# vga_scan_driver_flat

Figure 1. Gate-type map (vga_scan_driver_flat).
Drawn at 3 px/um.
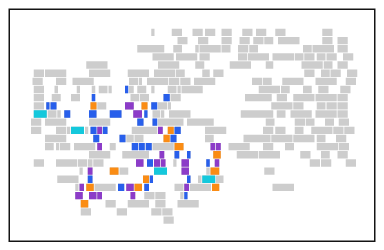
<file path="config.mk">
export PLATFORM = sky130hd
export DESIGN_NAME = vga_scan_driver_flat
export DESIGN_NICKNAME = d
export VERILOG_FILES = /design/src/rtl/vga_scan_driver_if.sv /design/src/rtl/vga_scan_driver.sv /design/src/flat_wrapper.sv
export SDC_FILE = /design/constraint.sdc
export NUM_CORES = 1
export LEC_CHECK = 0
export CELL_PAD_IN_SITES_DETAIL_PLACEMENT = 0
export CELL_PAD_IN_SITES_GLOBAL_PLACEMENT = 2
export CORE_ASPECT_RATIO = 0.6
export CORE_MARGIN = 5
export CORE_UTILIZATION = 27
export CTS_CLUSTER_DIAMETER = 200
export DETAILED_ROUTE_END_ITERATION = 12
export GPL_TIMING_DRIVEN = 1
export PLACE_DENSITY = 0.91
export SYNTH_ARGS = -nofsm -noshare
export SYNTH_HDL_FRONTEND = slang
export SYNTH_SLANG_ARGS = --single-unit
</file>
<file path="constraint.sdc">
create_clock -name Clk -period 3.6 [get_ports Clk]
set_input_delay 0.72 -clock Clk [delete_from_list [all_inputs] [get_ports Clk]]
set_output_delay 0.72 -clock Clk [all_outputs]
set_load 0.005 [all_outputs]
</file>
<file path="src/rtl/vga_scan_driver_if.sv">
// Pixel-side bundle between the raster driver, the colour path and the VGA DAC pins.
interface vga_scan_driver_if;
    logic [7:0] pix_R;
    logic [7:0] pix_G;
    logic [7:0] pix_B;
    logic [9:0] DrawX;
    logic [9:0] DrawY;
    logic [7:0] VGA_R;
    logic [7:0] VGA_G;
    logic [7:0] VGA_B;
    logic       VGA_HS;
    logic       VGA_VS;
    logic       VGA_BLANK_N;
    logic       VGA_SYNC_N;
    logic       VGA_CLK;
    logic       frame_start;

    modport master (
        input  pix_R, pix_G, pix_B,
        output DrawX, DrawY,
        output VGA_R, VGA_G, VGA_B,
        output VGA_HS, VGA_VS, VGA_BLANK_N, VGA_SYNC_N, VGA_CLK,
        output frame_start
    );

    modport slave (
        output pix_R, pix_G, pix_B,
        input  DrawX, DrawY,
        input  VGA_R, VGA_G, VGA_B,
        input  VGA_HS, VGA_VS, VGA_BLANK_N, VGA_SYNC_N, VGA_CLK,
        input  frame_start
    );
endinterface

</file>
<file path="src/rtl/vga_scan_driver.sv">
// Raster counters plus registered, blank-gated RGB/sync pin stage for a VGA DAC.
// Runs from the system clock with a divide-by-2 pixel enable that doubles as VGA_CLK.
module vga_scan_driver #(
    parameter int unsigned H_VISIBLE = 640,
    parameter int unsigned H_FRONT   = 16,
    parameter int unsigned H_SYNC    = 96,
    parameter int unsigned H_BACK    = 48,
    parameter int unsigned V_VISIBLE = 480,
    parameter int unsigned V_FRONT   = 10,
    parameter int unsigned V_SYNC    = 2,
    parameter int unsigned V_BACK    = 33
) (
    input  logic Clk,
    input  logic Reset,
    vga_scan_driver_if.master vga
);

    localparam int unsigned CW           = 10;
    localparam int unsigned H_TOTAL      = H_VISIBLE + H_FRONT + H_SYNC + H_BACK;
    localparam int unsigned V_TOTAL      = V_VISIBLE + V_FRONT + V_SYNC + V_BACK;
    localparam int unsigned H_SYNC_START = H_VISIBLE + H_FRONT;
    localparam int unsigned H_SYNC_END   = H_SYNC_START + H_SYNC - 1;
    localparam int unsigned V_SYNC_START = V_VISIBLE + V_FRONT;
    localparam int unsigned V_SYNC_END   = V_SYNC_START + V_SYNC - 1;

    logic          pix_en;
    logic [CW-1:0] hc;
    logic [CW-1:0] vc;
    logic [7:0]    red;
    logic [7:0]    green;
    logic [7:0]    blue;
    logic          hsync;
    logic          vsync;
    logic          blank_n;
    logic          frame_pulse;

    logic vis_c;
    logic hs_c;
    logic vs_c;
    logic h_last_c;
    logic v_last_c;

    // Decode of the pixel currently addressed by hc/vc.
    always_comb begin
        vis_c    = (hc < CW'(H_VISIBLE)) && (vc < CW'(V_VISIBLE));
        hs_c     = !((hc >= CW'(H_SYNC_START)) && (hc <= CW'(H_SYNC_END)));
        vs_c     = !((vc >= CW'(V_SYNC_START)) && (vc <= CW'(V_SYNC_END)));
        h_last_c = (hc == CW'(H_TOTAL - 1));
        v_last_c = (vc == CW'(V_TOTAL - 1));
    end

    // Pins update on the tick edge, i.e. where VGA_CLK falls, so the DAC sees
    // settled data on the following VGA_CLK rise.
    always_ff @(posedge Clk) begin
        if (Reset) begin
            pix_en      <= 1'b0;
            hc          <= '0;
            vc          <= '0;
            red         <= '0;
            green       <= '0;
            blue        <= '0;
            hsync       <= 1'b1;
            vsync       <= 1'b1;
            blank_n     <= 1'b0;
            frame_pulse <= 1'b0;
        end else begin
            pix_en      <= !pix_en;
            frame_pulse <= 1'b0;
            if (pix_en) begin
                red     <= vis_c ? vga.pix_R : 8'h00;
                green   <= vis_c ? vga.pix_G : 8'h00;
                blue    <= vis_c ? vga.pix_B : 8'h00;
                blank_n <= vis_c;
                hsync   <= hs_c;
                vsync   <= vs_c;
                if (h_last_c) begin
                    hc <= '0;
                    if (v_last_c) begin
                        vc          <= '0;
                        frame_pulse <= 1'b1;
                    end else begin
                        vc <= vc + CW'(1);
                    end
                end else begin
                    hc <= hc + CW'(1);
                end
            end
        end
    end

    assign vga.DrawX       = hc;
    assign vga.DrawY       = vc;
    assign vga.VGA_R       = red;
    assign vga.VGA_G       = green;
    assign vga.VGA_B       = blue;
    assign vga.VGA_HS      = hsync;
    assign vga.VGA_VS      = vsync;
    assign vga.VGA_BLANK_N = blank_n;
    assign vga.VGA_SYNC_N  = 1'b0;
    assign vga.VGA_CLK     = pix_en;
    assign vga.frame_start = frame_pulse;

endmodule

</file>
<file path="src/flat_wrapper.sv">
// flat-port wrapper written by rule: the top's interface ports become plain ports
module vga_scan_driver_flat 
#(
    parameter int unsigned H_VISIBLE = 640,
    parameter int unsigned H_FRONT   = 16,
    parameter int unsigned H_SYNC    = 96,
    parameter int unsigned H_BACK    = 48,
    parameter int unsigned V_VISIBLE = 480,
    parameter int unsigned V_FRONT   = 10,
    parameter int unsigned V_SYNC    = 2,
    parameter int unsigned V_BACK    = 33
)
  (Clk, Reset, vga_pix_R, vga_pix_G, vga_pix_B, vga_DrawX, vga_DrawY, vga_VGA_R, vga_VGA_G, vga_VGA_B, vga_VGA_HS, vga_VGA_VS, vga_VGA_BLANK_N, vga_VGA_SYNC_N, vga_VGA_CLK, vga_frame_start);
  vga_scan_driver_if vga_i ();
  input  logic Clk;
  input  logic Reset;
  input wire logic [$bits(vga_i.pix_R)-1:0] vga_pix_R;
  input wire logic [$bits(vga_i.pix_G)-1:0] vga_pix_G;
  input wire logic [$bits(vga_i.pix_B)-1:0] vga_pix_B;
  output wire logic [$bits(vga_i.DrawX)-1:0] vga_DrawX;
  output wire logic [$bits(vga_i.DrawY)-1:0] vga_DrawY;
  output wire logic [$bits(vga_i.VGA_R)-1:0] vga_VGA_R;
  output wire logic [$bits(vga_i.VGA_G)-1:0] vga_VGA_G;
  output wire logic [$bits(vga_i.VGA_B)-1:0] vga_VGA_B;
  output wire logic [$bits(vga_i.VGA_HS)-1:0] vga_VGA_HS;
  output wire logic [$bits(vga_i.VGA_VS)-1:0] vga_VGA_VS;
  output wire logic [$bits(vga_i.VGA_BLANK_N)-1:0] vga_VGA_BLANK_N;
  output wire logic [$bits(vga_i.VGA_SYNC_N)-1:0] vga_VGA_SYNC_N;
  output wire logic [$bits(vga_i.VGA_CLK)-1:0] vga_VGA_CLK;
  output wire logic [$bits(vga_i.frame_start)-1:0] vga_frame_start;
  assign vga_i.pix_R = vga_pix_R;
  assign vga_i.pix_G = vga_pix_G;
  assign vga_i.pix_B = vga_pix_B;
  assign vga_DrawX = vga_i.DrawX;
  assign vga_DrawY = vga_i.DrawY;
  assign vga_VGA_R = vga_i.VGA_R;
  assign vga_VGA_G = vga_i.VGA_G;
  assign vga_VGA_B = vga_i.VGA_B;
  assign vga_VGA_HS = vga_i.VGA_HS;
  assign vga_VGA_VS = vga_i.VGA_VS;
  assign vga_VGA_BLANK_N = vga_i.VGA_BLANK_N;
  assign vga_VGA_SYNC_N = vga_i.VGA_SYNC_N;
  assign vga_VGA_CLK = vga_i.VGA_CLK;
  assign vga_frame_start = vga_i.frame_start;
  vga_scan_driver #(.H_VISIBLE(H_VISIBLE), .H_FRONT(H_FRONT), .H_SYNC(H_SYNC), .H_BACK(H_BACK), .V_VISIBLE(V_VISIBLE), .V_FRONT(V_FRONT), .V_SYNC(V_SYNC), .V_BACK(V_BACK)) u_core (.Clk(Clk), .Reset(Reset), .vga(vga_i));
endmodule
</file>
==> flow_summary.ini <==
; flow metrics
[final_layout]
final-seq-area_um2 = 980.9
logic_gates = 132
comb_area_um2 = 942.2

[clock_tree]
path_clk_slew_ps = 70
post_cts_resized = 0
hold_buffers = 0
cts_buffers = 5

[min_path]
holdPathStages = 1

[place]
post-place-ws_ps = 1071
placed_cells = 368
placed_area_um2 = 2835

[routing]
antenna_left = 0
totalWireLength_mm = 5.672
highest_layer = met4

[setup_path]
crit_chain = clkdlybuf4s50_1
cp_max_fo = 18
r2r_cells = 5
worst_path_largest_cell_delay_ps = 710
crit_cells = 1

[yosys]
netlist_area_um2 = 2009
synthesis.instances = 202
yosys-top-cells-area = dfxtp_1 49%, a22o_1 10%, nand4_1 3.4%, xnor2_1 3.1%, ha_1 2.5%
synthDistinctLibCells = 41

[timing]
skew_ps = 8.150
period_needed_ps = 2330
relSlewSlack_pct = 43.43
hold_viol_final = 0

[global_route]
track_usage_pct = 12.07
antenna_found_initial = 0
grtUsageMet3_pct = 4.118
use_met1_pct = 18.44
grt_pass1_vias = 1661

[power]
p_per_area_nw_per_um2 = 405.9
ir_worst_vdd_mv = 0.1584

[outcome]
status = complete, no violations

[die]
initial_core_util_pct = 27.77
## Picture notes: Figure 1
aoi and oai cells -> purple  # cells 22
fa/ha/maj cells -> cyan  # cells 4
nand cells -> blue  # cells 31
and/or cells -> orange  # cells 13

-- kinds of logic (layout without fill, tap and decap cells) --
group / Yosys count / after routing / synth area share (%)
adders and majority gates: 4 / 4 / 2.491
other: 1 / 1 / 0.1866
AOI/OAI and AO/OA: 48 / 48 / 17.93
DFF: 49 / 49 / 48.82
buffers and inverters: 21 / 91 / 4.733
and+or+nand+nor: 67 / 67 / 20.55
xor gates and xnor gates: 11 / 11 / 4.794
muxes: 1 / 1 / 0.4982
-- power breakdown --
part	internal, mW	switching (mW)
logic	0.0744	0.0364
registers	0.562	0.0168
clock network	0.329	0.202

# fu_cdb_arbiter

Figure 2. I/O pins on the die edge (fu_cdb_arbiter).
Drawn at 2 px/um. Pins as bars across the die edge, other pins in gray.
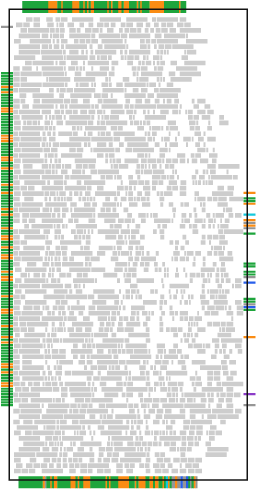
Figure 3. Clock routing (fu_cdb_arbiter).
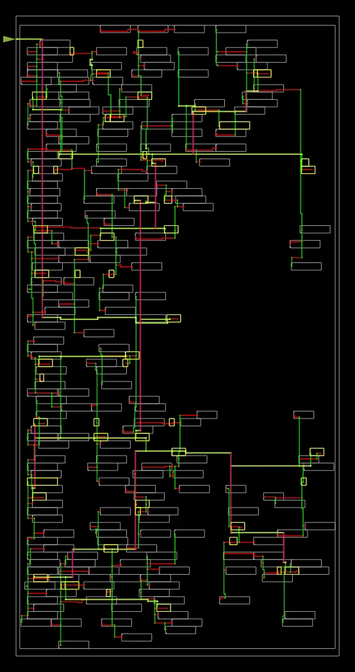
## src/rtl/fu_cdb_arbiter_pkg.sv

```systemverilog
// fu_cdb_arbiter_pkg: shared completion-entry type and branch-mask helpers
`ifndef XLEN
`define XLEN 32
`endif
`ifndef BRANCH_STACK_SIZE
`define BRANCH_STACK_SIZE 4
`endif

package fu_cdb_arbiter_pkg;
  localparam int BSS        = `BRANCH_STACK_SIZE;
  localparam int PRN_W      = 6;
  localparam int ROB_W      = 5;
  localparam int ALU_FUNC_W = 4;

  typedef struct packed {
    logic                  valid;
    logic [`XLEN-1:0]      result;
    logic [PRN_W-1:0]      dest_prn;
    logic [ROB_W-1:0]      rob_idx;
    logic [BSS-1:0]        branch_mask;
    logic [ALU_FUNC_W-1:0] alu_function;
  } FU_DONE_ENTRY;

  function automatic logic squash_hit(logic [BSS-1:0] mask, logic recovery, logic [BSS-1:0] stack);
    return recovery && |(mask & stack);
  endfunction

  function automatic FU_DONE_ENTRY clear_mask(FU_DONE_ENTRY e, logic correct, logic [BSS-1:0] stack);
    FU_DONE_ENTRY r;
    r = e;
    if (correct) r.branch_mask = e.branch_mask & ~stack;
    return r;
  endfunction
endpackage

```

## src/rtl/fu_cdb_arbiter_rr_multi_grant.sv

```systemverilog
// rr_multi_grant: round-robin scan from a pointer granting up to CDB_WIDTH eligible requesters
module rr_multi_grant #(
  parameter int NUM_FU    = 4,
  parameter int CDB_WIDTH = 2,
  parameter int IDX_W     = $clog2(NUM_FU)
) (
  input  logic [NUM_FU-1:0]                 i_elig,
  input  logic [IDX_W-1:0]                  i_rr_ptr,
  output logic [NUM_FU-1:0]                 o_grant,
  output logic [CDB_WIDTH-1:0]              o_port_valid,
  output logic [CDB_WIDTH-1:0][IDX_W-1:0]   o_port_idx,
  output logic [IDX_W-1:0]                  o_next_ptr
);
  // walk FUs in rotated order; the n-th eligible one found lands on port n
  always_comb begin
    int n;
    n = 0;
    o_grant      = '0;
    o_port_valid = '0;
    o_port_idx   = '0;
    o_next_ptr   = i_rr_ptr;
    for (int k = 0; k < NUM_FU; k++)
      for (int f = 0; f < NUM_FU; f++)
        if (f == (int'(i_rr_ptr) + k) % NUM_FU && i_elig[f] && n < CDB_WIDTH) begin
          o_grant[f] = 1'b1;
          for (int p = 0; p < CDB_WIDTH; p++)
            if (p == n) begin
              o_port_valid[p] = 1'b1;
              o_port_idx[p]   = IDX_W'(f);
            end
          o_next_ptr = IDX_W'((f + 1) % NUM_FU);
          n++;
        end
  end
endmodule

```

## src/rtl/fu_cdb_arbiter.sv

```systemverilog
// fu_cdb_arbiter: one holding slot per FU, up to CDB_WIDTH round-robin broadcasts per cycle
module fu_cdb_arbiter
  import fu_cdb_arbiter_pkg::*;
#(
  parameter int NUM_FU    = 4,
  parameter int CDB_WIDTH = 2,
  localparam int IDX_W    = $clog2(NUM_FU)
) (
  input  logic                              clock,
  input  logic                              reset,
  input  logic [NUM_FU-1:0]                 i_fu_valid,
  input  FU_DONE_ENTRY [NUM_FU-1:0]         i_fu_entry,
  input  logic                              i_branch_recovery,
  input  logic                              i_branch_correct,
  input  logic [BSS-1:0]                    i_branch_stack,
  output logic [NUM_FU-1:0]                 o_fu_ready,
  output logic [CDB_WIDTH-1:0]              o_cdb_valid,
  output FU_DONE_ENTRY [CDB_WIDTH-1:0]      o_cdb_entry,
  output logic [CDB_WIDTH-1:0][IDX_W-1:0]   o_cdb_fu_idx
);
  logic [NUM_FU-1:0]        r_hold_valid;
  FU_DONE_ENTRY [NUM_FU-1:0] r_hold_entry;
  logic [IDX_W-1:0]         r_rr_ptr;
  logic [NUM_FU-1:0]        w_squash, w_in_squash, w_elig, w_grant;
  logic [IDX_W-1:0]         w_next_ptr;

  // squash held and incoming entries whose mask hits the mispredicted branch
  always_comb begin
    w_squash    = '0;
    w_in_squash = '0;
    for (int i = 0; i < NUM_FU; i++) begin
      w_squash[i]    = squash_hit(r_hold_entry[i].branch_mask, i_branch_recovery, i_branch_stack);
      w_in_squash[i] = squash_hit(i_fu_entry[i].branch_mask, i_branch_recovery, i_branch_stack);
    end
  end

  assign w_elig     = r_hold_valid & ~w_squash;
  assign o_fu_ready = ~r_hold_valid | w_grant | w_squash;

  rr_multi_grant #(.NUM_FU(NUM_FU), .CDB_WIDTH(CDB_WIDTH), .IDX_W(IDX_W)) u_grant (
    .i_elig       (w_elig),
    .i_rr_ptr     (r_rr_ptr),
    .o_grant      (w_grant),
    .o_port_valid (o_cdb_valid),
    .o_port_idx   (o_cdb_fu_idx),
    .o_next_ptr   (w_next_ptr)
  );

  // broadcast payload; a resolving-correct branch is cleared from the mask on the way out
  always_comb begin
    o_cdb_entry = '0;
    for (int k = 0; k < CDB_WIDTH; k++)
      if (o_cdb_valid[k])
        o_cdb_entry[k] = clear_mask(r_hold_entry[o_cdb_fu_idx[k]], i_branch_correct, i_branch_stack);
  end

  // refill freed slots, keep masks of waiting entries current, advance the pointer
  always_ff @(posedge clock) begin
    if (reset) begin
      r_hold_valid <= '0;
      r_rr_ptr     <= '0;
    end else begin
      r_rr_ptr <= w_next_ptr;
      for (int i = 0; i < NUM_FU; i++)
        if (o_fu_ready[i]) begin
          r_hold_valid[i] <= i_fu_valid[i] && !w_in_squash[i];
          r_hold_entry[i] <= clear_mask(i_fu_entry[i], i_branch_correct, i_branch_stack);
        end else
          r_hold_entry[i] <= clear_mask(r_hold_entry[i], i_branch_correct, i_branch_stack);
    end
  end

  // branch control must be exclusive and one-hot, and ports must never share a source
  always_ff @(posedge clock) begin
    if (!reset) begin
      assert (!(i_branch_recovery && i_branch_correct));
      assert (!(i_branch_recovery || i_branch_correct) || $onehot(i_branch_stack));
      for (int j = 0; j < CDB_WIDTH; j++)
        for (int k = j + 1; k < CDB_WIDTH; k++)
          assert (!(o_cdb_valid[j] && o_cdb_valid[k] && o_cdb_fu_idx[j] == o_cdb_fu_idx[k]));
    end
  end
endmodule
```

## config.mk

```make
export PLATFORM = sky130hd
export DESIGN_NAME = fu_cdb_arbiter
export DESIGN_NICKNAME = d
export VERILOG_FILES = /design/src/rtl/fu_cdb_arbiter_pkg.sv /design/src/rtl/fu_cdb_arbiter_rr_multi_grant.sv /design/src/rtl/fu_cdb_arbiter.sv
export SDC_FILE = /design/constraint.sdc
export NUM_CORES = 1
export LEC_CHECK = 0
export CORE_ASPECT_RATIO = 2
export CORE_UTILIZATION = 46
export CTS_BUF_LIST = sky130_fd_sc_hd__clkbuf_8
export CTS_CLUSTER_SIZE = 20
export DETAILED_ROUTE_END_ITERATION = 10
export PLACE_DENSITY_LB_ADDON = 0.3
export REMOVE_ABC_BUFFERS = 1
export SLEW_MARGIN = 5
export SYNTH_ARGS = -nofsm -noshare
export SYNTH_HDL_FRONTEND = slang
export SYNTH_SLANG_ARGS = --single-unit
export TNS_END_PERCENT = 50
```

## constraint.sdc

```tcl
create_clock -name clock -period 33.9 [get_ports clock]
set_input_delay 10.17 -clock clock [delete_from_list [all_inputs] [get_ports clock]]
set_output_delay 10.17 -clock clock [all_outputs]
set_load 0.03 [all_outputs]
```

==> flow_summary.ini <==
; flow metrics
[outcome]
status = complete, no violations

[yosys]
synthFlopType = edfxtp_1
syn_area_per_cell_um2 = 10.51

[power]
power_switching_mw = 0.4294

[die]
pin_count = 334
core_area_um2 = 26380

[min_path]
hold_path_class = reg2reg

[routing]
antenna_left = 0

[final_layout]
stdcell_count = 1982
final-seq-area_um2 = 6366
design_area_um2 = 17530

[clock_tree]
cts_setup_buffers = 0
cts_tree = yes

[timing]
relSlewSlack_pct = 18.85
worst_pin_slew_ps = 1213
## Picture notes: Figure 2
`o_fu_ready` -> blue  # pins 4, direction output, edge 2 bottom, 2 right
`o_cdb_valid` -> cyan  # pins 2, direction output, edge 1 bottom, 1 right
`i_fu_entry` -> green  # pins 208, direction input, edge 89 left, 57 top, 52 bottom, 10 right
`o_cdb_entry` -> orange  # pins 104, direction output, edge 34 left, 33 bottom, 32 top, 5 right
`reset` -> purple  # pins 1, direction input, edge right
all pins by edge = 124 left, 97 bottom, 89 top, 24 right

## Picture notes: Figure 3
flop count: 214
layout clock buffer count: 31
skew final: 25.44 ps
Insertion Delay late pin: 610 ps

[how the worst max path moves through the flow]
stage	end	cells after the start
global route	o_cdb_entry[73]	60
global placement	o_cdb_entry[97]	53
CTS	o_cdb_entry[86]	53
finish	o_cdb_entry[84]	58
floorplan	o_cdb_entry[56]	50
detailed placement	o_cdb_entry[86]	53
[critical path: cells and delay by family]
kind	cells	cell delay (ps)
simple gates	21	4310
fa+ha+maj	14	4190
compound gates	12	2560
buf+inv	10	1680
mux	1	300

# fir_mac_engine

==> src/rtl/fir_pkg.sv <==
// Shared constants, state encoding and sizing helpers for the FIR MAC branch.
package fir_pkg;

    localparam int unsigned TapsDefault  = 10;
    localparam int unsigned DataWDefault = 16;
    localparam int unsigned CntW         = 5;

    localparam logic signed [31:0] Q15Round = 32'sd16384;
    localparam logic signed [15:0] SatMax   = 16'sh7FFF;
    localparam logic signed [15:0] SatMin   = 16'sh8000;

    typedef logic [1:0] fsmState_t;
    localparam fsmState_t StIdle = 2'd0;
    localparam fsmState_t StMac  = 2'd1;
    localparam fsmState_t StDone = 2'd2;

    // Full product width plus growth for summing `taps` products.
    function automatic int unsigned accWidth(input int unsigned taps, input int unsigned dataW);
        return 2 * dataW + $clog2(taps);
    endfunction

endpackage

==> src/rtl/fir_coeff_rf.sv <==
// Q15 coefficient register file: write port gated to IDLE, combinational read by tap index.
module fir_coeff_rf
    import fir_pkg::*;
#(
    parameter int unsigned TAPS   = TapsDefault,
    parameter int unsigned DATA_W = DataWDefault
) (
    input  logic              iClk_12M,
    input  logic              iRst,
    input  logic              iIdle,
    input  logic              iWrEn,
    input  logic [CntW-1:0]   iWrAddr,
    input  logic [DATA_W-1:0] iWrData,
    input  logic [CntW-1:0]   iRdAddr,
    output logic [DATA_W-1:0] oRdData
);

    logic [DATA_W-1:0] coeffQ [TAPS];

    // Addresses at or above TAPS match no entry and are silently dropped.
    always_ff @(posedge iClk_12M or posedge iRst) begin
        if (iRst) begin
            for (int k = 0; k < TAPS; k++) coeffQ[k] <= '0;
        end else if (iWrEn && iIdle) begin
            for (int k = 0; k < TAPS; k++) begin
                if (iWrAddr == CntW'(k)) coeffQ[k] <= iWrData;
            end
        end
    end

    always_comb begin
        oRdData = '0;
        for (int k = 0; k < TAPS; k++) begin
            if (iRdAddr == CntW'(k)) oRdData = coeffQ[k];
        end
    end

endmodule

==> src/rtl/fir_mac_engine.sv <==
// Time-multiplexed FIR branch: delay line, one MAC per clock, Q15 round and saturate.
module fir_mac_engine
    import fir_pkg::*;
#(
    parameter int unsigned TAPS   = TapsDefault,
    parameter int unsigned DATA_W = DataWDefault
) (
    input  logic              iClk_12M,
    input  logic              iRst,
    input  logic              iEnSample_600k,
    input  logic              iEnDelay,
    input  logic [DATA_W-1:0] iFirIn,
    input  logic              iCoeffWr,
    input  logic [CntW-1:0]   iCoeffAddr,
    input  logic [DATA_W-1:0] iCoeffData,
    output logic [DATA_W-1:0] oMac,
    output logic              oMacValid,
    output logic              oBusy,
    output logic              oOverrun
);

    localparam int unsigned AccW  = accWidth(TAPS, DATA_W);
    localparam int unsigned ProdW = 2 * DATA_W;

    fsmState_t              stateQ, stateD;
    logic [CntW-1:0]        tapQ, tapD;
    logic signed [AccW-1:0] accQ, accD;
    logic [DATA_W-1:0]      macQ, macD;
    logic                   validQ, validD;
    logic                   overrunQ, overrunD;
    logic [DATA_W-1:0]      xQ [TAPS];

    logic                   strobe, idle, shiftEn;
    logic [DATA_W-1:0]      xSel, cSel, satVal;
    logic signed [ProdW-1:0] prod;
    logic signed [AccW-1:0] rounded, shifted;

    assign strobe  = iEnSample_600k & iEnDelay;
    assign idle    = (stateQ == StIdle);
    assign shiftEn = strobe & idle;

    fir_coeff_rf #(
        .TAPS   (TAPS),
        .DATA_W (DATA_W)
    ) uCoeffRf (
        .iClk_12M (iClk_12M),
        .iRst     (iRst),
        .iIdle    (idle),
        .iWrEn    (iCoeffWr),
        .iWrAddr  (iCoeffAddr),
        .iWrData  (iCoeffData),
        .iRdAddr  (tapQ),
        .oRdData  (cSel)
    );

    always_ff @(posedge iClk_12M or posedge iRst) begin
        if (iRst) begin
            for (int k = 0; k < TAPS; k++) xQ[k] <= '0;
        end else if (shiftEn) begin
            xQ[0] <= iFirIn;
            for (int k = 1; k < TAPS; k++) xQ[k] <= xQ[k-1];
        end
    end

    always_comb begin
        xSel = '0;
        for (int k = 0; k < TAPS; k++) begin
            if (tapQ == CntW'(k)) xSel = xQ[k];
        end
    end

    assign prod    = ProdW'($signed(xSel)) * ProdW'($signed(cSel));
    assign rounded = accQ + AccW'(Q15Round);
    assign shifted = rounded >>> 15;

    always_comb begin
        if (shifted > AccW'(SatMax)) begin
            satVal = DATA_W'(SatMax);
        end else if (shifted < AccW'(SatMin)) begin
            satVal = DATA_W'(SatMin);
        end else begin
            satVal = shifted[DATA_W-1:0];
        end
    end

    always_comb begin
        stateD   = stateQ;
        tapD     = tapQ;
        accD     = accQ;
        macD     = macQ;
        validD   = 1'b0;
        // Anything arriving while busy is dropped, but the loss is remembered.
        overrunD = overrunQ | (~idle & (strobe | iCoeffWr));
        unique case (stateQ)
            StIdle: begin
                if (strobe) begin
                    stateD = StMac;
                    tapD   = '0;
                    accD   = '0;
                end
            end
            StMac: begin
                accD = accQ + AccW'(prod);
                tapD = tapQ + 1'b1;
                if (tapQ == CntW'(TAPS - 1)) stateD = StDone;
            end
            StDone: begin
                macD   = satVal;
                validD = 1'b1;
                stateD = StIdle;
            end
            default: stateD = StIdle;
        endcase
    end

    always_ff @(posedge iClk_12M or posedge iRst) begin
        if (iRst) begin
            stateQ   <= StIdle;
            tapQ     <= '0;
            accQ     <= '0;
            macQ     <= '0;
            validQ   <= 1'b0;
            overrunQ <= 1'b0;
        end else begin
            stateQ   <= stateD;
            tapQ     <= tapD;
            accQ     <= accD;
            macQ     <= macD;
            validQ   <= validD;
            overrunQ <= overrunD;
        end
    end

    assign oMac      = macQ;
    assign oMacValid = validQ;
    assign oBusy     = ~idle;
    assign oOverrun  = overrunQ;

endmodule
==> config.mk <==
export PLATFORM = sky130hd
export DESIGN_NAME = fir_mac_engine
export DESIGN_NICKNAME = d
export VERILOG_FILES = /design/src/rtl/fir_pkg.sv /design/src/rtl/fir_coeff_rf.sv /design/src/rtl/fir_mac_engine.sv
export SDC_FILE = /design/constraint.sdc
export NUM_CORES = 2
export LEC_CHECK = 0
export CORE_ASPECT_RATIO = 1.2
export CORE_MARGIN = 3
export CORE_UTILIZATION = 60
export CTS_CLUSTER_SIZE = 20
export DETAILED_ROUTE_END_ITERATION = 7
export PLACE_DENSITY = 0.77
export SYNTH_ARGS = -nofsm -noshare
export SYNTH_HDL_FRONTEND = slang
export SYNTH_HIERARCHICAL = 1
export SYNTH_SLANG_ARGS = --single-unit
==> constraint.sdc <==
create_clock -name iClk_12M -period 10.1 [get_ports iClk_12M]
set_input_delay 2.525 -clock iClk_12M [delete_from_list [all_inputs] [get_ports iClk_12M]]
set_output_delay 2.525 -clock iClk_12M [all_outputs]
set_load 0.005 [all_outputs]
Figure 4. Signal wires by layer (fir_mac_engine).
Drawn at 1 px/um. Only two layers are drawn.
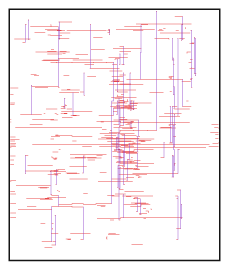
metal 4 -> purple  # wire length 2050 um
metal 3 -> red  # wire length 4140 um
Via Count: 21420
final wirelength: 68.51 mm
GRT Util Overall: 26.74%

Figure 5. Clock routing (fir_mac_engine).
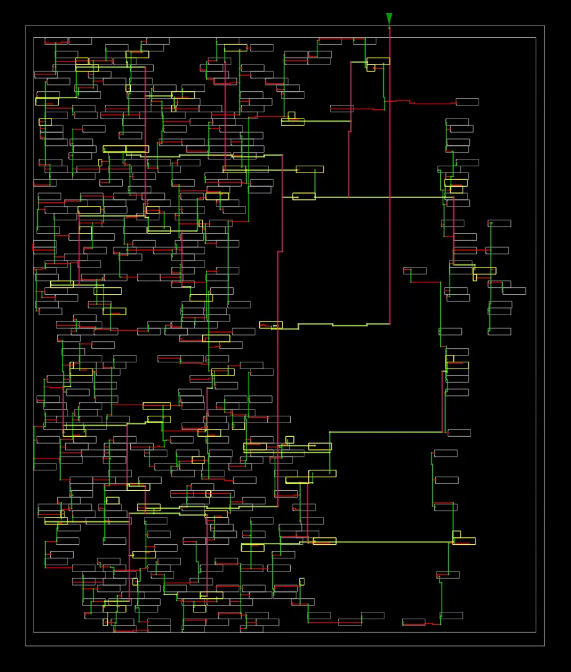
layout clock buffer count: 54
flop count: 381
skew final: 17.53 ps

-- flip-flops by register name (all words and copies together) (netlist names) --
register / count
oOverrun: 1
oMacValid: 1
accQ: 36
uCoeffRf/coeffQ: 160
stateQ: 2
oMac: 16
tapQ: 5
xQ: 160
-- cell type report --
class                      instances  area (um^2)  area share, %
timing repair buffer             120         1051          3.268
clock buffer                      54         1122          3.489
sequential                       381         9537          29.65
multi-input combinational       2096        17800          55.35
inverter                         435         1645          5.115
tap                              630        788.3          2.451
clock inverter                    15        217.7         0.6769
==> flow_summary.ini <==
; flow metrics
[outcome]
status = complete, no violations

[setup_path]
crit_cells = 30
critPathKind = reg2reg
worst_path_largest_cell_delay_ps = 760
cp.arrival_ps = 9890
critPathMostFrequentCell = fa_1

[clock_tree]
path_clk_slew_ps = 60
cts_setup_buffers = 0

[timing]
relSlewSlack_pct = 25.90
hold_viol_final = 0
worst_pin_slew_ps = 1108
rsz0062_at_grt = no
final.setup.tns_ps = 0

[yosys]
yosysCellCount = 3087
top_cell = nand2_1
synthFlopType = dfrtp_1
postSynthSeqShare_pct = 32.11

[final_layout]
n_antenna_cell = 0
fill_cells = 3784

[die]
initial_core_util_pct = 61.28

[routing]
highest_layer = met4

[min_path]
hold_path_startpoint = xQ[5]
hold_path_class = reg2reg
holdPathEnd = xQ[5]

[job]
warnings = 36
maxCapViolCount = 0

[place]
placed_cells = 3662

# ropuf_response_evaluator

<file path="config.mk">
export PLATFORM = sky130hd
export DESIGN_NAME = ropuf_response_evaluator
export DESIGN_NICKNAME = d
export VERILOG_FILES = /design/src/rtl/ropuf_response_evaluator.sv
export SDC_FILE = /design/constraint.sdc
export NUM_CORES = 1
export LEC_CHECK = 0
export CELL_PAD_IN_SITES_DETAIL_PLACEMENT = 1
export CELL_PAD_IN_SITES_GLOBAL_PLACEMENT = 1
export CORE_MARGIN = 2
export CORE_UTILIZATION = 44
export CTS_CLUSTER_SIZE = 28
export DETAILED_ROUTE_END_ITERATION = 10
export GPL_ROUTABILITY_DRIVEN = 0
export PLACE_DENSITY_LB_ADDON = 0.1
export SLEW_MARGIN = 5
export SYNTH_ARGS = -nofsm -noshare
export SYNTH_HDL_FRONTEND = slang
export SYNTH_SLANG_ARGS = --single-unit
export TNS_END_PERCENT = 50
</file>
<file path="constraint.sdc">
create_clock -name clk -period 25.8 [get_ports clk]
set_input_delay 5.16 -clock clk [delete_from_list [all_inputs] [get_ports clk]]
set_output_delay 5.16 -clock clk [all_outputs]
set_load 0.01 [all_outputs]
</file>
<file path="src/rtl/ropuf_response_evaluator.sv">
// ropuf_response_evaluator
// Sequences the RO-PUF challenge schedule (round/count + chal_strobe), measures
// the two ring oscillators selected by chal_in over a per-bit window, and
// shifts the comparison result of each bit into the key register.
// Optional build macro: ROPUF_MAJORITY_VOTE_EN splits the measurement window
// into three sub-windows and shifts the majority of the three sub-results.
// Handshake: start is a one-cycle request, accepted only in IDLE or DONE.
// key is valid while key_valid is high. chal_strobe is a one-clock pulse, and
// chal_in must then hold steady from count 10 through 25 of the bit.
module ropuf_response_evaluator #(
    parameter int KEY_BITS = 128,
    parameter int TICK_DIV = 64,
    parameter int CNT_W    = 16
) (
    input  logic                clk,
    input  logic                Reset,
    input  logic                start,
    input  logic [7:0]          chal_in,
    input  logic [15:0]         ro_in,
    output logic [3:0]          round,
    output logic [4:0]          count,
    output logic                chal_strobe,
    output logic [KEY_BITS-1:0] key,
    output logic                key_valid,
    output logic                busy,
    output logic [7:0]          tie_cnt
);

    localparam int              PW         = $clog2(TICK_DIV);
    localparam logic [PW-1:0]   PRESC_LAST = PW'(TICK_DIV - 1);
    localparam logic [8:0]      LAST_BIT   = 9'(KEY_BITS - 1);
    localparam logic [CNT_W-1:0] CNT_MAX   = '1;

    typedef enum logic [1:0] {
        S_IDLE = 2'd0,
        S_RUN  = 2'd1,
        S_DONE = 2'd2
    } state_t;

    state_t          state;
    state_t          state_next;
    logic [PW-1:0]   presc;
    logic [8:0]      bit_idx;
    logic            run;
    logic            go;
    logic            tick;
    logic            first;
    logic            wrap;
    logic            last_wrap;

    logic [15:0]     sync1;
    logic [15:0]     sync2;
    logic [15:0]     sync_prev;
    logic [15:0]     ro_edge;
    logic            edge_a;
    logic            edge_b;
    logic [CNT_W-1:0] cnt_a;
    logic [CNT_W-1:0] cnt_b;
    logic            cnt_clear;
    logic            cnt_en;
    logic            sub_restart;
    logic            gt;
    logic            eq;
    logic            shift_now;
    logic            res_bit;
    logic            res_tie;

    assign run       = (state == S_RUN);
    assign go        = start && (state != S_RUN);
    assign tick      = run && (presc == PRESC_LAST);
    assign first     = run && (presc == '0);
    assign wrap      = tick && (count == 5'd31);
    assign last_wrap = wrap && (bit_idx == LAST_BIT);
    assign round     = bit_idx[7:4];

    // State register
    always_ff @(posedge clk or posedge Reset) begin
        if (Reset) state <= S_IDLE;
        else       state <= state_next;
    end

    // Next-state: start is ignored while a run is in progress
    always_comb begin
        state_next = state;
        case (state)
            S_IDLE:  if (start) state_next = S_RUN;
            S_RUN:   if (last_wrap) state_next = S_DONE;
            S_DONE:  if (start) state_next = S_RUN;
            default: state_next = S_IDLE;
        endcase
    end

    // Registered status outputs, aligned with the state register
    always_ff @(posedge clk or posedge Reset) begin
        if (Reset) begin
            busy      <= 1'b0;
            key_valid <= 1'b0;
        end else begin
            busy      <= (state_next == S_RUN);
            key_valid <= (state_next == S_DONE);
        end
    end

    // Prescaler, step counter and bit index; all restart on an accepted start
    always_ff @(posedge clk or posedge Reset) begin
        if (Reset) begin
            presc   <= '0;
            count   <= '0;
            bit_idx <= '0;
        end else if (go) begin
            presc   <= '0;
            count   <= '0;
            bit_idx <= '0;
        end else if (run) begin
            presc <= tick ? '0 : presc + PW'(1);
            if (tick) count <= count + 5'd1;
            if (wrap) bit_idx <= last_wrap ? 9'd0 : bit_idx + 9'd1;
        end
    end

    // Challenge strobe lands on the first clock of count 5 (bit 0) or 26 (later bits)
    always_ff @(posedge clk or posedge Reset) begin
        if (Reset) chal_strobe <= 1'b0;
        else       chal_strobe <= tick && (((bit_idx == 9'd0) && (count == 5'd4)) ||
                                           ((bit_idx != 9'd0) && (count == 5'd25)));
    end

    // Two-flop synchronizer plus previous-value flop for rising-edge detection
    always_ff @(posedge clk or posedge Reset) begin
        if (Reset) begin
            sync1     <= '0;
            sync2     <= '0;
            sync_prev <= '0;
        end else begin
            sync1     <= ro_in;
            sync2     <= sync1;
            sync_prev <= sync2;
        end
    end

    assign ro_edge   = sync2 & ~sync_prev;
    assign edge_a    = ro_edge[chal_in[7:4]];
    assign edge_b    = ro_edge[chal_in[3:0]];
    assign cnt_clear = !run || (count < 5'd10);
    assign cnt_en    = run && (count >= 5'd10) && (count <= 5'd24);
    assign gt        = (cnt_a > cnt_b);
    assign eq        = (cnt_a == cnt_b);
    assign shift_now = first && (count == 5'd25);

`ifdef ROPUF_MAJORITY_VOTE_EN
    logic [1:0] sub_gt;
    logic [1:0] sub_eq;

    assign sub_restart = first && ((count == 5'd15) || (count == 5'd20));
    assign res_bit = (sub_gt[0] & sub_gt[1]) | (sub_gt[0] & gt) | (sub_gt[1] & gt);
    assign res_tie = (sub_eq[0] & sub_eq[1]) | (sub_eq[0] & eq) | (sub_eq[1] & eq);

    // Latch the first two sub-window results as each next sub-window starts
    always_ff @(posedge clk or posedge Reset) begin
        if (Reset) begin
            sub_gt <= '0;
            sub_eq <= '0;
        end else if (first && (count == 5'd15)) begin
            sub_gt[0] <= gt;
            sub_eq[0] <= eq;
        end else if (first && (count == 5'd20)) begin
            sub_gt[1] <= gt;
            sub_eq[1] <= eq;
        end
    end
`else
    assign sub_restart = 1'b0;
    assign res_bit     = gt;
    assign res_tie     = eq;
`endif

    // Saturating oscillation counters; a sub-window restart keeps the edge seen that clock
    always_ff @(posedge clk or posedge Reset) begin
        if (Reset) begin
            cnt_a <= '0;
            cnt_b <= '0;
        end else if (cnt_clear) begin
            cnt_a <= '0;
            cnt_b <= '0;
        end else if (sub_restart) begin
            cnt_a <= CNT_W'(edge_a);
            cnt_b <= CNT_W'(edge_b);
        end else if (cnt_en) begin
            if (edge_a && (cnt_a != CNT_MAX)) cnt_a <= cnt_a + CNT_W'(1);
            if (edge_b && (cnt_b != CNT_MAX)) cnt_b <= cnt_b + CNT_W'(1);
        end
    end

    // Shift the response bit into the key; the first bit ends at the MSB
    always_ff @(posedge clk or posedge Reset) begin
        if (Reset) begin
            key     <= '0;
            tie_cnt <= '0;
        end else if (go) begin
            key     <= '0;
            tie_cnt <= '0;
        end else if (shift_now) begin
            key <= (key << 1) | KEY_BITS'(res_bit);
            if (res_tie && (tie_cnt != 8'hFF)) tie_cnt <= tie_cnt + 8'd1;
        end
    end

endmodule

</file>
==> flow_summary.ini <==
; flow metrics
[clock_tree]
post_cts_resized = 0
path_clk_slew_ps = 60
clock-sinks = 241
cts_tree = yes
cts_setup_buffers = 0

[final_layout]
clockBufferCount = 38
fin_util_pct = 56.93
area_delta_synth_final_pct = 27.79
fill_cells = 2595
comb_area_um2 = 4008
finish.net_count = 1275
n_all_buffers = 182
clock_area_share_pct = 6.763
n_antenna_cell = 0

[yosys]
top_cell = nand2_1
synth-async-reset-ratio_pct = 100.0
synthFlopType = dfrtp_1
top_area_share_pct = 58.02
postSynthSeqShare_pct = 58.02
ys_warn_count = 0

[place]
post-place-ws_ps = 17520

[power]
power.total_mw = 0.8119
power_switching_mw = 0.1783
p_sw_share_pct = 21.96
ir_worst_vdd_mv = 0.04562

[min_path]
holdPathStages = 0

[setup_path]
critical-path-top-delay-family = simple AND/OR/NAND/NOR gates
cp_max_fo = 21
worst_path_largest_cell_delay_ps = 690
rr_endpoint = cnt_b[0]
crit_path_end_kind = flip-flop
critPathKind = in2reg
r2r_cells = 7
r2r_slack_ps = 22760
crit_cells = 7

[routing]
wl_met1_mm = 12.24
met2RoutedLength_mm = 13.42
drc = 0

[timing]
setup_ws_ps = 18070
setup_viol = 0
clock.fmax_mhz = 129.3
finalHoldWorstSlack_ps = 344.9
worst_pin_slew_ps = 1093

[die]
die_w_um = 157.7
core_area_um2 = 23330
pin_count = 175

[outcome]
status = complete, no violations
==> layer usage <==
layer / up-vias / track usage [%]
met3: 47 / 6.625
met5: - / 0
li1: 3972 / -
met1: 4287 / 30.50
met2: 185 / 38.16
met4: 0 / 6.061
==> cell families after synthesis <==
| kind of cell | share of synthesized area, % |
|---|---|
| AOI/OAI and AO/OA | 8.329 |
| xor gates and xnor gates | 0.7583 |
| adders and majority gates | 3.250 |
| buffers and inverters | 3.587 |
| DFF | 58.02 |
| muxes | 1.902 |
| and+or+nand+nor | 24.16 |
Figure 6. Clock routing (ropuf_response_evaluator).
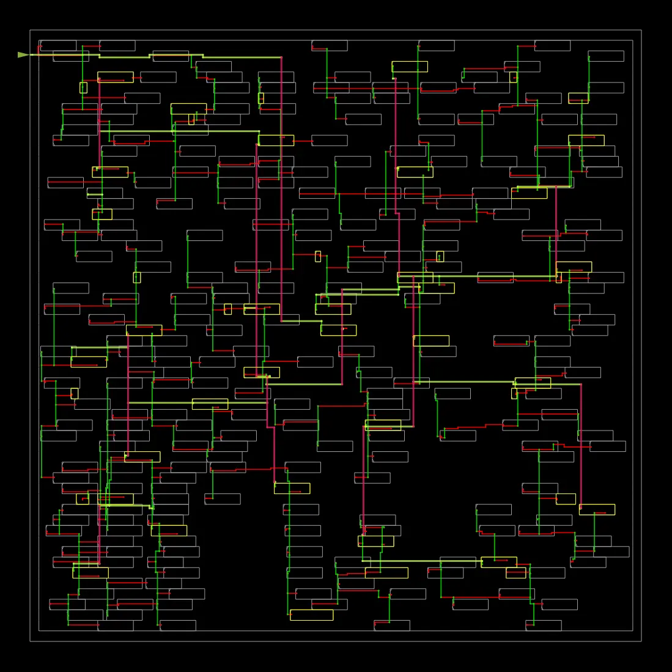
Clock group: 0.387 mW
Insertion Delay late pin: 540 ps

Figure 7. Gate-type map (ropuf_response_evaluator).
Drawn at 2 px/um.
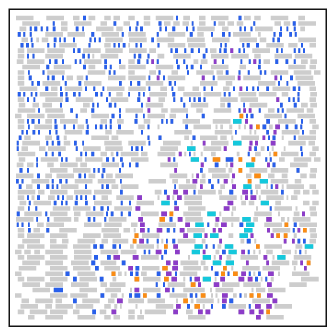
and/or cells -> orange  # cells 35
nand cells -> blue  # cells 469, where spread over the die
aoi and oai cells -> purple  # cells 120
fa/ha/maj cells -> cyan  # cells 27
Comb/total area: 30.17%
Commonest Layout Cell: nand2_1
Final Instance Count excl. Fillers: 1557


# vga_pattern_gen

[src/rtl/vga_pattern_gen.sv]
// vga_pattern_gen: synthetic 640x480@60 timing and test-pattern source.
// A core-clock divider produces a pixel tick. The h/v counters advance on
// each tick. All pixel outputs are decoded from the next position and are
// registered together on the tick edge.
module vga_pattern_gen #(
  parameter int CLK_DIV  = 4,
  parameter int H_ACTIVE = 640,
  parameter int H_FP     = 16,
  parameter int H_SYNC   = 96,
  parameter int H_BP     = 48,
  parameter int V_ACTIVE = 480,
  parameter int V_FP     = 10,
  parameter int V_SYNC   = 2,
  parameter int V_BP     = 33,
  parameter int SYNC_POL = 0
) (
  input  logic        I_CLK_100,
  input  logic        I_RST,
  input  logic        I_EN,
  input  logic [1:0]  I_PATTERN,
  output logic [23:0] O_PIX_DATA,
  output logic        O_VSYNC,
  output logic        O_HSYNC,
  output logic        O_DE,
  output logic        O_PCLK,
  output logic [9:0]  O_X,
  output logic [9:0]  O_Y,
  output logic        O_FRAME_START
);

  localparam int H_TOTAL = H_ACTIVE + H_FP + H_SYNC + H_BP;
  localparam int V_TOTAL = V_ACTIVE + V_FP + V_SYNC + V_BP;
  localparam int DW      = (CLK_DIV > 2) ? $clog2(CLK_DIV) : 1;

  localparam logic [DW-1:0] D_LAST = DW'(CLK_DIV - 1);
  localparam logic [DW-1:0] D_HALF = DW'(CLK_DIV / 2);
  localparam logic [9:0] H_LAST = 10'(H_TOTAL - 1);
  localparam logic [9:0] V_LAST = 10'(V_TOTAL - 1);
  localparam logic [9:0] H_ACT  = 10'(H_ACTIVE);
  localparam logic [9:0] V_ACT  = 10'(V_ACTIVE);
  localparam logic [9:0] HS_BEG = 10'(H_ACTIVE + H_FP);
  localparam logic [9:0] HS_END = 10'(H_ACTIVE + H_FP + H_SYNC - 1);
  localparam logic [9:0] VS_BEG = 10'(V_ACTIVE + V_FP);
  localparam logic [9:0] VS_END = 10'(V_ACTIVE + V_FP + V_SYNC - 1);
  localparam logic SYNC_ON  = 1'(SYNC_POL);
  localparam logic SYNC_OFF = ~SYNC_ON;

  logic [DW-1:0] d, d_nxt;
  logic          tick;
  // first: no pixel presented yet since reset/enable, so the next one is (0,0)
  logic          first;
  logic [1:0]    pat_q, pat_nxt;
  logic [9:0]    nh, nv;
  logic          origin, de_nxt, hs_nxt, vs_nxt;
  logic [2:0]    bar;
  logic [23:0]   pix_nxt;

  assign tick  = I_EN && (d == D_LAST);
  assign d_nxt = tick ? '0 : d + 1'b1;

  // next raster position; O_X/O_Y hold the one currently presented
  always_comb begin
    nh = '0;
    nv = '0;
    if (!first) begin
      if (O_X == H_LAST) begin
        nh = '0;
        nv = (O_Y == V_LAST) ? '0 : O_Y + 10'd1;
      end else begin
        nh = O_X + 10'd1;
        nv = O_Y;
      end
    end
  end

  assign origin  = (nh == '0) && (nv == '0);
  // a new select takes effect from the first pixel of a frame, never mid-frame
  assign pat_nxt = origin ? I_PATTERN : pat_q;
  assign de_nxt  = (nh < H_ACT) && (nv < V_ACT);
  assign hs_nxt  = (nh >= HS_BEG && nh <= HS_END) ? SYNC_ON : SYNC_OFF;
  assign vs_nxt  = (nv >= VS_BEG && nv <= VS_END) ? SYNC_ON : SYNC_OFF;
  assign bar     = 3'(nh / 10'd80);

  // pattern decode for the next pixel, blanked outside the active region
  always_comb begin
    pix_nxt = '0;
    if (de_nxt) begin
      case (pat_nxt)
        2'd0: begin
          case (bar)
            3'd0:    pix_nxt = 24'hFFFFFF;
            3'd1:    pix_nxt = 24'hFFFF00;
            3'd2:    pix_nxt = 24'h00FFFF;
            3'd3:    pix_nxt = 24'h00FF00;
            3'd4:    pix_nxt = 24'hFF00FF;
            3'd5:    pix_nxt = 24'hFF0000;
            3'd6:    pix_nxt = 24'h0000FF;
            default: pix_nxt = 24'h000000;
          endcase
        end
        2'd1:    pix_nxt = {3{nh[7:0]}};
        2'd2:    pix_nxt = (nh[5] ^ nv[5]) ? 24'h000000 : 24'hFFFFFF;
        default: pix_nxt = 24'h808080;
      endcase
    end
  end

  // divider, counters and registered outputs; I_EN low behaves like reset
  always_ff @(posedge I_CLK_100 or posedge I_RST) begin
    if (I_RST) begin
      d             <= '0;
      first         <= 1'b1;
      pat_q         <= '0;
      O_X           <= '0;
      O_Y           <= '0;
      O_PIX_DATA    <= '0;
      O_DE          <= 1'b0;
      O_HSYNC       <= SYNC_OFF;
      O_VSYNC       <= SYNC_OFF;
      O_PCLK        <= 1'b0;
      O_FRAME_START <= 1'b0;
    end else if (!I_EN) begin
      d             <= '0;
      first         <= 1'b1;
      pat_q         <= '0;
      O_X           <= '0;
      O_Y           <= '0;
      O_PIX_DATA    <= '0;
      O_DE          <= 1'b0;
      O_HSYNC       <= SYNC_OFF;
      O_VSYNC       <= SYNC_OFF;
      O_PCLK        <= 1'b0;
      O_FRAME_START <= 1'b0;
    end else begin
      d             <= d_nxt;
      // pclk rises mid-pixel so data has half a period of setup and hold
      O_PCLK        <= (d_nxt >= D_HALF);
      O_FRAME_START <= tick && origin;
      if (tick) begin
        first      <= 1'b0;
        pat_q      <= pat_nxt;
        O_X        <= nh;
        O_Y        <= nv;
        O_PIX_DATA <= pix_nxt;
        O_DE       <= de_nxt;
        O_HSYNC    <= hs_nxt;
        O_VSYNC    <= vs_nxt;
      end
    end
  end

endmodule

[config.mk]
export PLATFORM = sky130hd
export DESIGN_NAME = vga_pattern_gen
export DESIGN_NICKNAME = d
export VERILOG_FILES = /design/src/rtl/vga_pattern_gen.sv
export SDC_FILE = /design/constraint.sdc
export NUM_CORES = 1
export LEC_CHECK = 0
export CORE_AREA = 2 2 84 86
export DETAILED_ROUTE_END_ITERATION = 8
export DIE_AREA = 0 0 86 88
export GPL_TIMING_DRIVEN = 0
export PLACE_DENSITY = 0.88
export SYNTH_ARGS = -nofsm -noshare
export SYNTH_HDL_FRONTEND = slang
export SYNTH_SLANG_ARGS = --single-unit
[constraint.sdc]
create_clock -name I_CLK_100 -period 5.2 [get_ports I_CLK_100]
set_clock_uncertainty 0.1 [all_clocks]
set_input_delay 0.52 -clock I_CLK_100 [delete_from_list [all_inputs] [get_ports I_CLK_100]]
set_output_delay 0.52 -clock I_CLK_100 [all_outputs]
set_load 0.01 [all_outputs]
Figure 8. Clock routing (vga_pattern_gen).
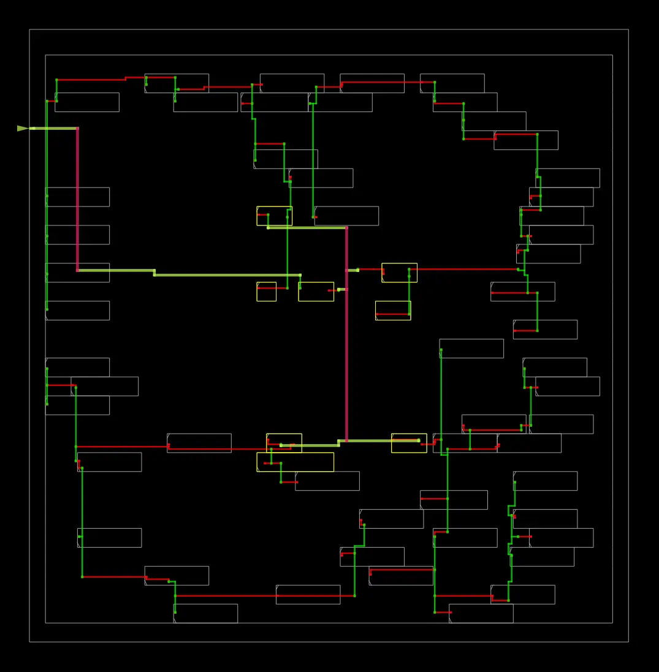
Insertion Delay late pin: 310 ps
Clock group: 0.297 mW
flop count: 53
layout clock buffer count: 6
clk sinks: 53

==> flow_summary.ini <==
; flow metrics
[outcome]
status = complete, no violations

[timing]
finalMaxSlewViolations = 0
period_needed_ps = 4455
finalHoldWorstSlack_ps = 364.7
rsz0062_at_grt = no

[place]
dpl.hpwl_mm = 7.709
post-place-ws_ps = 850.3
numPortBuffers = 53

[clock_tree]
cts_buffer_depth = 2
clock-root-buffer = clkbuf_8

[routing]
highest_layer = met4
wl_met1_mm = 4.397
totalWireLength_mm = 10.24

[power]
pwr-share-clk_pct = 35.5
comb_power_share_pct = 13.1
p_sw_share_pct = 25.21

[yosys]
yosysCellCount = 407
netlist_area_um2 = 3593
synthXorXnorAreaFrac_pct = 5.118
postSynthSeqShare_pct = 37.01
yosys_area_um2 = 3593
numSynthFlops = 53
synthDistinctLibCells = 69

[final_layout]
finish.net_count = 477
largestRegisters = O_PIX_DATA (24), O_X (10), O_Y (10)
lay_top_count = clkdlybuf4s50_1
drive_gt1_share_pct = 7.889
n_antenna_cell = 0
largest_register_ffs = 24
final_cell_mix = 53 x clkdlybuf4s50_1, 50 x dfrtp_1, 43 x nand2_1
largest_register = O_PIX_DATA

[setup_path]
setup.worst_path.start = O_X[0]
cp.arrival_ps = 4550
r2r_cells = 11

[die]
die_area_um2 = 7568
core_area_um2 = 6644
die_height_um = 88

[min_path]
hold_path_startpoint = d[0]
hold_path_class = reg2reg

[global_route]
antenna_found_initial = 0
Figure 9. Met4 routing (vga_pattern_gen).
Drawn at 4 px/um.
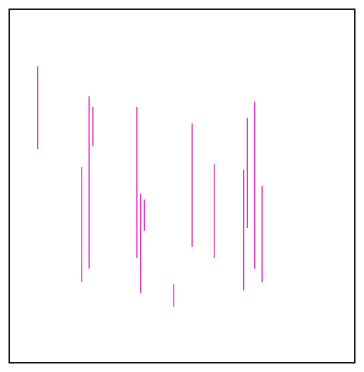
wire length on this layer = 352 um
nets with wire on the layer = 14
longest straight run = 42.8 um

-- cell type report --
type	count	area (um^2)
Tap cell	80	100.1
Fill cell	567	2280
Sequential cell	53	1330
Multi-Input combinational cell	314	2102
Inverter	15	56.30
Buffer	25	105.1
Clock inverter	2	37.54
Timing Repair Buffer	54	550.5
Clock buffer	6	82.58
-- critical path: stages (launching register included) --
cell	delay, ps
dfrtp_1	590
ha_1	200
buf_2	200
nand4_4	180
nor4_4	580
a311oi_1	180
a41o_1	290
nor4_2	460
nand2_1	260
mux2i_2	560
a31oi_1	380
a221o_1	360

# image_stream_proc

[config.mk]
export PLATFORM = sky130hd
export DESIGN_NAME = image_stream_proc
export DESIGN_NICKNAME = d
export VERILOG_FILES = /design/src/rtl/image_stream_proc.sv
export SDC_FILE = /design/constraint.sdc
export NUM_CORES = 1
export LEC_CHECK = 0
export CAP_MARGIN = 20
export CORE_MARGIN = 8
export CORE_UTILIZATION = 45
export CTS_CLUSTER_SIZE = 28
export DETAILED_ROUTE_END_ITERATION = 16
export HOLD_SLACK_MARGIN = 0.15
export PLACE_DENSITY_LB_ADDON = 0.12
export SLEW_MARGIN = 20
export SYNTH_ARGS = -nofsm -noshare
export SYNTH_HDL_FRONTEND = slang
export SYNTH_SLANG_ARGS = --single-unit
[constraint.sdc]
create_clock -name clk -period 9.51 [get_ports clk]
set_input_delay 1.902 -clock clk [delete_from_list [all_inputs] [get_ports clk]]
set_output_delay 1.902 -clock clk [all_outputs]
set_load 0.1 [all_outputs]
[src/rtl/image_stream_proc.sv]
// image_stream_proc: streaming RGB point processor for a WIDTH x HEIGHT frame.
//   Each frame runs V_sync start-up, then for every row an H blanking gap followed by
//   WIDTH/PIX_PER_CLK accepted beats. Every accepted beat is transformed by the mode
//   latched at start and appears one cycle later on m_data/m_valid.
// Ports:
//   clk, rst          clock (rising edge), asynchronous active-high reset
//   start             frame start pulse, honoured only while idle
//   mode              00 bypass, 01 brightness, 10 grey inversion, 11 threshold
//   bright_sub        brightness direction: 0 add, 1 subtract
//   value, threshold  brightness offset and threshold level
//   s_valid, s_ready  input beat handshake
//   s_data            PIX_PER_CLK pixels, pixel k channel c (R,G,B) at [(3k+c)*DW +: DW]
//   V_sync            high during start-up delay
//   H_sync, m_valid   high for each output beat
//   m_data            processed beat, same packing as s_data; holds when m_valid is low
//   frame_done        one-cycle pulse after the last output beat of a frame
module image_stream_proc #(
    parameter int unsigned WIDTH          = 768,
    parameter int unsigned HEIGHT         = 512,
    parameter int unsigned PIX_PER_CLK    = 2,
    parameter int unsigned DATA_WIDTH     = 8,
    parameter int unsigned START_UP_DELAY = 100,
    parameter int unsigned H_SYNC_DELAY   = 150
) (
    input  logic                                  clk,
    input  logic                                  rst,
    input  logic                                  start,
    input  logic [1:0]                            mode,
    input  logic                                  bright_sub,
    input  logic [DATA_WIDTH-1:0]                 value,
    input  logic [DATA_WIDTH-1:0]                 threshold,
    input  logic                                  s_valid,
    output logic                                  s_ready,
    input  logic [PIX_PER_CLK*3*DATA_WIDTH-1:0]   s_data,
    output logic                                  V_sync,
    output logic                                  H_sync,
    output logic                                  m_valid,
    output logic [PIX_PER_CLK*3*DATA_WIDTH-1:0]   m_data,
    output logic                                  frame_done
);

    localparam int unsigned BW   = PIX_PER_CLK * 3 * DATA_WIDTH;
    localparam int unsigned CW   = (WIDTH > 1) ? $clog2(WIDTH) : 1;
    localparam int unsigned RW   = (HEIGHT > 1) ? $clog2(HEIGHT) : 1;
    localparam int unsigned MAXD = (START_UP_DELAY > H_SYNC_DELAY) ? START_UP_DELAY : H_SYNC_DELAY;
    localparam int unsigned NW   = $clog2(MAXD + 1);
    // Two guard bits so channel sums (up to 3*MAXV) never overflow.
    localparam int unsigned AW   = DATA_WIDTH + 2;

    localparam logic [AW-1:0] MAXV     = AW'((2 ** DATA_WIDTH) - 1);
    localparam logic [NW-1:0] VS_LAST  = NW'(START_UP_DELAY - 1);
    localparam logic [NW-1:0] HS_LAST  = NW'(H_SYNC_DELAY - 1);
    localparam logic [CW-1:0] LAST_COL = CW'(WIDTH - PIX_PER_CLK);
    localparam logic [RW-1:0] LAST_ROW = RW'(HEIGHT - 1);

    typedef enum logic [2:0] {StIdle, StVsync, StHsync, StData, StDone} state_e;

    state_e          state_q, state_d;
    logic [NW-1:0]   cnt_q;
    logic [CW-1:0]   col_q;
    logic [RW-1:0]   row_q;
    logic [1:0]      mode_q;
    logic            sub_q;
    logic [AW-1:0]   val_q, thr_q;
    logic            accept;
    logic            valid_q, done_q;
    logic [BW-1:0]   data_q, proc_data;
    logic [AW-1:0]   chan [3];
    logic [AW-1:0]   grey;
    logic [DATA_WIDTH-1:0] res;

    assign accept = s_valid & s_ready;

    // State register
    always_ff @(posedge clk or posedge rst) begin
        if (rst) state_q <= StIdle;
        else     state_q <= state_d;
    end

    // Next-state logic
    always_comb begin
        state_d = state_q;
        case (state_q)
            StIdle:  if (start) state_d = StVsync;
            StVsync: if (cnt_q == VS_LAST) state_d = StHsync;
            StHsync: if (cnt_q == HS_LAST) state_d = StData;
            StData:  if (accept && col_q == LAST_COL) state_d = (row_q == LAST_ROW) ? StDone : StHsync;
            StDone:  state_d = StIdle;
            default: state_d = StIdle;
        endcase
    end

    // State-decoded outputs
    always_comb begin
        V_sync  = (state_q == StVsync);
        s_ready = (state_q == StData);
    end

    // Delay counter restarts on every state change, so each timed state starts from zero.
    always_ff @(posedge clk or posedge rst) begin
        if (rst) begin
            cnt_q <= '0;
        end else if ((state_q == StVsync || state_q == StHsync) && state_d == state_q) begin
            cnt_q <= cnt_q + NW'(1);
        end else begin
            cnt_q <= '0;
        end
    end

    // Pixel position and frame configuration
    always_ff @(posedge clk or posedge rst) begin
        if (rst) begin
            col_q  <= '0;
            row_q  <= '0;
            mode_q <= '0;
            sub_q  <= 1'b0;
            val_q  <= '0;
            thr_q  <= '0;
        end else if (state_q == StIdle) begin
            col_q <= '0;
            row_q <= '0;
            if (start) begin
                mode_q <= mode;
                sub_q  <= bright_sub;
                val_q  <= AW'(value);
                thr_q  <= AW'(threshold);
            end
        end else if (accept) begin
            if (col_q == LAST_COL) begin
                col_q <= '0;
                row_q <= row_q + RW'(1);
            end else begin
                col_q <= col_q + CW'(PIX_PER_CLK);
            end
        end
    end

    // Point operation on the incoming beat
    always_comb begin
        proc_data = '0;
        chan      = '{default: '0};
        grey      = '0;
        res       = '0;
        for (int k = 0; k < int'(PIX_PER_CLK); k++) begin
            for (int c = 0; c < 3; c++) begin
                chan[c] = AW'(s_data[(3*k+c)*DATA_WIDTH +: DATA_WIDTH]);
            end
            grey = (chan[0] + chan[1] + chan[2]) / AW'(3);
            for (int c = 0; c < 3; c++) begin
                case (mode_q)
                    2'b00: res = DATA_WIDTH'(chan[c]);
                    2'b01: begin
                        if (sub_q) begin
                            res = (chan[c] > val_q) ? DATA_WIDTH'(chan[c] - val_q) : '0;
                        end else begin
                            res = (chan[c] + val_q > MAXV) ? DATA_WIDTH'(MAXV)
                                                           : DATA_WIDTH'(chan[c] + val_q);
                        end
                    end
                    2'b10:   res = DATA_WIDTH'(MAXV - grey);
                    default: res = (grey > thr_q) ? DATA_WIDTH'(MAXV) : '0;
                endcase
                proc_data[(3*k+c)*DATA_WIDTH +: DATA_WIDTH] = res;
            end
        end
    end

    // Output stage: one cycle latency, data holds between beats
    always_ff @(posedge clk or posedge rst) begin
        if (rst) begin
            valid_q <= 1'b0;
            data_q  <= '0;
            done_q  <= 1'b0;
        end else begin
            valid_q <= accept;
            done_q  <= (state_q == StDone);
            if (accept) data_q <= proc_data;
        end
    end

    assign m_valid    = valid_q;
    assign H_sync     = valid_q;
    assign m_data     = data_q;
    assign frame_done = done_q;

endmodule

==> flow_summary.ini <==
; flow metrics
[die]
initial_core_util_pct = 45.71
fp-row-count = 59
die_area_um2 = 31930
die_height_um = 178.7

[clock_tree]
cts_tree = yes
cts_max_level = 3
hold_buffers = 0
clock.latency.late_pin_ps = 370
clock-root-buffer = clkbuf_16

[yosys]
largest_area_cell = dfrtp_1
ys_sh_mux_pct = 1.450
yosysCellCount = 1478
postSynthSeqShare_pct = 20.59
synthFlopType = dfrtp_1
synthSimpleGateAreaFrac_pct = 16.76

[setup_path]
r2r_cells = 12
worst_path_largest_cell_delay_ps = 540
cp_slowest_cell = clkdlybuf4s50_1
crit_cells = 35

[global_route]
overflow = 0
grt_max_degree = 84
grt_pass1_wl_mm = 60.39
antenna_found_initial = 1
grtUsageMet3_pct = 4.591

[timing]
hold_viol_final = 0
finalHoldWorstSlack_ps = 518.3
period_needed_ps = 9029

[routing]
wl_met1_mm = 17.77

[final_layout]
n_antenna_cell = 0
design_area_um2 = 13820
clock_area_share_pct = 2.254
final-seq-area_um2 = 2454
bufAreaShareNonClock_pct = 10.86
fin_util_pct = 53.04
comb_area_um2 = 8702

[place]
numPortBuffers = 123
gp_congestion = 0.9183
post-place-ws_ps = 118.6

[job]
warnings = 75
maxCapViolCount = 0

[power]
p_int_mw = 1.227
p_per_area_nw_per_um2 = 175.4
power_leader = combinational logic
powerComb_mw = 1.56

[outcome]
status = complete, no violations

[min_path]
hold_path_class = reg2reg
holdPathStages = 1
==> worst paths after layout <==
check,startpoint,end,slack (ps)
setup / recovery,s_data[25],m_data[35],480
hold / removal,m_data[42],m_data[42],520
min in group asynchronous,rst,cnt_q[2],1860
max in group asynchronous,rst,sub_q,6300
setup reg to reg,val_q[1],m_data[28],5230
hold reg to reg,m_data[42],m_data[42],520
==> kinds of logic (layout without fill, tap and decap cells) <==
kind of cell    count (synthesis)  in the layout
xor+xnor                       83             83
compound gates                503            503
mux                            15             15
fa+ha+maj                     163            163
flops                          98             98
buf+inv                       191            290
simple gates                  425            425
Figure 10. Clock routing (image_stream_proc).
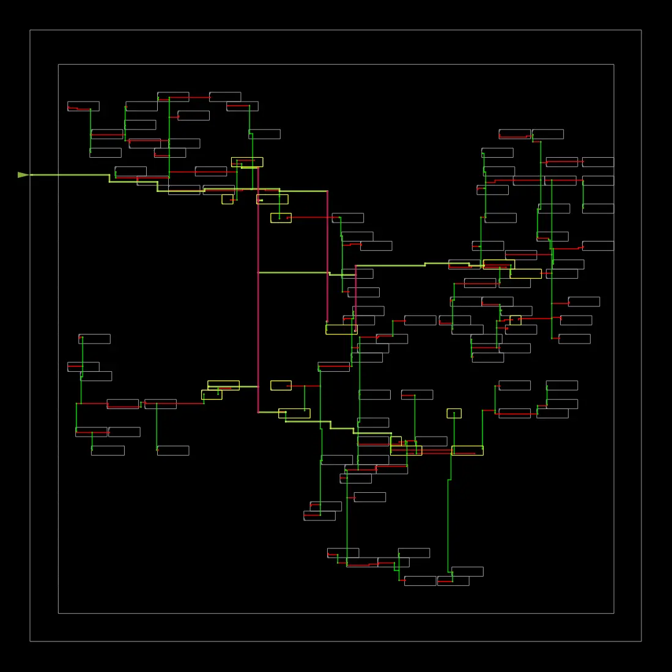
Clock group: 0.384 mW
flop count: 98

Figure 11. Signal wires by layer (image_stream_proc).
Drawn at 1.5 px/um. Only two layers are drawn.
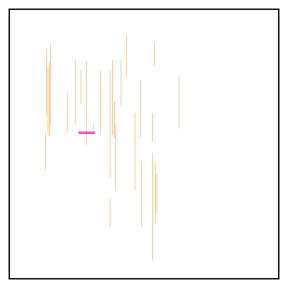
metal 5 -> magenta  # wire length 9.20 um
metal 4 -> orange  # wire length 1010 um
Via Count: 11390
GRT Util Overall: 24.04%
final wirelength: 38.36 mm
WL/cell: 20.06 um


# dna_word_packer_flat

### src/rtl/dna_word_packer_if.sv
// Handshake bundle between the base source, the packer and the word-sum stage.
// Digit i of word_out occupies bits [2i+1:2i].
interface dna_word_packer_if #(
    parameter int N = 4
);
    logic [1:0]     base_in;
    logic           base_valid;
    logic           base_ready;
    logic           base_last;
    logic [2*N-1:0] word_out;
    logic [6:0]     word_len;
    logic           word_valid;
    logic           word_ready;
    logic [15:0]    words_emitted;

    // master is the side feeding bases and draining words; slave is the packer
    modport master (
        output base_in, base_valid, base_last, word_ready,
        input  base_ready, word_out, word_len, word_valid, words_emitted
    );

    modport slave (
        input  base_in, base_valid, base_last, word_ready,
        output base_ready, word_out, word_len, word_valid, words_emitted
    );
endinterface

### src/rtl/dna_word_packer.sv
// Packs 2-bit DNA bases into N-digit zero-padded words with a registered
// valid/ready output; one spare word can park in the assembly register.
module dna_word_packer #(
    parameter int N = 4
) (
    input  logic              clk,
    input  logic              rst_n,
    dna_word_packer_if.slave  bus
);
    typedef enum logic {FILL, HOLD} state_t;

    localparam logic [6:0] LAST_DIGIT = 7'(N - 1);

    state_t         state, state_n;
    logic [2*N-1:0] asm_q, asm_n, asm_ins;
    logic [2*N-1:0] word_q, word_n;
    logic [6:0]     cnt_q, cnt_n;
    logic [6:0]     len_q, len_n;
    logic [6:0]     hold_len_q, hold_len_n;
    logic           valid_q, valid_n;
    logic [15:0]    emitted_q, emitted_n;
    logic           ready;
    logic           accept, handoff, slot_free, complete;

    assign ready     = rst_n && (state == FILL);
    assign accept    = bus.base_valid && ready;
    assign handoff   = valid_q && bus.word_ready;
    assign slot_free = !valid_q || bus.word_ready;
    assign complete  = accept && ((cnt_q == LAST_DIGIT) || bus.base_last);

    // Current partial word with the incoming base dropped into digit cnt
    always_comb begin
        asm_ins = asm_q;
        for (int i = 0; i < N; i++) begin
            if (cnt_q == 7'(i)) begin
                asm_ins[2*i +: 2] = bus.base_in;
            end
        end
    end

    always_comb begin
        state_n    = state;
        asm_n      = asm_q;
        cnt_n      = cnt_q;
        word_n     = word_q;
        len_n      = len_q;
        hold_len_n = hold_len_q;
        valid_n    = valid_q && !bus.word_ready;
        emitted_n  = handoff ? 16'(emitted_q + 16'd1) : emitted_q;

        unique case (state)
            FILL: begin
                if (complete && slot_free) begin
                    word_n  = asm_ins;
                    len_n   = 7'(cnt_q + 7'd1);
                    valid_n = 1'b1;
                    asm_n   = '0;
                    cnt_n   = '0;
                end else if (complete) begin
                    asm_n      = asm_ins;
                    hold_len_n = 7'(cnt_q + 7'd1);
                    state_n    = HOLD;
                end else if (accept) begin
                    asm_n = asm_ins;
                    cnt_n = 7'(cnt_q + 7'd1);
                end
            end
            HOLD: begin
                if (slot_free) begin
                    word_n  = asm_q;
                    len_n   = hold_len_q;
                    valid_n = 1'b1;
                    asm_n   = '0;
                    cnt_n   = '0;
                    state_n = FILL;
                end
            end
            default: state_n = FILL;
        endcase
    end

    always_ff @(posedge clk) begin
        if (!rst_n) begin
            state      <= FILL;
            asm_q      <= '0;
            cnt_q      <= '0;
            word_q     <= '0;
            len_q      <= '0;
            hold_len_q <= '0;
            valid_q    <= 1'b0;
            emitted_q  <= '0;
        end else begin
            state      <= state_n;
            asm_q      <= asm_n;
            cnt_q      <= cnt_n;
            word_q     <= word_n;
            len_q      <= len_n;
            hold_len_q <= hold_len_n;
            valid_q    <= valid_n;
            emitted_q  <= emitted_n;
        end
    end

    assign bus.base_ready    = ready;
    assign bus.word_out      = word_q;
    assign bus.word_len      = len_q;
    assign bus.word_valid    = valid_q;
    assign bus.words_emitted = emitted_q;
endmodule

### src/flat_wrapper.sv
// flat-port wrapper written by rule: the top's interface ports become plain ports
module dna_word_packer_flat 
#(
    parameter int N = 4
)
  (clk, rst_n, bus_base_in, bus_base_valid, bus_base_last, bus_word_ready, bus_base_ready, bus_word_out, bus_word_len, bus_word_valid, bus_words_emitted);
  dna_word_packer_if #(.N(N)) bus_i ();
  input  logic clk;
  input  logic rst_n;
  input wire logic [$bits(bus_i.base_in)-1:0] bus_base_in;
  input wire logic [$bits(bus_i.base_valid)-1:0] bus_base_valid;
  input wire logic [$bits(bus_i.base_last)-1:0] bus_base_last;
  input wire logic [$bits(bus_i.word_ready)-1:0] bus_word_ready;
  output wire logic [$bits(bus_i.base_ready)-1:0] bus_base_ready;
  output wire logic [$bits(bus_i.word_out)-1:0] bus_word_out;
  output wire logic [$bits(bus_i.word_len)-1:0] bus_word_len;
  output wire logic [$bits(bus_i.word_valid)-1:0] bus_word_valid;
  output wire logic [$bits(bus_i.words_emitted)-1:0] bus_words_emitted;
  assign bus_i.base_in = bus_base_in;
  assign bus_i.base_valid = bus_base_valid;
  assign bus_i.base_last = bus_base_last;
  assign bus_i.word_ready = bus_word_ready;
  assign bus_base_ready = bus_i.base_ready;
  assign bus_word_out = bus_i.word_out;
  assign bus_word_len = bus_i.word_len;
  assign bus_word_valid = bus_i.word_valid;
  assign bus_words_emitted = bus_i.words_emitted;
  dna_word_packer #(.N(N)) u_core (.clk(clk), .rst_n(rst_n), .bus(bus_i));
endmodule
### config.mk
export PLATFORM = sky130hd
export DESIGN_NAME = dna_word_packer_flat
export DESIGN_NICKNAME = d
export VERILOG_FILES = /design/src/rtl/dna_word_packer_if.sv /design/src/rtl/dna_word_packer.sv /design/src/flat_wrapper.sv
export SDC_FILE = /design/constraint.sdc
export NUM_CORES = 1
export LEC_CHECK = 0
export ABC_AREA = 1
export CORE_MARGIN = 5
export CORE_UTILIZATION = 35
export CTS_BUF_LIST = sky130_fd_sc_hd__clkbuf_16
export CTS_CLUSTER_SIZE = 28
export DETAILED_ROUTE_END_ITERATION = 10
export SLEW_MARGIN = 10
export SYNTH_ARGS = -nofsm -noshare
export SYNTH_HDL_FRONTEND = slang
export SYNTH_SLANG_ARGS = --single-unit
### constraint.sdc
create_clock -name clk -period 1.94 [get_ports clk]
set_input_delay 0.388 -clock clk [delete_from_list [all_inputs] [get_ports clk]]
set_output_delay 0.388 -clock clk [all_outputs]
set_load 0.1 [all_outputs]
Figure 12. Clock routing (dna_word_packer_flat).
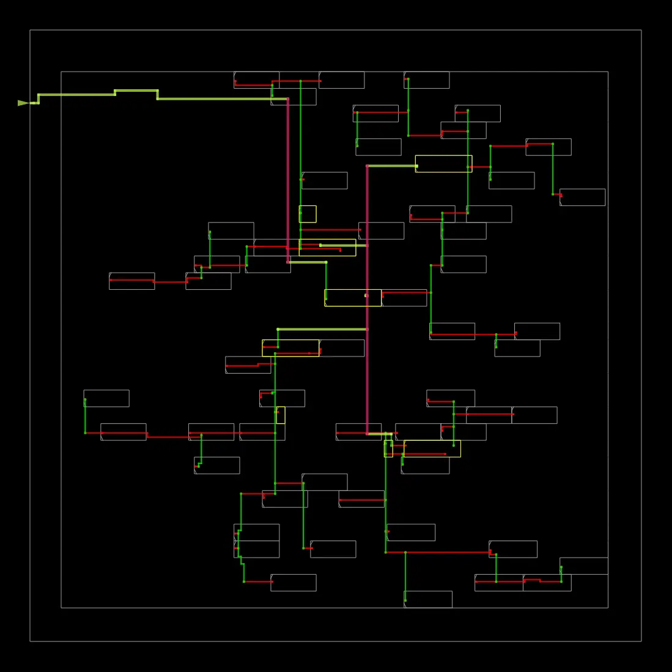
skew final: 4.495 ps
Clock group: 0.863 mW
Insertion Delay late pin: 290 ps
TritonCTS buffer count: 5

==> flow_summary.ini <==
; flow metrics
[yosys]
top_cell = nand2_1
synthXorXnorAreaFrac_pct = 1.257
ys_top_cells_by_count = 94 x nand2_1, 64 x nor2_1, 55 x dfxtp_1
synthesis.instances = 408
synthFlopType = dfxtp_1
largest_area_cell = dfxtp_1
syn_area_per_cell_um2 = 6.833
ys_warn_count = 0
syn_nets = 420
synth-compound-area-share_pct = 13.20

[final_layout]
drive_gt1_share_pct = 20.22
n_all_buffers = 57
ff_count = 55
clock_area_share_pct = 3.999
bufAreaShareNonClock_pct = 14.78
final_cell_mix = 94 x nand2_1, 64 x nor2_1, 47 x dfxtp_1
finish.net_count = 471

[setup_path]
cp_slowest_cell = dfxtp_1
r2r_start = u_core.cnt_q[1]
worstPathBufferInverterCount = 3
crit_cells = 10
rr_endpoint = u_core.hold_len_q[2]
crit_path_end_kind = flip-flop

[clock_tree]
cts_max_level = 2
path_clk_slew_ps = 70

[die]
die_area_um2 = 9850

[power]
p_sw_share_pct = 28.16
power_switching_mw = 0.6748
comb_power_share_pct = 15.1
pwr-share-clk_pct = 36.0
power.total_mw = 2.396
seqPwrFrac_pct = 48.9

[place]
placed_area_um2 = 3364
placed_cells = 554

[routing]
wl_per_cell_um = 12.04
drt_pass1_iterations = 4
totalWireLength_mm = 6.765

[global_route]
met2_usage_pct = 24.23
overflow = 0

[outcome]
status = complete, no violations

[timing]
finalHoldWorstSlack_ps = 445.6
clock.fmax_mhz = 567.4
setup_ws_ps = 177.6
-- state kept, by name (all words and copies together), names as in the netlist --
register and cells:
u_core.state 1, u_core.bus.word_len 7, u_core.hold_len_q 7, u_core.bus.word_out 8
u_core.cnt_q 7, u_core.bus.word_valid 1, u_core.bus.words_emitted 16, u_core.asm_q 8
-- routing by layer --
metal / up-vias / share of wire, %
met1: 1218 / 48
li1: 1404 / -
met5: - / 0
met2: 45 / 47
met3: 7 / 4.3
met4: 0 / 1.0

# bpsk_rx

Figure 13. Signal wires by layer (bpsk_rx).
Drawn at 2 px/um. Only two layers are drawn.
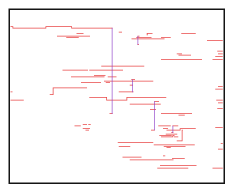
==> src/rtl/bpsk_rx.sv <==
// bpsk_rx: coherent BPSK receiver with PN7 synchronisation.
//
// Sampling: a divider produces one ADC sample strobe every CLK_DIV clocks.
// clk_ad is the ADC sample clock. Each strobe multiplies the offset-binary
// sample by a square carrier reference (+ for the first half of the carrier
// period, - for the second half) and accumulates the product. One bit lasts
// CYC_PER_BIT carrier periods. The clock after the last strobe of a bit
// decides the bit, publishes it and clears the accumulator.
//
// The PN7 tracker (HUNT -> CHECK -> LOCK) finds lock and resolves the 180
// degree phase ambiguity through invert. It fixes bit timing by slipping one
// carrier period. While locked it counts bit errors against a flywheel
// prediction.
//
// Ports:
//   clk, reset_n  system clock, asynchronous active-low reset
//   adc_dat       ADC sample, offset binary (128 = zero)
//   clk_ad        ADC sample clock
//   err_clr       synchronous clear of err_cnt (wins over an increment)
//   rx_bit        decided, polarity-corrected data bit
//   rx_bit_valid  one-cycle pulse per decided bit
//   corr_out      top 8 bits of the last dumped accumulator
//   sync_state    0 HUNT, 1 CHECK, 2 LOCK (FSM state, exported for debug)
//   locked        sync_state == LOCK
//   invert        current polarity-correction flag
//   err_cnt       saturating bit-error count while locked
//
// Output qualifier: rx_bit_valid is a single-cycle strobe with no
// backpressure. rx_bit and corr_out change only in the cycle where
// rx_bit_valid is high, and they hold until the next pulse.
module bpsk_rx #(
  parameter int CLK_DIV     = 4,
  parameter int CARRIER_LEN = 128,
  parameter int CYC_PER_BIT = 2,
  parameter int ACC_W       = 18,
  parameter int CHECK_LEN   = 16,
  parameter int LOSS_LIM    = 8
) (
  input  logic        clk,
  input  logic        reset_n,
  input  logic [7:0]  adc_dat,
  output logic        clk_ad,
  input  logic        err_clr,
  output logic        rx_bit,
  output logic        rx_bit_valid,
  output logic [7:0]  corr_out,
  output logic [1:0]  sync_state,
  output logic        locked,
  output logic        invert,
  output logic [15:0] err_cnt
);
  localparam int DIV_W   = (CLK_DIV > 1) ? $clog2(CLK_DIV) : 1;
  localparam int PH_W    = (CARRIER_LEN > 1) ? $clog2(CARRIER_LEN) : 1;
  localparam int CYC_W   = (CYC_PER_BIT > 1) ? $clog2(CYC_PER_BIT) : 1;
  localparam int CNT_MAX = (CHECK_LEN > 7) ? CHECK_LEN : 7;
  localparam int CNT_W   = $clog2(CNT_MAX + 1);
  localparam int MISS_W  = $clog2(LOSS_LIM + 1);

  localparam logic [DIV_W-1:0]  DIV_LAST   = DIV_W'(CLK_DIV - 1);
  localparam logic [DIV_W-1:0]  DIV_HALF   = DIV_W'(CLK_DIV / 2);
  localparam logic [PH_W-1:0]   PH_LAST    = PH_W'(CARRIER_LEN - 1);
  localparam logic [PH_W-1:0]   PH_HALF    = PH_W'(CARRIER_LEN / 2);
  localparam logic [CYC_W-1:0]  CYC_LAST   = CYC_W'(CYC_PER_BIT - 1);
  localparam logic [CNT_W-1:0]  HUNT_LAST  = CNT_W'(6);
  localparam logic [CNT_W-1:0]  CHECK_LAST = CNT_W'(CHECK_LEN - 1);
  localparam logic [CNT_W-1:0]  CHECK_ALL  = CNT_W'(CHECK_LEN);
  localparam logic [MISS_W-1:0] MISS_LIM   = MISS_W'(LOSS_LIM);
  localparam logic              SLIP_EN    = (CYC_PER_BIT > 1);

  typedef enum logic [1:0] {HUNT = 2'd0, CHECK = 2'd1, LOCK = 2'd2} sync_e;

  // ---------------- sampling and integrate-and-dump ----------------
  logic [DIV_W-1:0] div_q, div_nxt;
  logic [PH_W-1:0]  phase_q;
  logic [CYC_W-1:0] carr_q;
  logic [ACC_W-1:0] acc_q;
  logic [ACC_W-1:0] samp;
  logic             strobe, phase_last, carr_last, dump_q;
  logic             bit_now, slip;

  assign strobe     = (div_q == DIV_LAST);
  assign div_nxt    = strobe ? '0 : div_q + 1'b1;
  assign phase_last = (phase_q == PH_LAST);
  assign carr_last  = (carr_q == CYC_LAST);
  // Offset binary to two's complement: flip the MSB, then sign-extend.
  assign samp       = {{(ACC_W-8){~adc_dat[7]}}, ~adc_dat[7], adc_dat[6:0]};
  // Sign bit of the accumulator is the raw decision; zero decides 0.
  assign bit_now    = acc_q[ACC_W-1] ^ invert;

  always_ff @(posedge clk or negedge reset_n) begin
    if (!reset_n) begin
      div_q   <= '0;
      clk_ad  <= 1'b0;
      phase_q <= '0;
      carr_q  <= '0;
      acc_q   <= '0;
      dump_q  <= 1'b0;
    end else begin
      div_q  <= div_nxt;
      clk_ad <= (div_nxt < DIV_HALF);
      dump_q <= 1'b0;
      if (strobe) begin
        acc_q   <= (phase_q < PH_HALF) ? acc_q + samp : acc_q - samp;
        phase_q <= phase_last ? '0 : phase_q + 1'b1;
        if (phase_last) carr_q <= carr_last ? '0 : carr_q + 1'b1;
        dump_q  <= phase_last && carr_last;
      end
      // The dump clock never carries a strobe because CLK_DIV is at least 2.
      // A slip parks the carrier counter on its last value, so the next bit
      // is one carrier period long. That moves the bit boundary by one period.
      if (dump_q) begin
        acc_q <= '0;
        if (slip) carr_q <= CYC_LAST;
      end
    end
  end

  always_ff @(posedge clk or negedge reset_n) begin
    if (!reset_n) begin
      rx_bit_valid <= 1'b0;
      rx_bit       <= 1'b0;
      corr_out     <= '0;
    end else begin
      rx_bit_valid <= dump_q;
      if (dump_q) begin
        rx_bit   <= bit_now;
        corr_out <= acc_q[ACC_W-1 -: 8];
      end
    end
  end

  // ---------------- PN7 synchroniser ----------------
  sync_e             state_q, state_d;
  logic [6:0]        shreg_q, shreg_d;
  logic [CNT_W-1:0]  cnt_q, cnt_d, mis_q, mis_d, mis_tot;
  logic [MISS_W-1:0] miss_q, miss_d;
  logic              inv_d, err_inc, pred, mismatch;

  // x^7 + x^6 + 1: b[n] = b[n-6] ^ b[n-7]
  assign pred     = shreg_q[5] ^ shreg_q[6];
  assign mismatch = bit_now ^ pred;
  assign mis_tot  = mis_q + {{(CNT_W-1){1'b0}}, mismatch};

  always_comb begin
    state_d = state_q;
    shreg_d = shreg_q;
    cnt_d   = cnt_q;
    mis_d   = mis_q;
    miss_d  = miss_q;
    inv_d   = invert;
    err_inc = 1'b0;
    slip    = 1'b0;
    if (dump_q) begin
      case (state_q)
        HUNT: begin
          shreg_d = {shreg_q[5:0], bit_now};
          if (cnt_q == HUNT_LAST) begin
            state_d = CHECK;
            cnt_d   = '0;
            mis_d   = '0;
          end else begin
            cnt_d = cnt_q + 1'b1;
          end
        end
        CHECK: begin
          shreg_d = {shreg_q[5:0], bit_now};
          if (cnt_q == CHECK_LAST) begin
            cnt_d = '0;
            mis_d = '0;
            if (mis_tot == '0) begin
              state_d = LOCK;
              miss_d  = '0;
            end else if (mis_tot == CHECK_ALL) begin
              // An inverted PN stream fails every prediction.
              inv_d   = ~invert;
              state_d = HUNT;
            end else begin
              state_d = HUNT;
              slip    = SLIP_EN;
            end
          end else begin
            cnt_d = cnt_q + 1'b1;
            mis_d = mis_tot;
          end
        end
        LOCK: begin
          // Flywheel: the prediction, not the received bit, feeds the register.
          shreg_d = {shreg_q[5:0], pred};
          if (mismatch) begin
            err_inc = 1'b1;
            miss_d  = miss_q + 1'b1;
          end else if (miss_q != '0) begin
            miss_d = miss_q - 1'b1;
          end
          if (miss_d == MISS_LIM) begin
            state_d = HUNT;
            cnt_d   = '0;
          end
        end
        default: begin
          state_d = HUNT;
          cnt_d   = '0;
        end
      endcase
    end
  end

  always_ff @(posedge clk or negedge reset_n) begin
    if (!reset_n) begin
      state_q <= HUNT;
      shreg_q <= '0;
      cnt_q   <= '0;
      mis_q   <= '0;
      miss_q  <= '0;
      invert  <= 1'b0;
      err_cnt <= '0;
    end else begin
      state_q <= state_d;
      shreg_q <= shreg_d;
      cnt_q   <= cnt_d;
      mis_q   <= mis_d;
      miss_q  <= miss_d;
      invert  <= inv_d;
      if (err_clr)                             err_cnt <= '0;
      else if (err_inc && err_cnt != 16'hFFFF) err_cnt <= err_cnt + 1'b1;
    end
  end

  assign sync_state = state_q;
  assign locked     = (state_q == LOCK);

endmodule

==> config.mk <==
export PLATFORM = sky130hd
export DESIGN_NAME = bpsk_rx
export DESIGN_NICKNAME = d
export VERILOG_FILES = /design/src/rtl/bpsk_rx.sv
export SDC_FILE = /design/constraint.sdc
export NUM_CORES = 1
export LEC_CHECK = 0
export CAP_MARGIN = 0
export CORE_ASPECT_RATIO = 0.8
export CORE_MARGIN = 2
export CORE_UTILIZATION = 59
export DETAILED_ROUTE_END_ITERATION = 8
export PLACE_DENSITY = 0.81
export SETUP_SLACK_MARGIN = 0.3
export SYNTH_ARGS = -nofsm -noshare
export SYNTH_HDL_FRONTEND = slang
export SYNTH_SLANG_ARGS = --single-unit
==> constraint.sdc <==
create_clock -name clk -period 3.6 [get_ports clk]
set_clock_uncertainty 0.15 [all_clocks]
set_input_delay 0.72 -clock clk [delete_from_list [all_inputs] [get_ports clk]]
set_output_delay 0.72 -clock clk [all_outputs]
set_load 0.02 [all_outputs]
==> flow_summary.ini <==
; flow metrics
[outcome]
status = complete, no violations

[place]
dpl.hpwl_mm = 8.629

[routing]
drtIter0Drc = 228
wl_met1_mm = 5.440

[clock_tree]
cts_setup_buffers = 1
hold_buffers = 0
clock-sinks = 80
cts_buffers = 9
post_cts_resized = 23
clock-root-buffer = clkbuf_8
path_clk_slew_ps = 90

[yosys]
ys_top_cells_by_count = 80 x dfrtp_1, 47 x nor2_1, 43 x a21oi_1, 43 x nand2_1, 32 x ha_1
yosys_area_um2 = 4982
synthDistinctLibCells = 64
netlist_area_um2 = 4982
numSynthFlops = 80
synthXorXnorAreaFrac_pct = 7.207
adder_share_pct = 8.438
top_cell = dfrtp_1

[setup_path]
cp_max_fo = 4
worst_path_largest_cell_delay_ps = 540
worstSetupEndpoint = acc_q[15]
r2r_cells = 10

[final_layout]
stdcell_count = 744
finish.net_count = 675
fin_util_pct = 78.91

[power]
power_switching_mw = 1.208
power_leader = combinational logic
power.leakage_nw = 2.849
ir_worst_vdd_mv = 0.4356

[die]
die_area_um2 = 9200
core_area_um2 = 8055
pin_count = 42

[global_route]
top_usage_layer = met2
use_met1_pct = 37.55

[timing]
fin_crit_sh_pct = 92.05
worst_pin_slew_ps = 982.0

[min_path]
hold_path_startpoint = div_q[0]
Notes on Figure 13 above:
metal 4 -> purple  # wire length 70.7 um
metal 3 -> red  # wire length 616 um

-- stage by stage --
step	worst slack (ps)	hold slack, ps
2_1_floorplan	55.21	201.9
3_3_place_gp	-396.6	265.4
3_5_place_dp	-499.5	306.9
4_1_cts	303.3	320.1
5_1_grt	203.0	340.5
6_report	286.1	318.7
-- layout make-up --
class	count	area, um^2	share of cell area [%]
Clock inverter	6	90.09	1.417
Clock buffer	10	127.6	2.008
Tap cell	108	135.1	2.126
Inverter	23	96.34	1.516
Sequential cell	80	2004	31.54
Multi-Input combinational cell	409	2998	47.17
Timing Repair Buffer	108	904.6	14.23

# multi_cycle_ctrl_flat

===== src/rtl/multi_cycle_ctrl_pkg.sv =====
// Shared opcode constants, FSM state encoding and writeback selects for multi_cycle_ctrl.
// The TRAP state only exists when ILLEGAL_TRAP_EN is defined.
package multi_cycle_ctrl_pkg;

   localparam logic [6:0] OP_LOAD   = 7'h03;
   localparam logic [6:0] OP_IMM    = 7'h13;
   localparam logic [6:0] OP_AUIPC  = 7'h17;
   localparam logic [6:0] OP_STORE  = 7'h23;
   localparam logic [6:0] OP_REG    = 7'h33;
   localparam logic [6:0] OP_LUI    = 7'h37;
   localparam logic [6:0] OP_BRANCH = 7'h63;
   localparam logic [6:0] OP_JALR   = 7'h67;
   localparam logic [6:0] OP_JAL    = 7'h6F;

   localparam logic [1:0] WB_ALU = 2'd0;
   localparam logic [1:0] WB_MEM = 2'd1;
   localparam logic [1:0] WB_PC4 = 2'd2;
   localparam logic [1:0] WB_IMM = 2'd3;

   typedef enum logic [2:0] {
      ST_IF  = 3'd0,
      ST_ID  = 3'd1,
      ST_EX  = 3'd2,
      ST_MEM = 3'd3,
      ST_WB  = 3'd4
`ifdef ILLEGAL_TRAP_EN
      , ST_TRAP = 3'd5
`endif
   } state_e;

endpackage


===== src/rtl/multi_cycle_ctrl_if.sv =====
// Bus bundle between the multi-cycle controller (master) and the datapath/memories (slave).
interface multi_cycle_ctrl_if;
   // Handshakes: a request (imem_req/dmem_req) stays high until the matching ready is
   // seen in the same cycle; a ready arriving in the first request cycle completes it.
   logic        imem_req;
   logic        imem_ready;
   logic        ir_we;
   logic [31:0] pc;
   logic [6:0]  opcode;
   logic [31:0] imm32;
   logic [31:0] rs1_val;
   logic        br_taken;
   logic        dmem_req;
   logic        dmem_we;
   logic        dmem_ready;
   logic        reg_we;
   logic [1:0]  wb_sel;
   logic [2:0]  state;
   logic        retire;
   logic        illegal;

   modport master (
      output imem_req, ir_we, pc, dmem_req, dmem_we, reg_we, wb_sel, state, retire, illegal,
      input  imem_ready, opcode, imm32, rs1_val, br_taken, dmem_ready
   );

   modport slave (
      input  imem_req, ir_we, pc, dmem_req, dmem_we, reg_we, wb_sel, state, retire, illegal,
      output imem_ready, opcode, imm32, rs1_val, br_taken, dmem_ready
   );
endinterface


===== src/rtl/multi_cycle_ctrl_pc_next_unit.sv =====
// Next-PC computation for the retiring instruction; all sums wrap modulo 2^32.
module pc_next_unit
   import multi_cycle_ctrl_pkg::*;
(
   input  logic [31:0] pc,
   input  logic [6:0]  opcode,
   input  logic [31:0] imm32,
   input  logic [31:0] rs1_val,
   input  logic        br_taken,
   output logic [31:0] pc_next
);

   logic [31:0] jalr_tgt;

   always_comb begin
      jalr_tgt = rs1_val + imm32;
      pc_next  = pc + 32'd4;
      case (opcode)
         OP_JAL:    pc_next = pc + imm32;
         OP_JALR:   pc_next = {jalr_tgt[31:1], 1'b0};
         OP_BRANCH: if (br_taken) pc_next = pc + imm32;
         default:   ;
      endcase
   end

endmodule


===== src/rtl/multi_cycle_ctrl.sv =====
// Multi-cycle IF/ID/EX/MEM/WB instruction controller with PC register.
// Define ILLEGAL_TRAP_EN to trap on unknown opcodes; otherwise they execute as NOP.
module multi_cycle_ctrl
   import multi_cycle_ctrl_pkg::*;
#(
   parameter logic [31:0] RESET_PC = 32'h0000_0000
) (
   input  logic                 clk,
   input  logic                 rst,
   multi_cycle_ctrl_if.master   bus
);

   state_e      state_q, state_d;
   logic [31:0] pc_q, pc_d, pc_next;

   logic        is_load, is_store, to_wb, use_mem;
   logic        imem_req_c, ir_we_c, dmem_req_c, dmem_we_c, reg_we_c, retire_c;
   logic [1:0]  wb_sel_c;

   assign is_load  = (bus.opcode == OP_LOAD);
   assign is_store = (bus.opcode == OP_STORE);
   assign use_mem  = is_load | is_store;
   assign to_wb    = bus.opcode inside {OP_REG, OP_IMM, OP_LUI, OP_AUIPC, OP_JAL, OP_JALR};

`ifdef ILLEGAL_TRAP_EN
   logic known_op;
   assign known_op = use_mem | to_wb | (bus.opcode == OP_BRANCH);
`endif

   pc_next_unit u_pc_next (
      .pc       (pc_q),
      .opcode   (bus.opcode),
      .imm32    (bus.imm32),
      .rs1_val  (bus.rs1_val),
      .br_taken (bus.br_taken),
      .pc_next  (pc_next)
   );

   always_ff @(posedge clk) begin
      if (rst) begin
         state_q <= ST_IF;
         pc_q    <= RESET_PC;
      end else begin
         state_q <= state_d;
         pc_q    <= pc_d;
      end
   end

   always_comb begin
      state_d = state_q;
      case (state_q)
         ST_IF:  if (bus.imem_ready) state_d = ST_ID;
         ST_ID: begin
            state_d = ST_EX;
`ifdef ILLEGAL_TRAP_EN
            if (!known_op) state_d = ST_TRAP;
`endif
         end
         // Anything that is neither a memory op nor a writeback op retires here.
         ST_EX: begin
            if (use_mem)    state_d = ST_MEM;
            else if (to_wb) state_d = ST_WB;
            else            state_d = ST_IF;
         end
         ST_MEM: if (bus.dmem_ready) state_d = is_load ? ST_WB : ST_IF;
         ST_WB:  state_d = ST_IF;
`ifdef ILLEGAL_TRAP_EN
         ST_TRAP: state_d = ST_TRAP;
`endif
         default: state_d = ST_IF;
      endcase
   end

   always_comb begin
      imem_req_c = 1'b0;
      ir_we_c    = 1'b0;
      dmem_req_c = 1'b0;
      dmem_we_c  = 1'b0;
      reg_we_c   = 1'b0;
      retire_c   = 1'b0;
      wb_sel_c   = WB_ALU;
      case (state_q)
         ST_IF: begin
            imem_req_c = 1'b1;
            ir_we_c    = bus.imem_ready;
         end
         ST_EX:  retire_c = !use_mem && !to_wb;
         ST_MEM: begin
            dmem_req_c = 1'b1;
            dmem_we_c  = is_store;
            retire_c   = is_store && bus.dmem_ready;
         end
         ST_WB: begin
            reg_we_c = 1'b1;
            retire_c = 1'b1;
            if (is_load)                                          wb_sel_c = WB_MEM;
            else if (bus.opcode == OP_JAL || bus.opcode == OP_JALR) wb_sel_c = WB_PC4;
            else if (bus.opcode == OP_LUI)                        wb_sel_c = WB_IMM;
         end
         default: ;
      endcase
   end

   always_comb begin
      pc_d = retire_c ? pc_next : pc_q;
   end

   // Reset forces every output quiet in the same cycle, ahead of any ready.
   assign bus.imem_req = imem_req_c & ~rst;
   assign bus.ir_we    = ir_we_c & ~rst;
   assign bus.dmem_req = dmem_req_c & ~rst;
   assign bus.dmem_we  = dmem_we_c & ~rst;
   assign bus.reg_we   = reg_we_c & ~rst;
   assign bus.retire   = retire_c & ~rst;
   assign bus.wb_sel   = rst ? WB_ALU : wb_sel_c;
   assign bus.pc       = rst ? RESET_PC : pc_q;
   assign bus.state    = state_q;
`ifdef ILLEGAL_TRAP_EN
   assign bus.illegal  = (state_q == ST_TRAP) & ~rst;
`else
   assign bus.illegal  = 1'b0;
`endif

endmodule


===== src/flat_wrapper.sv =====
// flat-port wrapper written by rule: the top's interface ports become plain ports
module multi_cycle_ctrl_flat import multi_cycle_ctrl_pkg::*;
#(
   parameter logic [31:0] RESET_PC = 32'h0000_0000
)
  (clk, rst, bus_imem_req, bus_ir_we, bus_pc, bus_dmem_req, bus_dmem_we, bus_reg_we, bus_wb_sel, bus_state, bus_retire, bus_illegal, bus_imem_ready, bus_opcode, bus_imm32, bus_rs1_val, bus_br_taken, bus_dmem_ready);
  multi_cycle_ctrl_if bus_i ();
  input  logic clk;
  input  logic rst;
  output wire logic [$bits(bus_i.imem_req)-1:0] bus_imem_req;
  output wire logic [$bits(bus_i.ir_we)-1:0] bus_ir_we;
  output wire logic [$bits(bus_i.pc)-1:0] bus_pc;
  output wire logic [$bits(bus_i.dmem_req)-1:0] bus_dmem_req;
  output wire logic [$bits(bus_i.dmem_we)-1:0] bus_dmem_we;
  output wire logic [$bits(bus_i.reg_we)-1:0] bus_reg_we;
  output wire logic [$bits(bus_i.wb_sel)-1:0] bus_wb_sel;
  output wire logic [$bits(bus_i.state)-1:0] bus_state;
  output wire logic [$bits(bus_i.retire)-1:0] bus_retire;
  output wire logic [$bits(bus_i.illegal)-1:0] bus_illegal;
  input wire logic [$bits(bus_i.imem_ready)-1:0] bus_imem_ready;
  input wire logic [$bits(bus_i.opcode)-1:0] bus_opcode;
  input wire logic [$bits(bus_i.imm32)-1:0] bus_imm32;
  input wire logic [$bits(bus_i.rs1_val)-1:0] bus_rs1_val;
  input wire logic [$bits(bus_i.br_taken)-1:0] bus_br_taken;
  input wire logic [$bits(bus_i.dmem_ready)-1:0] bus_dmem_ready;
  assign bus_imem_req = bus_i.imem_req;
  assign bus_ir_we = bus_i.ir_we;
  assign bus_pc = bus_i.pc;
  assign bus_dmem_req = bus_i.dmem_req;
  assign bus_dmem_we = bus_i.dmem_we;
  assign bus_reg_we = bus_i.reg_we;
  assign bus_wb_sel = bus_i.wb_sel;
  assign bus_state = bus_i.state;
  assign bus_retire = bus_i.retire;
  assign bus_illegal = bus_i.illegal;
  assign bus_i.imem_ready = bus_imem_ready;
  assign bus_i.opcode = bus_opcode;
  assign bus_i.imm32 = bus_imm32;
  assign bus_i.rs1_val = bus_rs1_val;
  assign bus_i.br_taken = bus_br_taken;
  assign bus_i.dmem_ready = bus_dmem_ready;
  multi_cycle_ctrl #(.RESET_PC(RESET_PC)) u_core (.clk(clk), .rst(rst), .bus(bus_i));
endmodule

===== config.mk =====
export PLATFORM = sky130hd
export DESIGN_NAME = multi_cycle_ctrl_flat
export DESIGN_NICKNAME = d
export VERILOG_FILES = /design/src/rtl/multi_cycle_ctrl_pkg.sv /design/src/rtl/multi_cycle_ctrl_if.sv /design/src/rtl/multi_cycle_ctrl_pc_next_unit.sv /design/src/rtl/multi_cycle_ctrl.sv /design/src/flat_wrapper.sv
export SDC_FILE = /design/constraint.sdc
export NUM_CORES = 1
export LEC_CHECK = 0
export CAP_MARGIN = 20
export CORE_ASPECT_RATIO = 1.75
export CORE_UTILIZATION = 50
export DETAILED_ROUTE_END_ITERATION = 10
export PLACE_DENSITY = 0.78
export SYNTH_ARGS = -nofsm -noshare
export SYNTH_HDL_FRONTEND = slang
export SYNTH_SLANG_ARGS = --single-unit
export TNS_END_PERCENT = 1

===== constraint.sdc =====
create_clock -name clk -period 3.6 [get_ports clk]
set_input_delay 0.36 -clock clk [delete_from_list [all_inputs] [get_ports clk]]
set_output_delay 0.36 -clock clk [all_outputs]
set_load 0.005 [all_outputs]

Figure 14. I/O pins on the die edge (multi_cycle_ctrl_flat).
Drawn at 3 px/um. Pins as bars across the die edge, other pins in gray.
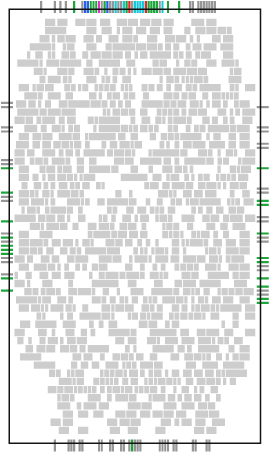
`bus_opcode` -> cyan  # pins 7, direction input, edge top
`bus_wb_sel` -> red  # pins 2, direction output, edge top
`bus_imem_req` -> magenta  # pins 1, direction output, edge top
`bus_state` -> blue  # pins 3, direction output, edge top
`bus_pc` -> green  # pins 32, direction output, edge 12 top, 10 right, 9 left, 1 bottom
all pins by edge = 46 top, 27 bottom, 25 right, 22 left

Figure 15. Clock routing (multi_cycle_ctrl_flat).
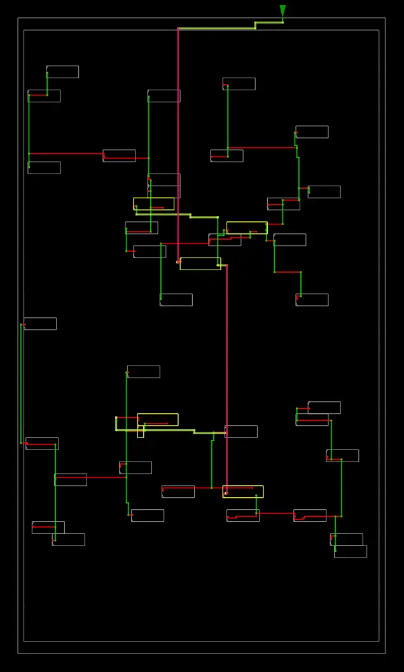
Clock group: 0.429 mW
TritonCTS buffer count: 5
layout clock buffer count: 6
Insertion Delay late pin: 290 ps
clk sinks: 35

==> flow_summary.ini <==
; flow metrics
[power]
power_switching_mw = 0.6220
p_per_area_nw_per_um2 = 221.6

[global_route]
grt_max_degree = 55

[yosys]
ys_top_cells_by_count = 76 x nor2_1, 66 x nand2_1, 65 x a21oi_1
largest_area_cell = ha_1
synth-compound-area-share_pct = 32.03
synthesis.instances = 793

[final_layout]
fin_util_pct = 66.30
final_cell_mix = 117 x clkdlybuf4s50_1, 76 x nor2_1, 66 x nand2_1
drive_gt1_share_pct = 8.467
area_delta_synth_final_pct = 28.13
seq_area_share_pct = 9.464
bufAreaShareNonClock_pct = 20.04

[timing]
relSlewSlack_pct = 40.63

[setup_path]
rr_endpoint = u_core.pc_q[28]

[routing]
wl_per_cell_um = 19.74
vias = 6911

[clock_tree]
path_clk_slew_ps = 60
cts_tree = yes

[outcome]
status = complete, no violations

[die]
pin_count = 120

[place]
gp_congestion = 1.047
critical path: stages:
cell             delay [ps]
clkdlybuf4s50_1         510
inv_1                    80
fa_1                    470
nor2b_1                 190
o211ai_1                180
a2111oi_2               450
buf_4                   210
nor3_1                   70
o31ai_1                 340
a21o_1                  170
a21oi_1                  70
xnor2_1                 140
a221oi_2                220
nor2_1                   50
power groups by stage:
stage          sequential, mW  clock (mW)  combinational [mW]
2_1_floorplan           0.429           0               0.485
3_3_place_gp            0.436           0               0.750
3_5_place_dp            0.437           0               0.763
4_1_cts                 0.429       0.431               0.770
5_1_grt                 0.432       0.445               0.850
6_report                0.430       0.429               0.781

# bram_arbiter

Figure 16. Met4 routing (bram_arbiter).
Drawn at 3 px/um.
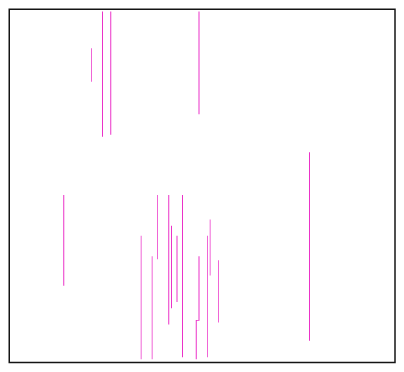
$ cat src/rtl/bram_arbiter.sv
// rtl/bram_arbiter.sv - independent round-robin write/read arbiters sharing one simple dual-port BRAM
// Read grants are withheld when they collide with the same-cycle write address.
module bram_arbiter #(
    parameter int ADDR_WIDTH = 8,
    parameter int DATA_WIDTH = 32,
    parameter int NB_REQ     = 4
) (
    input  logic                         aclk,
    input  logic                         aresetn,
    input  logic [NB_REQ-1:0]            req_valid,
    output logic [NB_REQ-1:0]            req_ready,
    input  logic [NB_REQ-1:0]            req_wr,
    input  logic [NB_REQ*ADDR_WIDTH-1:0] req_addr,
    input  logic [NB_REQ*DATA_WIDTH-1:0] req_wdata,
    output logic [NB_REQ-1:0]            rsp_valid,
    output logic [DATA_WIDTH-1:0]        rsp_data,
    output logic                         wren,
    output logic [ADDR_WIDTH-1:0]        wraddr,
    output logic [DATA_WIDTH-1:0]        wrdata,
    output logic                         rden,
    output logic [ADDR_WIDTH-1:0]        rdaddr,
    input  logic [DATA_WIDTH-1:0]        rddata
);
    localparam int IDX_W = $clog2(NB_REQ);
    localparam logic [IDX_W-1:0] PTR_RST = IDX_W'(NB_REQ - 1);

    logic [IDX_W-1:0]      r_wr_ptr;
    logic [IDX_W-1:0]      r_rd_ptr;
    logic [NB_REQ-1:0]     r_rsp_valid;

    logic [NB_REQ-1:0]     w_wr_cand;
    logic [NB_REQ-1:0]     w_rd_cand;
    logic                  w_wr_found;
    logic                  w_rd_found;
    logic [IDX_W-1:0]      w_wr_idx;
    logic [IDX_W-1:0]      w_rd_idx;
    logic [ADDR_WIDTH-1:0] w_wr_addr;
    logic [ADDR_WIDTH-1:0] w_rd_addr;
    logic [DATA_WIDTH-1:0] w_wr_data;
    logic                  w_hazard;
    logic                  w_rd_gnt;
    logic [NB_REQ-1:0]     w_rd_onehot;

    // Walk from lowest to highest priority so the highest-priority candidate is written last.
    function automatic logic [IDX_W:0] rr_pick(input logic [NB_REQ-1:0] cand,
                                               input logic [IDX_W-1:0]  last);
        logic [IDX_W:0] res;
        int             idx;
        res = '0;
        for (int k = NB_REQ; k >= 1; k--) begin
            idx = (int'(last) + k) % NB_REQ;
            if (cand[IDX_W'(idx)]) begin
                res = {1'b1, IDX_W'(idx)};
            end
        end
        return res;
    endfunction

    assign w_wr_cand = req_valid &  req_wr & {NB_REQ{aresetn}};
    assign w_rd_cand = req_valid & ~req_wr & {NB_REQ{aresetn}};

    assign {w_wr_found, w_wr_idx} = rr_pick(w_wr_cand, r_wr_ptr);
    assign {w_rd_found, w_rd_idx} = rr_pick(w_rd_cand, r_rd_ptr);

    assign w_wr_addr = req_addr[w_wr_idx*ADDR_WIDTH +: ADDR_WIDTH];
    assign w_rd_addr = req_addr[w_rd_idx*ADDR_WIDTH +: ADDR_WIDTH];
    assign w_wr_data = req_wdata[w_wr_idx*DATA_WIDTH +: DATA_WIDTH];

    // Deferring the colliding read one cycle lets it observe the freshly written word.
    assign w_hazard = w_wr_found && w_rd_found && (w_wr_addr == w_rd_addr);
    assign w_rd_gnt = w_rd_found && !w_hazard;

    always_comb begin
        w_rd_onehot = '0;
        req_ready   = '0;
        if (w_rd_gnt) begin
            w_rd_onehot[w_rd_idx] = 1'b1;
            req_ready[w_rd_idx]   = 1'b1;
        end
        if (w_wr_found) begin
            req_ready[w_wr_idx] = 1'b1;
        end
    end

    assign wren   = w_wr_found;
    assign wraddr = w_wr_found ? w_wr_addr : '0;
    assign wrdata = w_wr_found ? w_wr_data : '0;
    assign rden   = w_rd_gnt;
    assign rdaddr = w_rd_gnt ? w_rd_addr : '0;

    assign rsp_valid = r_rsp_valid;
    assign rsp_data  = (|r_rsp_valid) ? rddata : '0;

    always_ff @(posedge aclk or negedge aresetn) begin
        if (!aresetn) begin
            r_wr_ptr    <= PTR_RST;
            r_rd_ptr    <= PTR_RST;
            r_rsp_valid <= '0;
        end else begin
            if (w_wr_found) begin
                r_wr_ptr <= w_wr_idx;
            end
            if (w_rd_gnt) begin
                r_rd_ptr <= w_rd_idx;
            end
            r_rsp_valid <= w_rd_onehot;
        end
    end

endmodule

$ cat config.mk
export PLATFORM = sky130hd
export DESIGN_NAME = bram_arbiter
export DESIGN_NICKNAME = d
export VERILOG_FILES = /design/src/rtl/bram_arbiter.sv
export SDC_FILE = /design/constraint.sdc
export NUM_CORES = 1
export LEC_CHECK = 0
export CORE_ASPECT_RATIO = 0.9
export CORE_MARGIN = 10
export CORE_UTILIZATION = 25
export DETAILED_ROUTE_END_ITERATION = 16
export PLACE_DENSITY = 0.73
export SLEW_MARGIN = 0
export SYNTH_ARGS = -nofsm -noshare
export SYNTH_HDL_FRONTEND = slang
export SYNTH_SLANG_ARGS = --single-unit
$ cat constraint.sdc
create_clock -name aclk -period 4 [get_ports aclk]
set_input_delay 0.8 -clock aclk [delete_from_list [all_inputs] [get_ports aclk]]
set_output_delay 0.8 -clock aclk [all_outputs]
set_load 0.02 [all_outputs]
==> flow_summary.ini <==
; flow metrics
[outcome]
status = finished, violations left
violations = negative setup slack

[final_layout]
clock_area_share_pct = 1.210
lay_top_count = clkdlybuf4s50_1

[min_path]
holdPathEnd = r_wr_ptr[0]

[clock_tree]
cts_buffer_depth = 2

[die]
die_area_um2 = 15020
initial_core_util_pct = 25.64
die_w_um = 128.1

[routing]
drc = 0
drtIter0Drc = 290
wl_met3_mm = 1.639

[timing]
hold_viol_final = 0
setup_viol = 13
clock.fmax_mhz = 237.4
setup_ws_ps = -211.5

[setup_path]
rr_endpoint = r_rd_ptr[1]
cp.arrival_ps = 3410

[global_route]
met2_usage_pct = 38.36

[yosys]
ys_sh_mux_pct = 14.67
synth-async-reset-ratio_pct = 100.0
top_area_share_pct = 21.57

[place]
dpl.hpwl_mm = 13.83

[job]
maxCapViolCount = 0

[power]
ir_worst_vdd_mv = 0.1421
Notes on Figure 16 above:
longest straight run = 62.6 um
share of all routed wire = 3.3%
main direction = vertical
wire length on this layer = 575 um
nets with wire on the layer = 17
final wirelength: 17.62 mm
Via Count: 4482

-- registers in the layout, indices dropped and copies added (netlist names) --
register	count
r_wr_ptr	2
rsp_valid	4
r_rd_ptr	2
-- stage by stage --
stage | setup slack, ps | instances
after floorplan | 55.49 | 417
after global placement | -1115 | 848
after detailed placement | -1226 | 848
after CTS | -119.2 | 885
after global routing | -325.5 | 888
final | -211.5 | 888
-- report_power, final --
part	leakage, nW	total (mW)	internal (mW)	switching [mW]
logic	2.79	1.02	0.545	0.476
registers	0.0960	0.105	0.0954	0.00967
clock network	0.0382	0.171	0.133	0.0380

# sum_accum_serializer_flat

==> config.mk <==
export PLATFORM = sky130hd
export DESIGN_NAME = sum_accum_serializer_flat
export DESIGN_NICKNAME = d
export VERILOG_FILES = /design/src/rtl/sum_accum_serializer_if.sv /design/src/rtl/sum_accum_serializer.sv /design/src/flat_wrapper.sv
export SDC_FILE = /design/constraint.sdc
export NUM_CORES = 1
export LEC_CHECK = 0
export ABC_CLOCK_PERIOD_IN_PS = 2900
export CAP_MARGIN = 10
export CORE_ASPECT_RATIO = 0.75
export CORE_UTILIZATION = 55
export DETAILED_ROUTE_END_ITERATION = 7
export PLACE_DENSITY = 0.79
export SETUP_SLACK_MARGIN = 0.02
export SLEW_MARGIN = 20
export SYNTH_ARGS = -nofsm -noshare
export SYNTH_HDL_FRONTEND = slang
export SYNTH_SLANG_ARGS = --single-unit
==> constraint.sdc <==
create_clock -name clk -period 2.9 [get_ports clk]
set_clock_uncertainty 0.2 [all_clocks]
set_input_delay 0.435 -clock clk [delete_from_list [all_inputs] [get_ports clk]]
set_output_delay 0.435 -clock clk [all_outputs]
set_load 0.02 [all_outputs]
==> src/rtl/sum_accum_serializer_if.sv <==
// sum_accum_serializer_if: sample input and byte output handshakes.
// The master drives samples and out_ready; the slave is the serializer.
interface sum_accum_serializer_if;
    logic [7:0] in_data;
    logic       in_valid;
    logic       in_ready;
    logic [7:0] out_data;
    logic       out_valid;
    logic       out_ready;

    modport master (
        output in_data, in_valid, out_ready,
        input  in_ready, out_data, out_valid
    );

    modport slave (
        input  in_data, in_valid, out_ready,
        output in_ready, out_data, out_valid
    );
endinterface

==> src/rtl/sum_accum_serializer.sv <==
// sum_accum_serializer: accumulates 8-bit sums, streams the total MSB-first.
// Define SUM_ACCUM_SAT_EN to clamp the accumulator instead of wrapping.
module sum_accum_serializer #(
    parameter int ACC_W = 16,
    parameter int CNT_W = 8
) (
    input  logic                 clk,
    input  logic                 rst_n,
    sum_accum_serializer_if.slave bus,
    input  logic                 flush,
    output logic [CNT_W-1:0]     count,
    output logic                 ovf
);
    localparam int NB   = ACC_W / 8;
    localparam int BC_W = $clog2(NB + 1);
    localparam int SW   = ACC_W + 1;

    typedef enum logic {ACCUM, SEND} state_t;

    state_t           state;
    state_t           state_next;
    logic [ACC_W-1:0] acc;
    logic [ACC_W-1:0] acc_next;
    logic [ACC_W-1:0] shift;
    logic [BC_W-1:0]  bytes;
    logic [ACC_W:0]   sum;
    logic             accept;
    logic             carry;
    logic             snap;
    logic             last;

    assign accept = (state == ACCUM) && bus.in_valid;
    assign sum    = {1'b0, acc} + SW'(bus.in_data);
    assign carry  = accept && sum[ACC_W];
    assign snap   = (state == ACCUM) && flush;
    assign last   = (state == SEND) && bus.out_ready
                    && (bytes == BC_W'(1));

    // Outputs decode from state and registers only.
    assign bus.in_ready  = (state == ACCUM);
    assign bus.out_valid = (state == SEND);
    assign bus.out_data  = (state == SEND) ? shift[ACC_W-1 -: 8] : 8'h00;

    // Post-update accumulator value, also the snapshot source on flush.
    always_comb begin
        acc_next = acc;
        if (accept) begin
`ifdef SUM_ACCUM_SAT_EN
            acc_next = carry ? '1 : sum[ACC_W-1:0];
`else
            acc_next = sum[ACC_W-1:0];
`endif
        end
    end

    // State register.
    always_ff @(posedge clk or negedge rst_n) begin
        if (!rst_n) state <= ACCUM;
        else        state <= state_next;
    end

    // Next state: flush leaves ACCUM, the last accepted byte returns.
    always_comb begin
        state_next = state;
        unique case (state)
            ACCUM:   if (flush) state_next = SEND;
            SEND:    if (last)  state_next = ACCUM;
            default: state_next = ACCUM;
        endcase
    end

    // Accumulate, snapshot into the shifter, and shift out on handshake.
    always_ff @(posedge clk or negedge rst_n) begin
        if (!rst_n) begin
            acc   <= '0;
            shift <= '0;
            bytes <= '0;
            count <= '0;
            ovf   <= 1'b0;
        end else if (snap) begin
            shift <= acc_next;
            acc   <= '0;
            count <= '0;
            ovf   <= 1'b0;
            bytes <= BC_W'(NB);
        end else if (state == ACCUM) begin
            acc <= acc_next;
            if (accept && count != '1) count <= count + CNT_W'(1);
            if (carry) ovf <= 1'b1;
        end else if (bus.out_ready) begin
            shift <= shift << 8;
            bytes <= bytes - BC_W'(1);
        end
    end
endmodule

==> src/flat_wrapper.sv <==
// flat-port wrapper written by rule: the top's interface ports become plain ports
module sum_accum_serializer_flat 
#(
    parameter int ACC_W = 16,
    parameter int CNT_W = 8
)
  (clk, rst_n, flush, count, ovf, bus_in_data, bus_in_valid, bus_out_ready, bus_in_ready, bus_out_data, bus_out_valid);
  sum_accum_serializer_if bus_i ();
  input  logic clk;
  input  logic rst_n;
  input  logic flush;
  output logic [CNT_W-1:0] count;
  output logic ovf;
  input wire logic [$bits(bus_i.in_data)-1:0] bus_in_data;
  input wire logic [$bits(bus_i.in_valid)-1:0] bus_in_valid;
  input wire logic [$bits(bus_i.out_ready)-1:0] bus_out_ready;
  output wire logic [$bits(bus_i.in_ready)-1:0] bus_in_ready;
  output wire logic [$bits(bus_i.out_data)-1:0] bus_out_data;
  output wire logic [$bits(bus_i.out_valid)-1:0] bus_out_valid;
  assign bus_i.in_data = bus_in_data;
  assign bus_i.in_valid = bus_in_valid;
  assign bus_i.out_ready = bus_out_ready;
  assign bus_in_ready = bus_i.in_ready;
  assign bus_out_data = bus_i.out_data;
  assign bus_out_valid = bus_i.out_valid;
  sum_accum_serializer #(.ACC_W(ACC_W), .CNT_W(CNT_W)) u_core (.clk(clk), .rst_n(rst_n), .bus(bus_i), .flush(flush), .count(count), .ovf(ovf));
endmodule
Figure 17. Signal wires by layer (sum_accum_serializer_flat).
Drawn at 3 px/um. Only two layers are drawn.
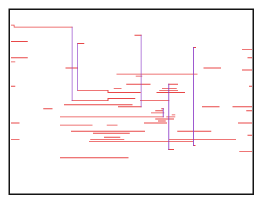
metal 4 -> purple  # wire length 121 um
metal 3 -> red  # wire length 449 um
final wirelength: 6.275 mm
GRT Util Overall: 28.06%
Via Count: 2267
WL/cell: 16.64 um

Figure 18. Gate-type map (sum_accum_serializer_flat).
Drawn at 4 px/um.
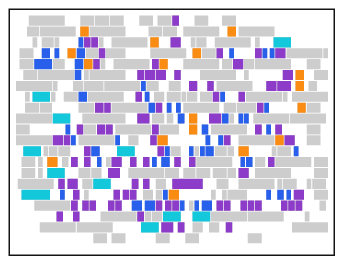
fa/ha/maj cells -> cyan  # cells 11
and/or cells -> orange  # cells 17
aoi and oai cells -> purple  # cells 84
nand cells -> blue  # cells 50
Comb/total area: 44.36%
Final Instance Count excl. Fillers: 377
Commonest Layout Cell: dfrtp_1

==> placed cells by master (no fill, tap or decap), types with 4 or more instances in the layout <==
master / count
dfrtp_1: 44
ha_1: 10
a22oi_1: 8
clkbuf_8: 5
mux2i_1: 5
xor2_1: 8
xnor2_1: 4
nor3_1: 4
o21ai_1: 4
inv_1: 7
o21ai_0: 35
nor2_1: 20
clkdlybuf4s50_1: 30
nand3_1: 7
a21oi_1: 23
buf_4: 10
nand2_1: 32
nand4_1: 5
and2_1: 8
==> flow_summary.ini <==
; flow metrics
[outcome]
status = complete, no violations

[place]
post-place-ws_ps = 15.98
placed_cells = 368
placed_area_um2 = 2943
numPortBuffers = 31
gp_congestion = 0.9084

[power]
pwr-share-clk_pct = 16.0
powerComb_mw = 1.41
powerClk_mw = 0.469
ir_worst_vdd_mv = 0.6006

[yosys]
adder_share_pct = 5.659
yosysCellCount = 282
ys_sh_mux_pct = 1.951
largest_area_cell = dfrtp_1
numSynthFlops = 44
netlist_area_um2 = 2565
syn_area_per_cell_um2 = 9.096

[timing]
setup_viol = 0
relSlewSlack_pct = 48.55
worst_pin_slew_ps = 768.9
rsz0062_at_grt = no
clock.fmax_mhz = 379.3
hold_viol_final = 0
finalMaxSlewViolations = 0

[min_path]
holdPathEnd = u_core.shift[4]
holdPathStages = 2

[setup_path]
crit_path_end_kind = flip-flop
startpoint_type = input port

[final_layout]
comb_area_um2 = 1358
n_antenna_cell = 0
seq_area_share_pct = 35.98
logic_gates = 218
fill_cells = 382
clockBufferCount = 6
largestRegisters = u_core.acc (16), u_core.shift (16), u_core.count (8)

[die]
fp-row-count = 21

[global_route]
grt_max_degree = 23
grt_pass1_vias = 2009
grt_pass1_wl_mm = 10.10

[clock_tree]
post_cts_resized = 0

[routing]
wl_met3_um = 449


## Gallery

Clock routing.
picture 1
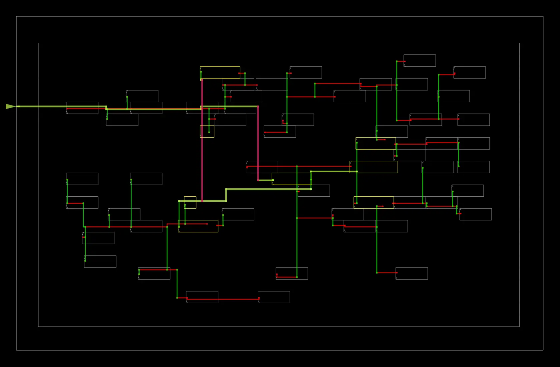
picture 2
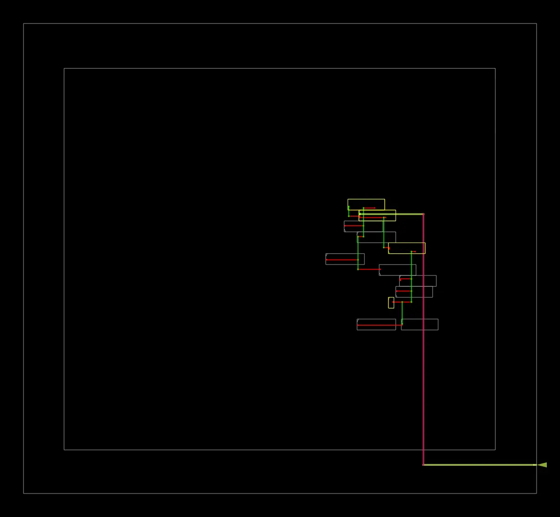
picture 3
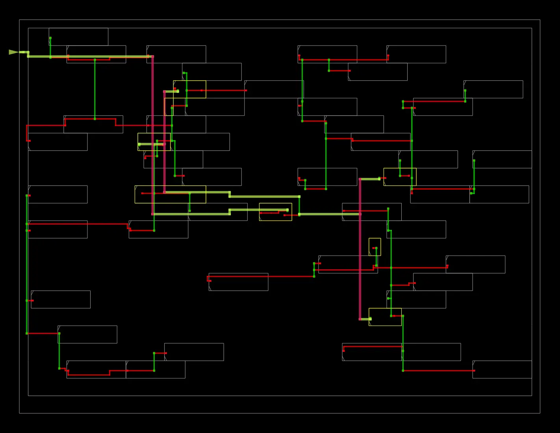
picture 4
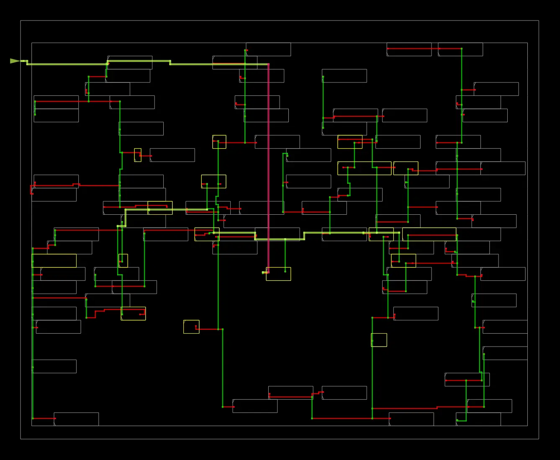
bpsk_rx is picture 4.
bram_arbiter is picture 2.
vga_scan_driver_flat is picture 1.
sum_accum_serializer_flat is picture 3.
- most sequential cells: picture 4
- fewest sequential cells: picture 2


==> gallery <==
I/O pins on the die edge.
(a)
Drawn at 4 px/um. Pins as bars across the die edge, other pins in gray.
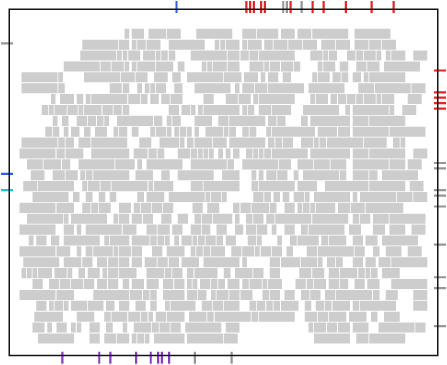
(b)
Drawn at 2 px/um. Pins as bars across the die edge, other pins in gray.
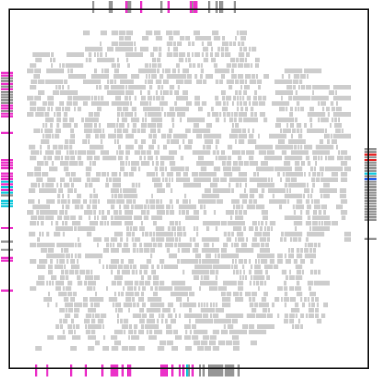
(c)
Drawn at 3 px/um. Pins as bars across the die edge, other pins in gray.
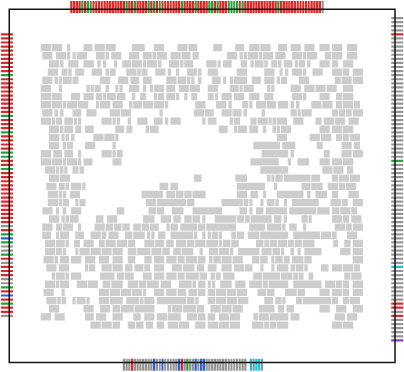
(d)
Drawn at 3 px/um. Pins as bars across the die edge, other pins in gray.
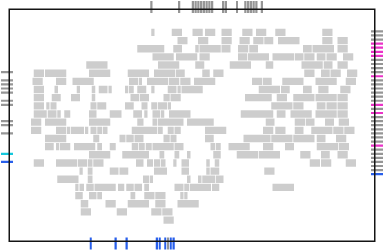
(e)
Drawn at 4 px/um. Pins as bars across the die edge, other pins in gray.
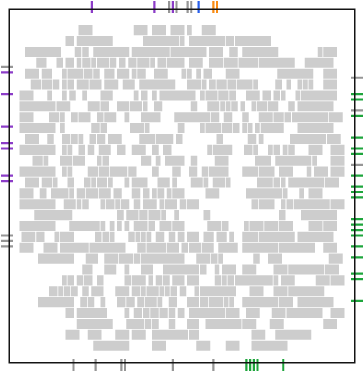
(f)
Drawn at 2 px/um. Pins as bars across the die edge, other pins in gray.
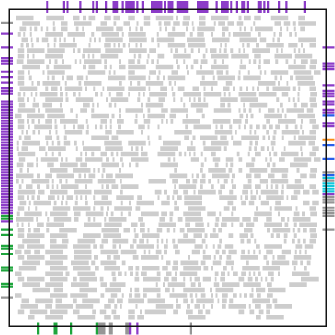
The one with the fewest pins is (a).
The one with the smallest die is (e).
(d) is vga_scan_driver_flat.
(a) is bpsk_rx.
(b) is image_stream_proc.
(c) is bram_arbiter.
(e) is vga_pattern_gen.
(f) is ropuf_response_evaluator.

Key to (d):
`vga_DrawY` -> blue  # pins 10, direction output, edge 8 bottom, 1 right, 1 left
`vga_VGA_VS` -> cyan  # pins 1, direction output, edge left
`vga_VGA_R` -> magenta  # pins 8, direction output, edge right

Power and IR drop assume default switching activity.
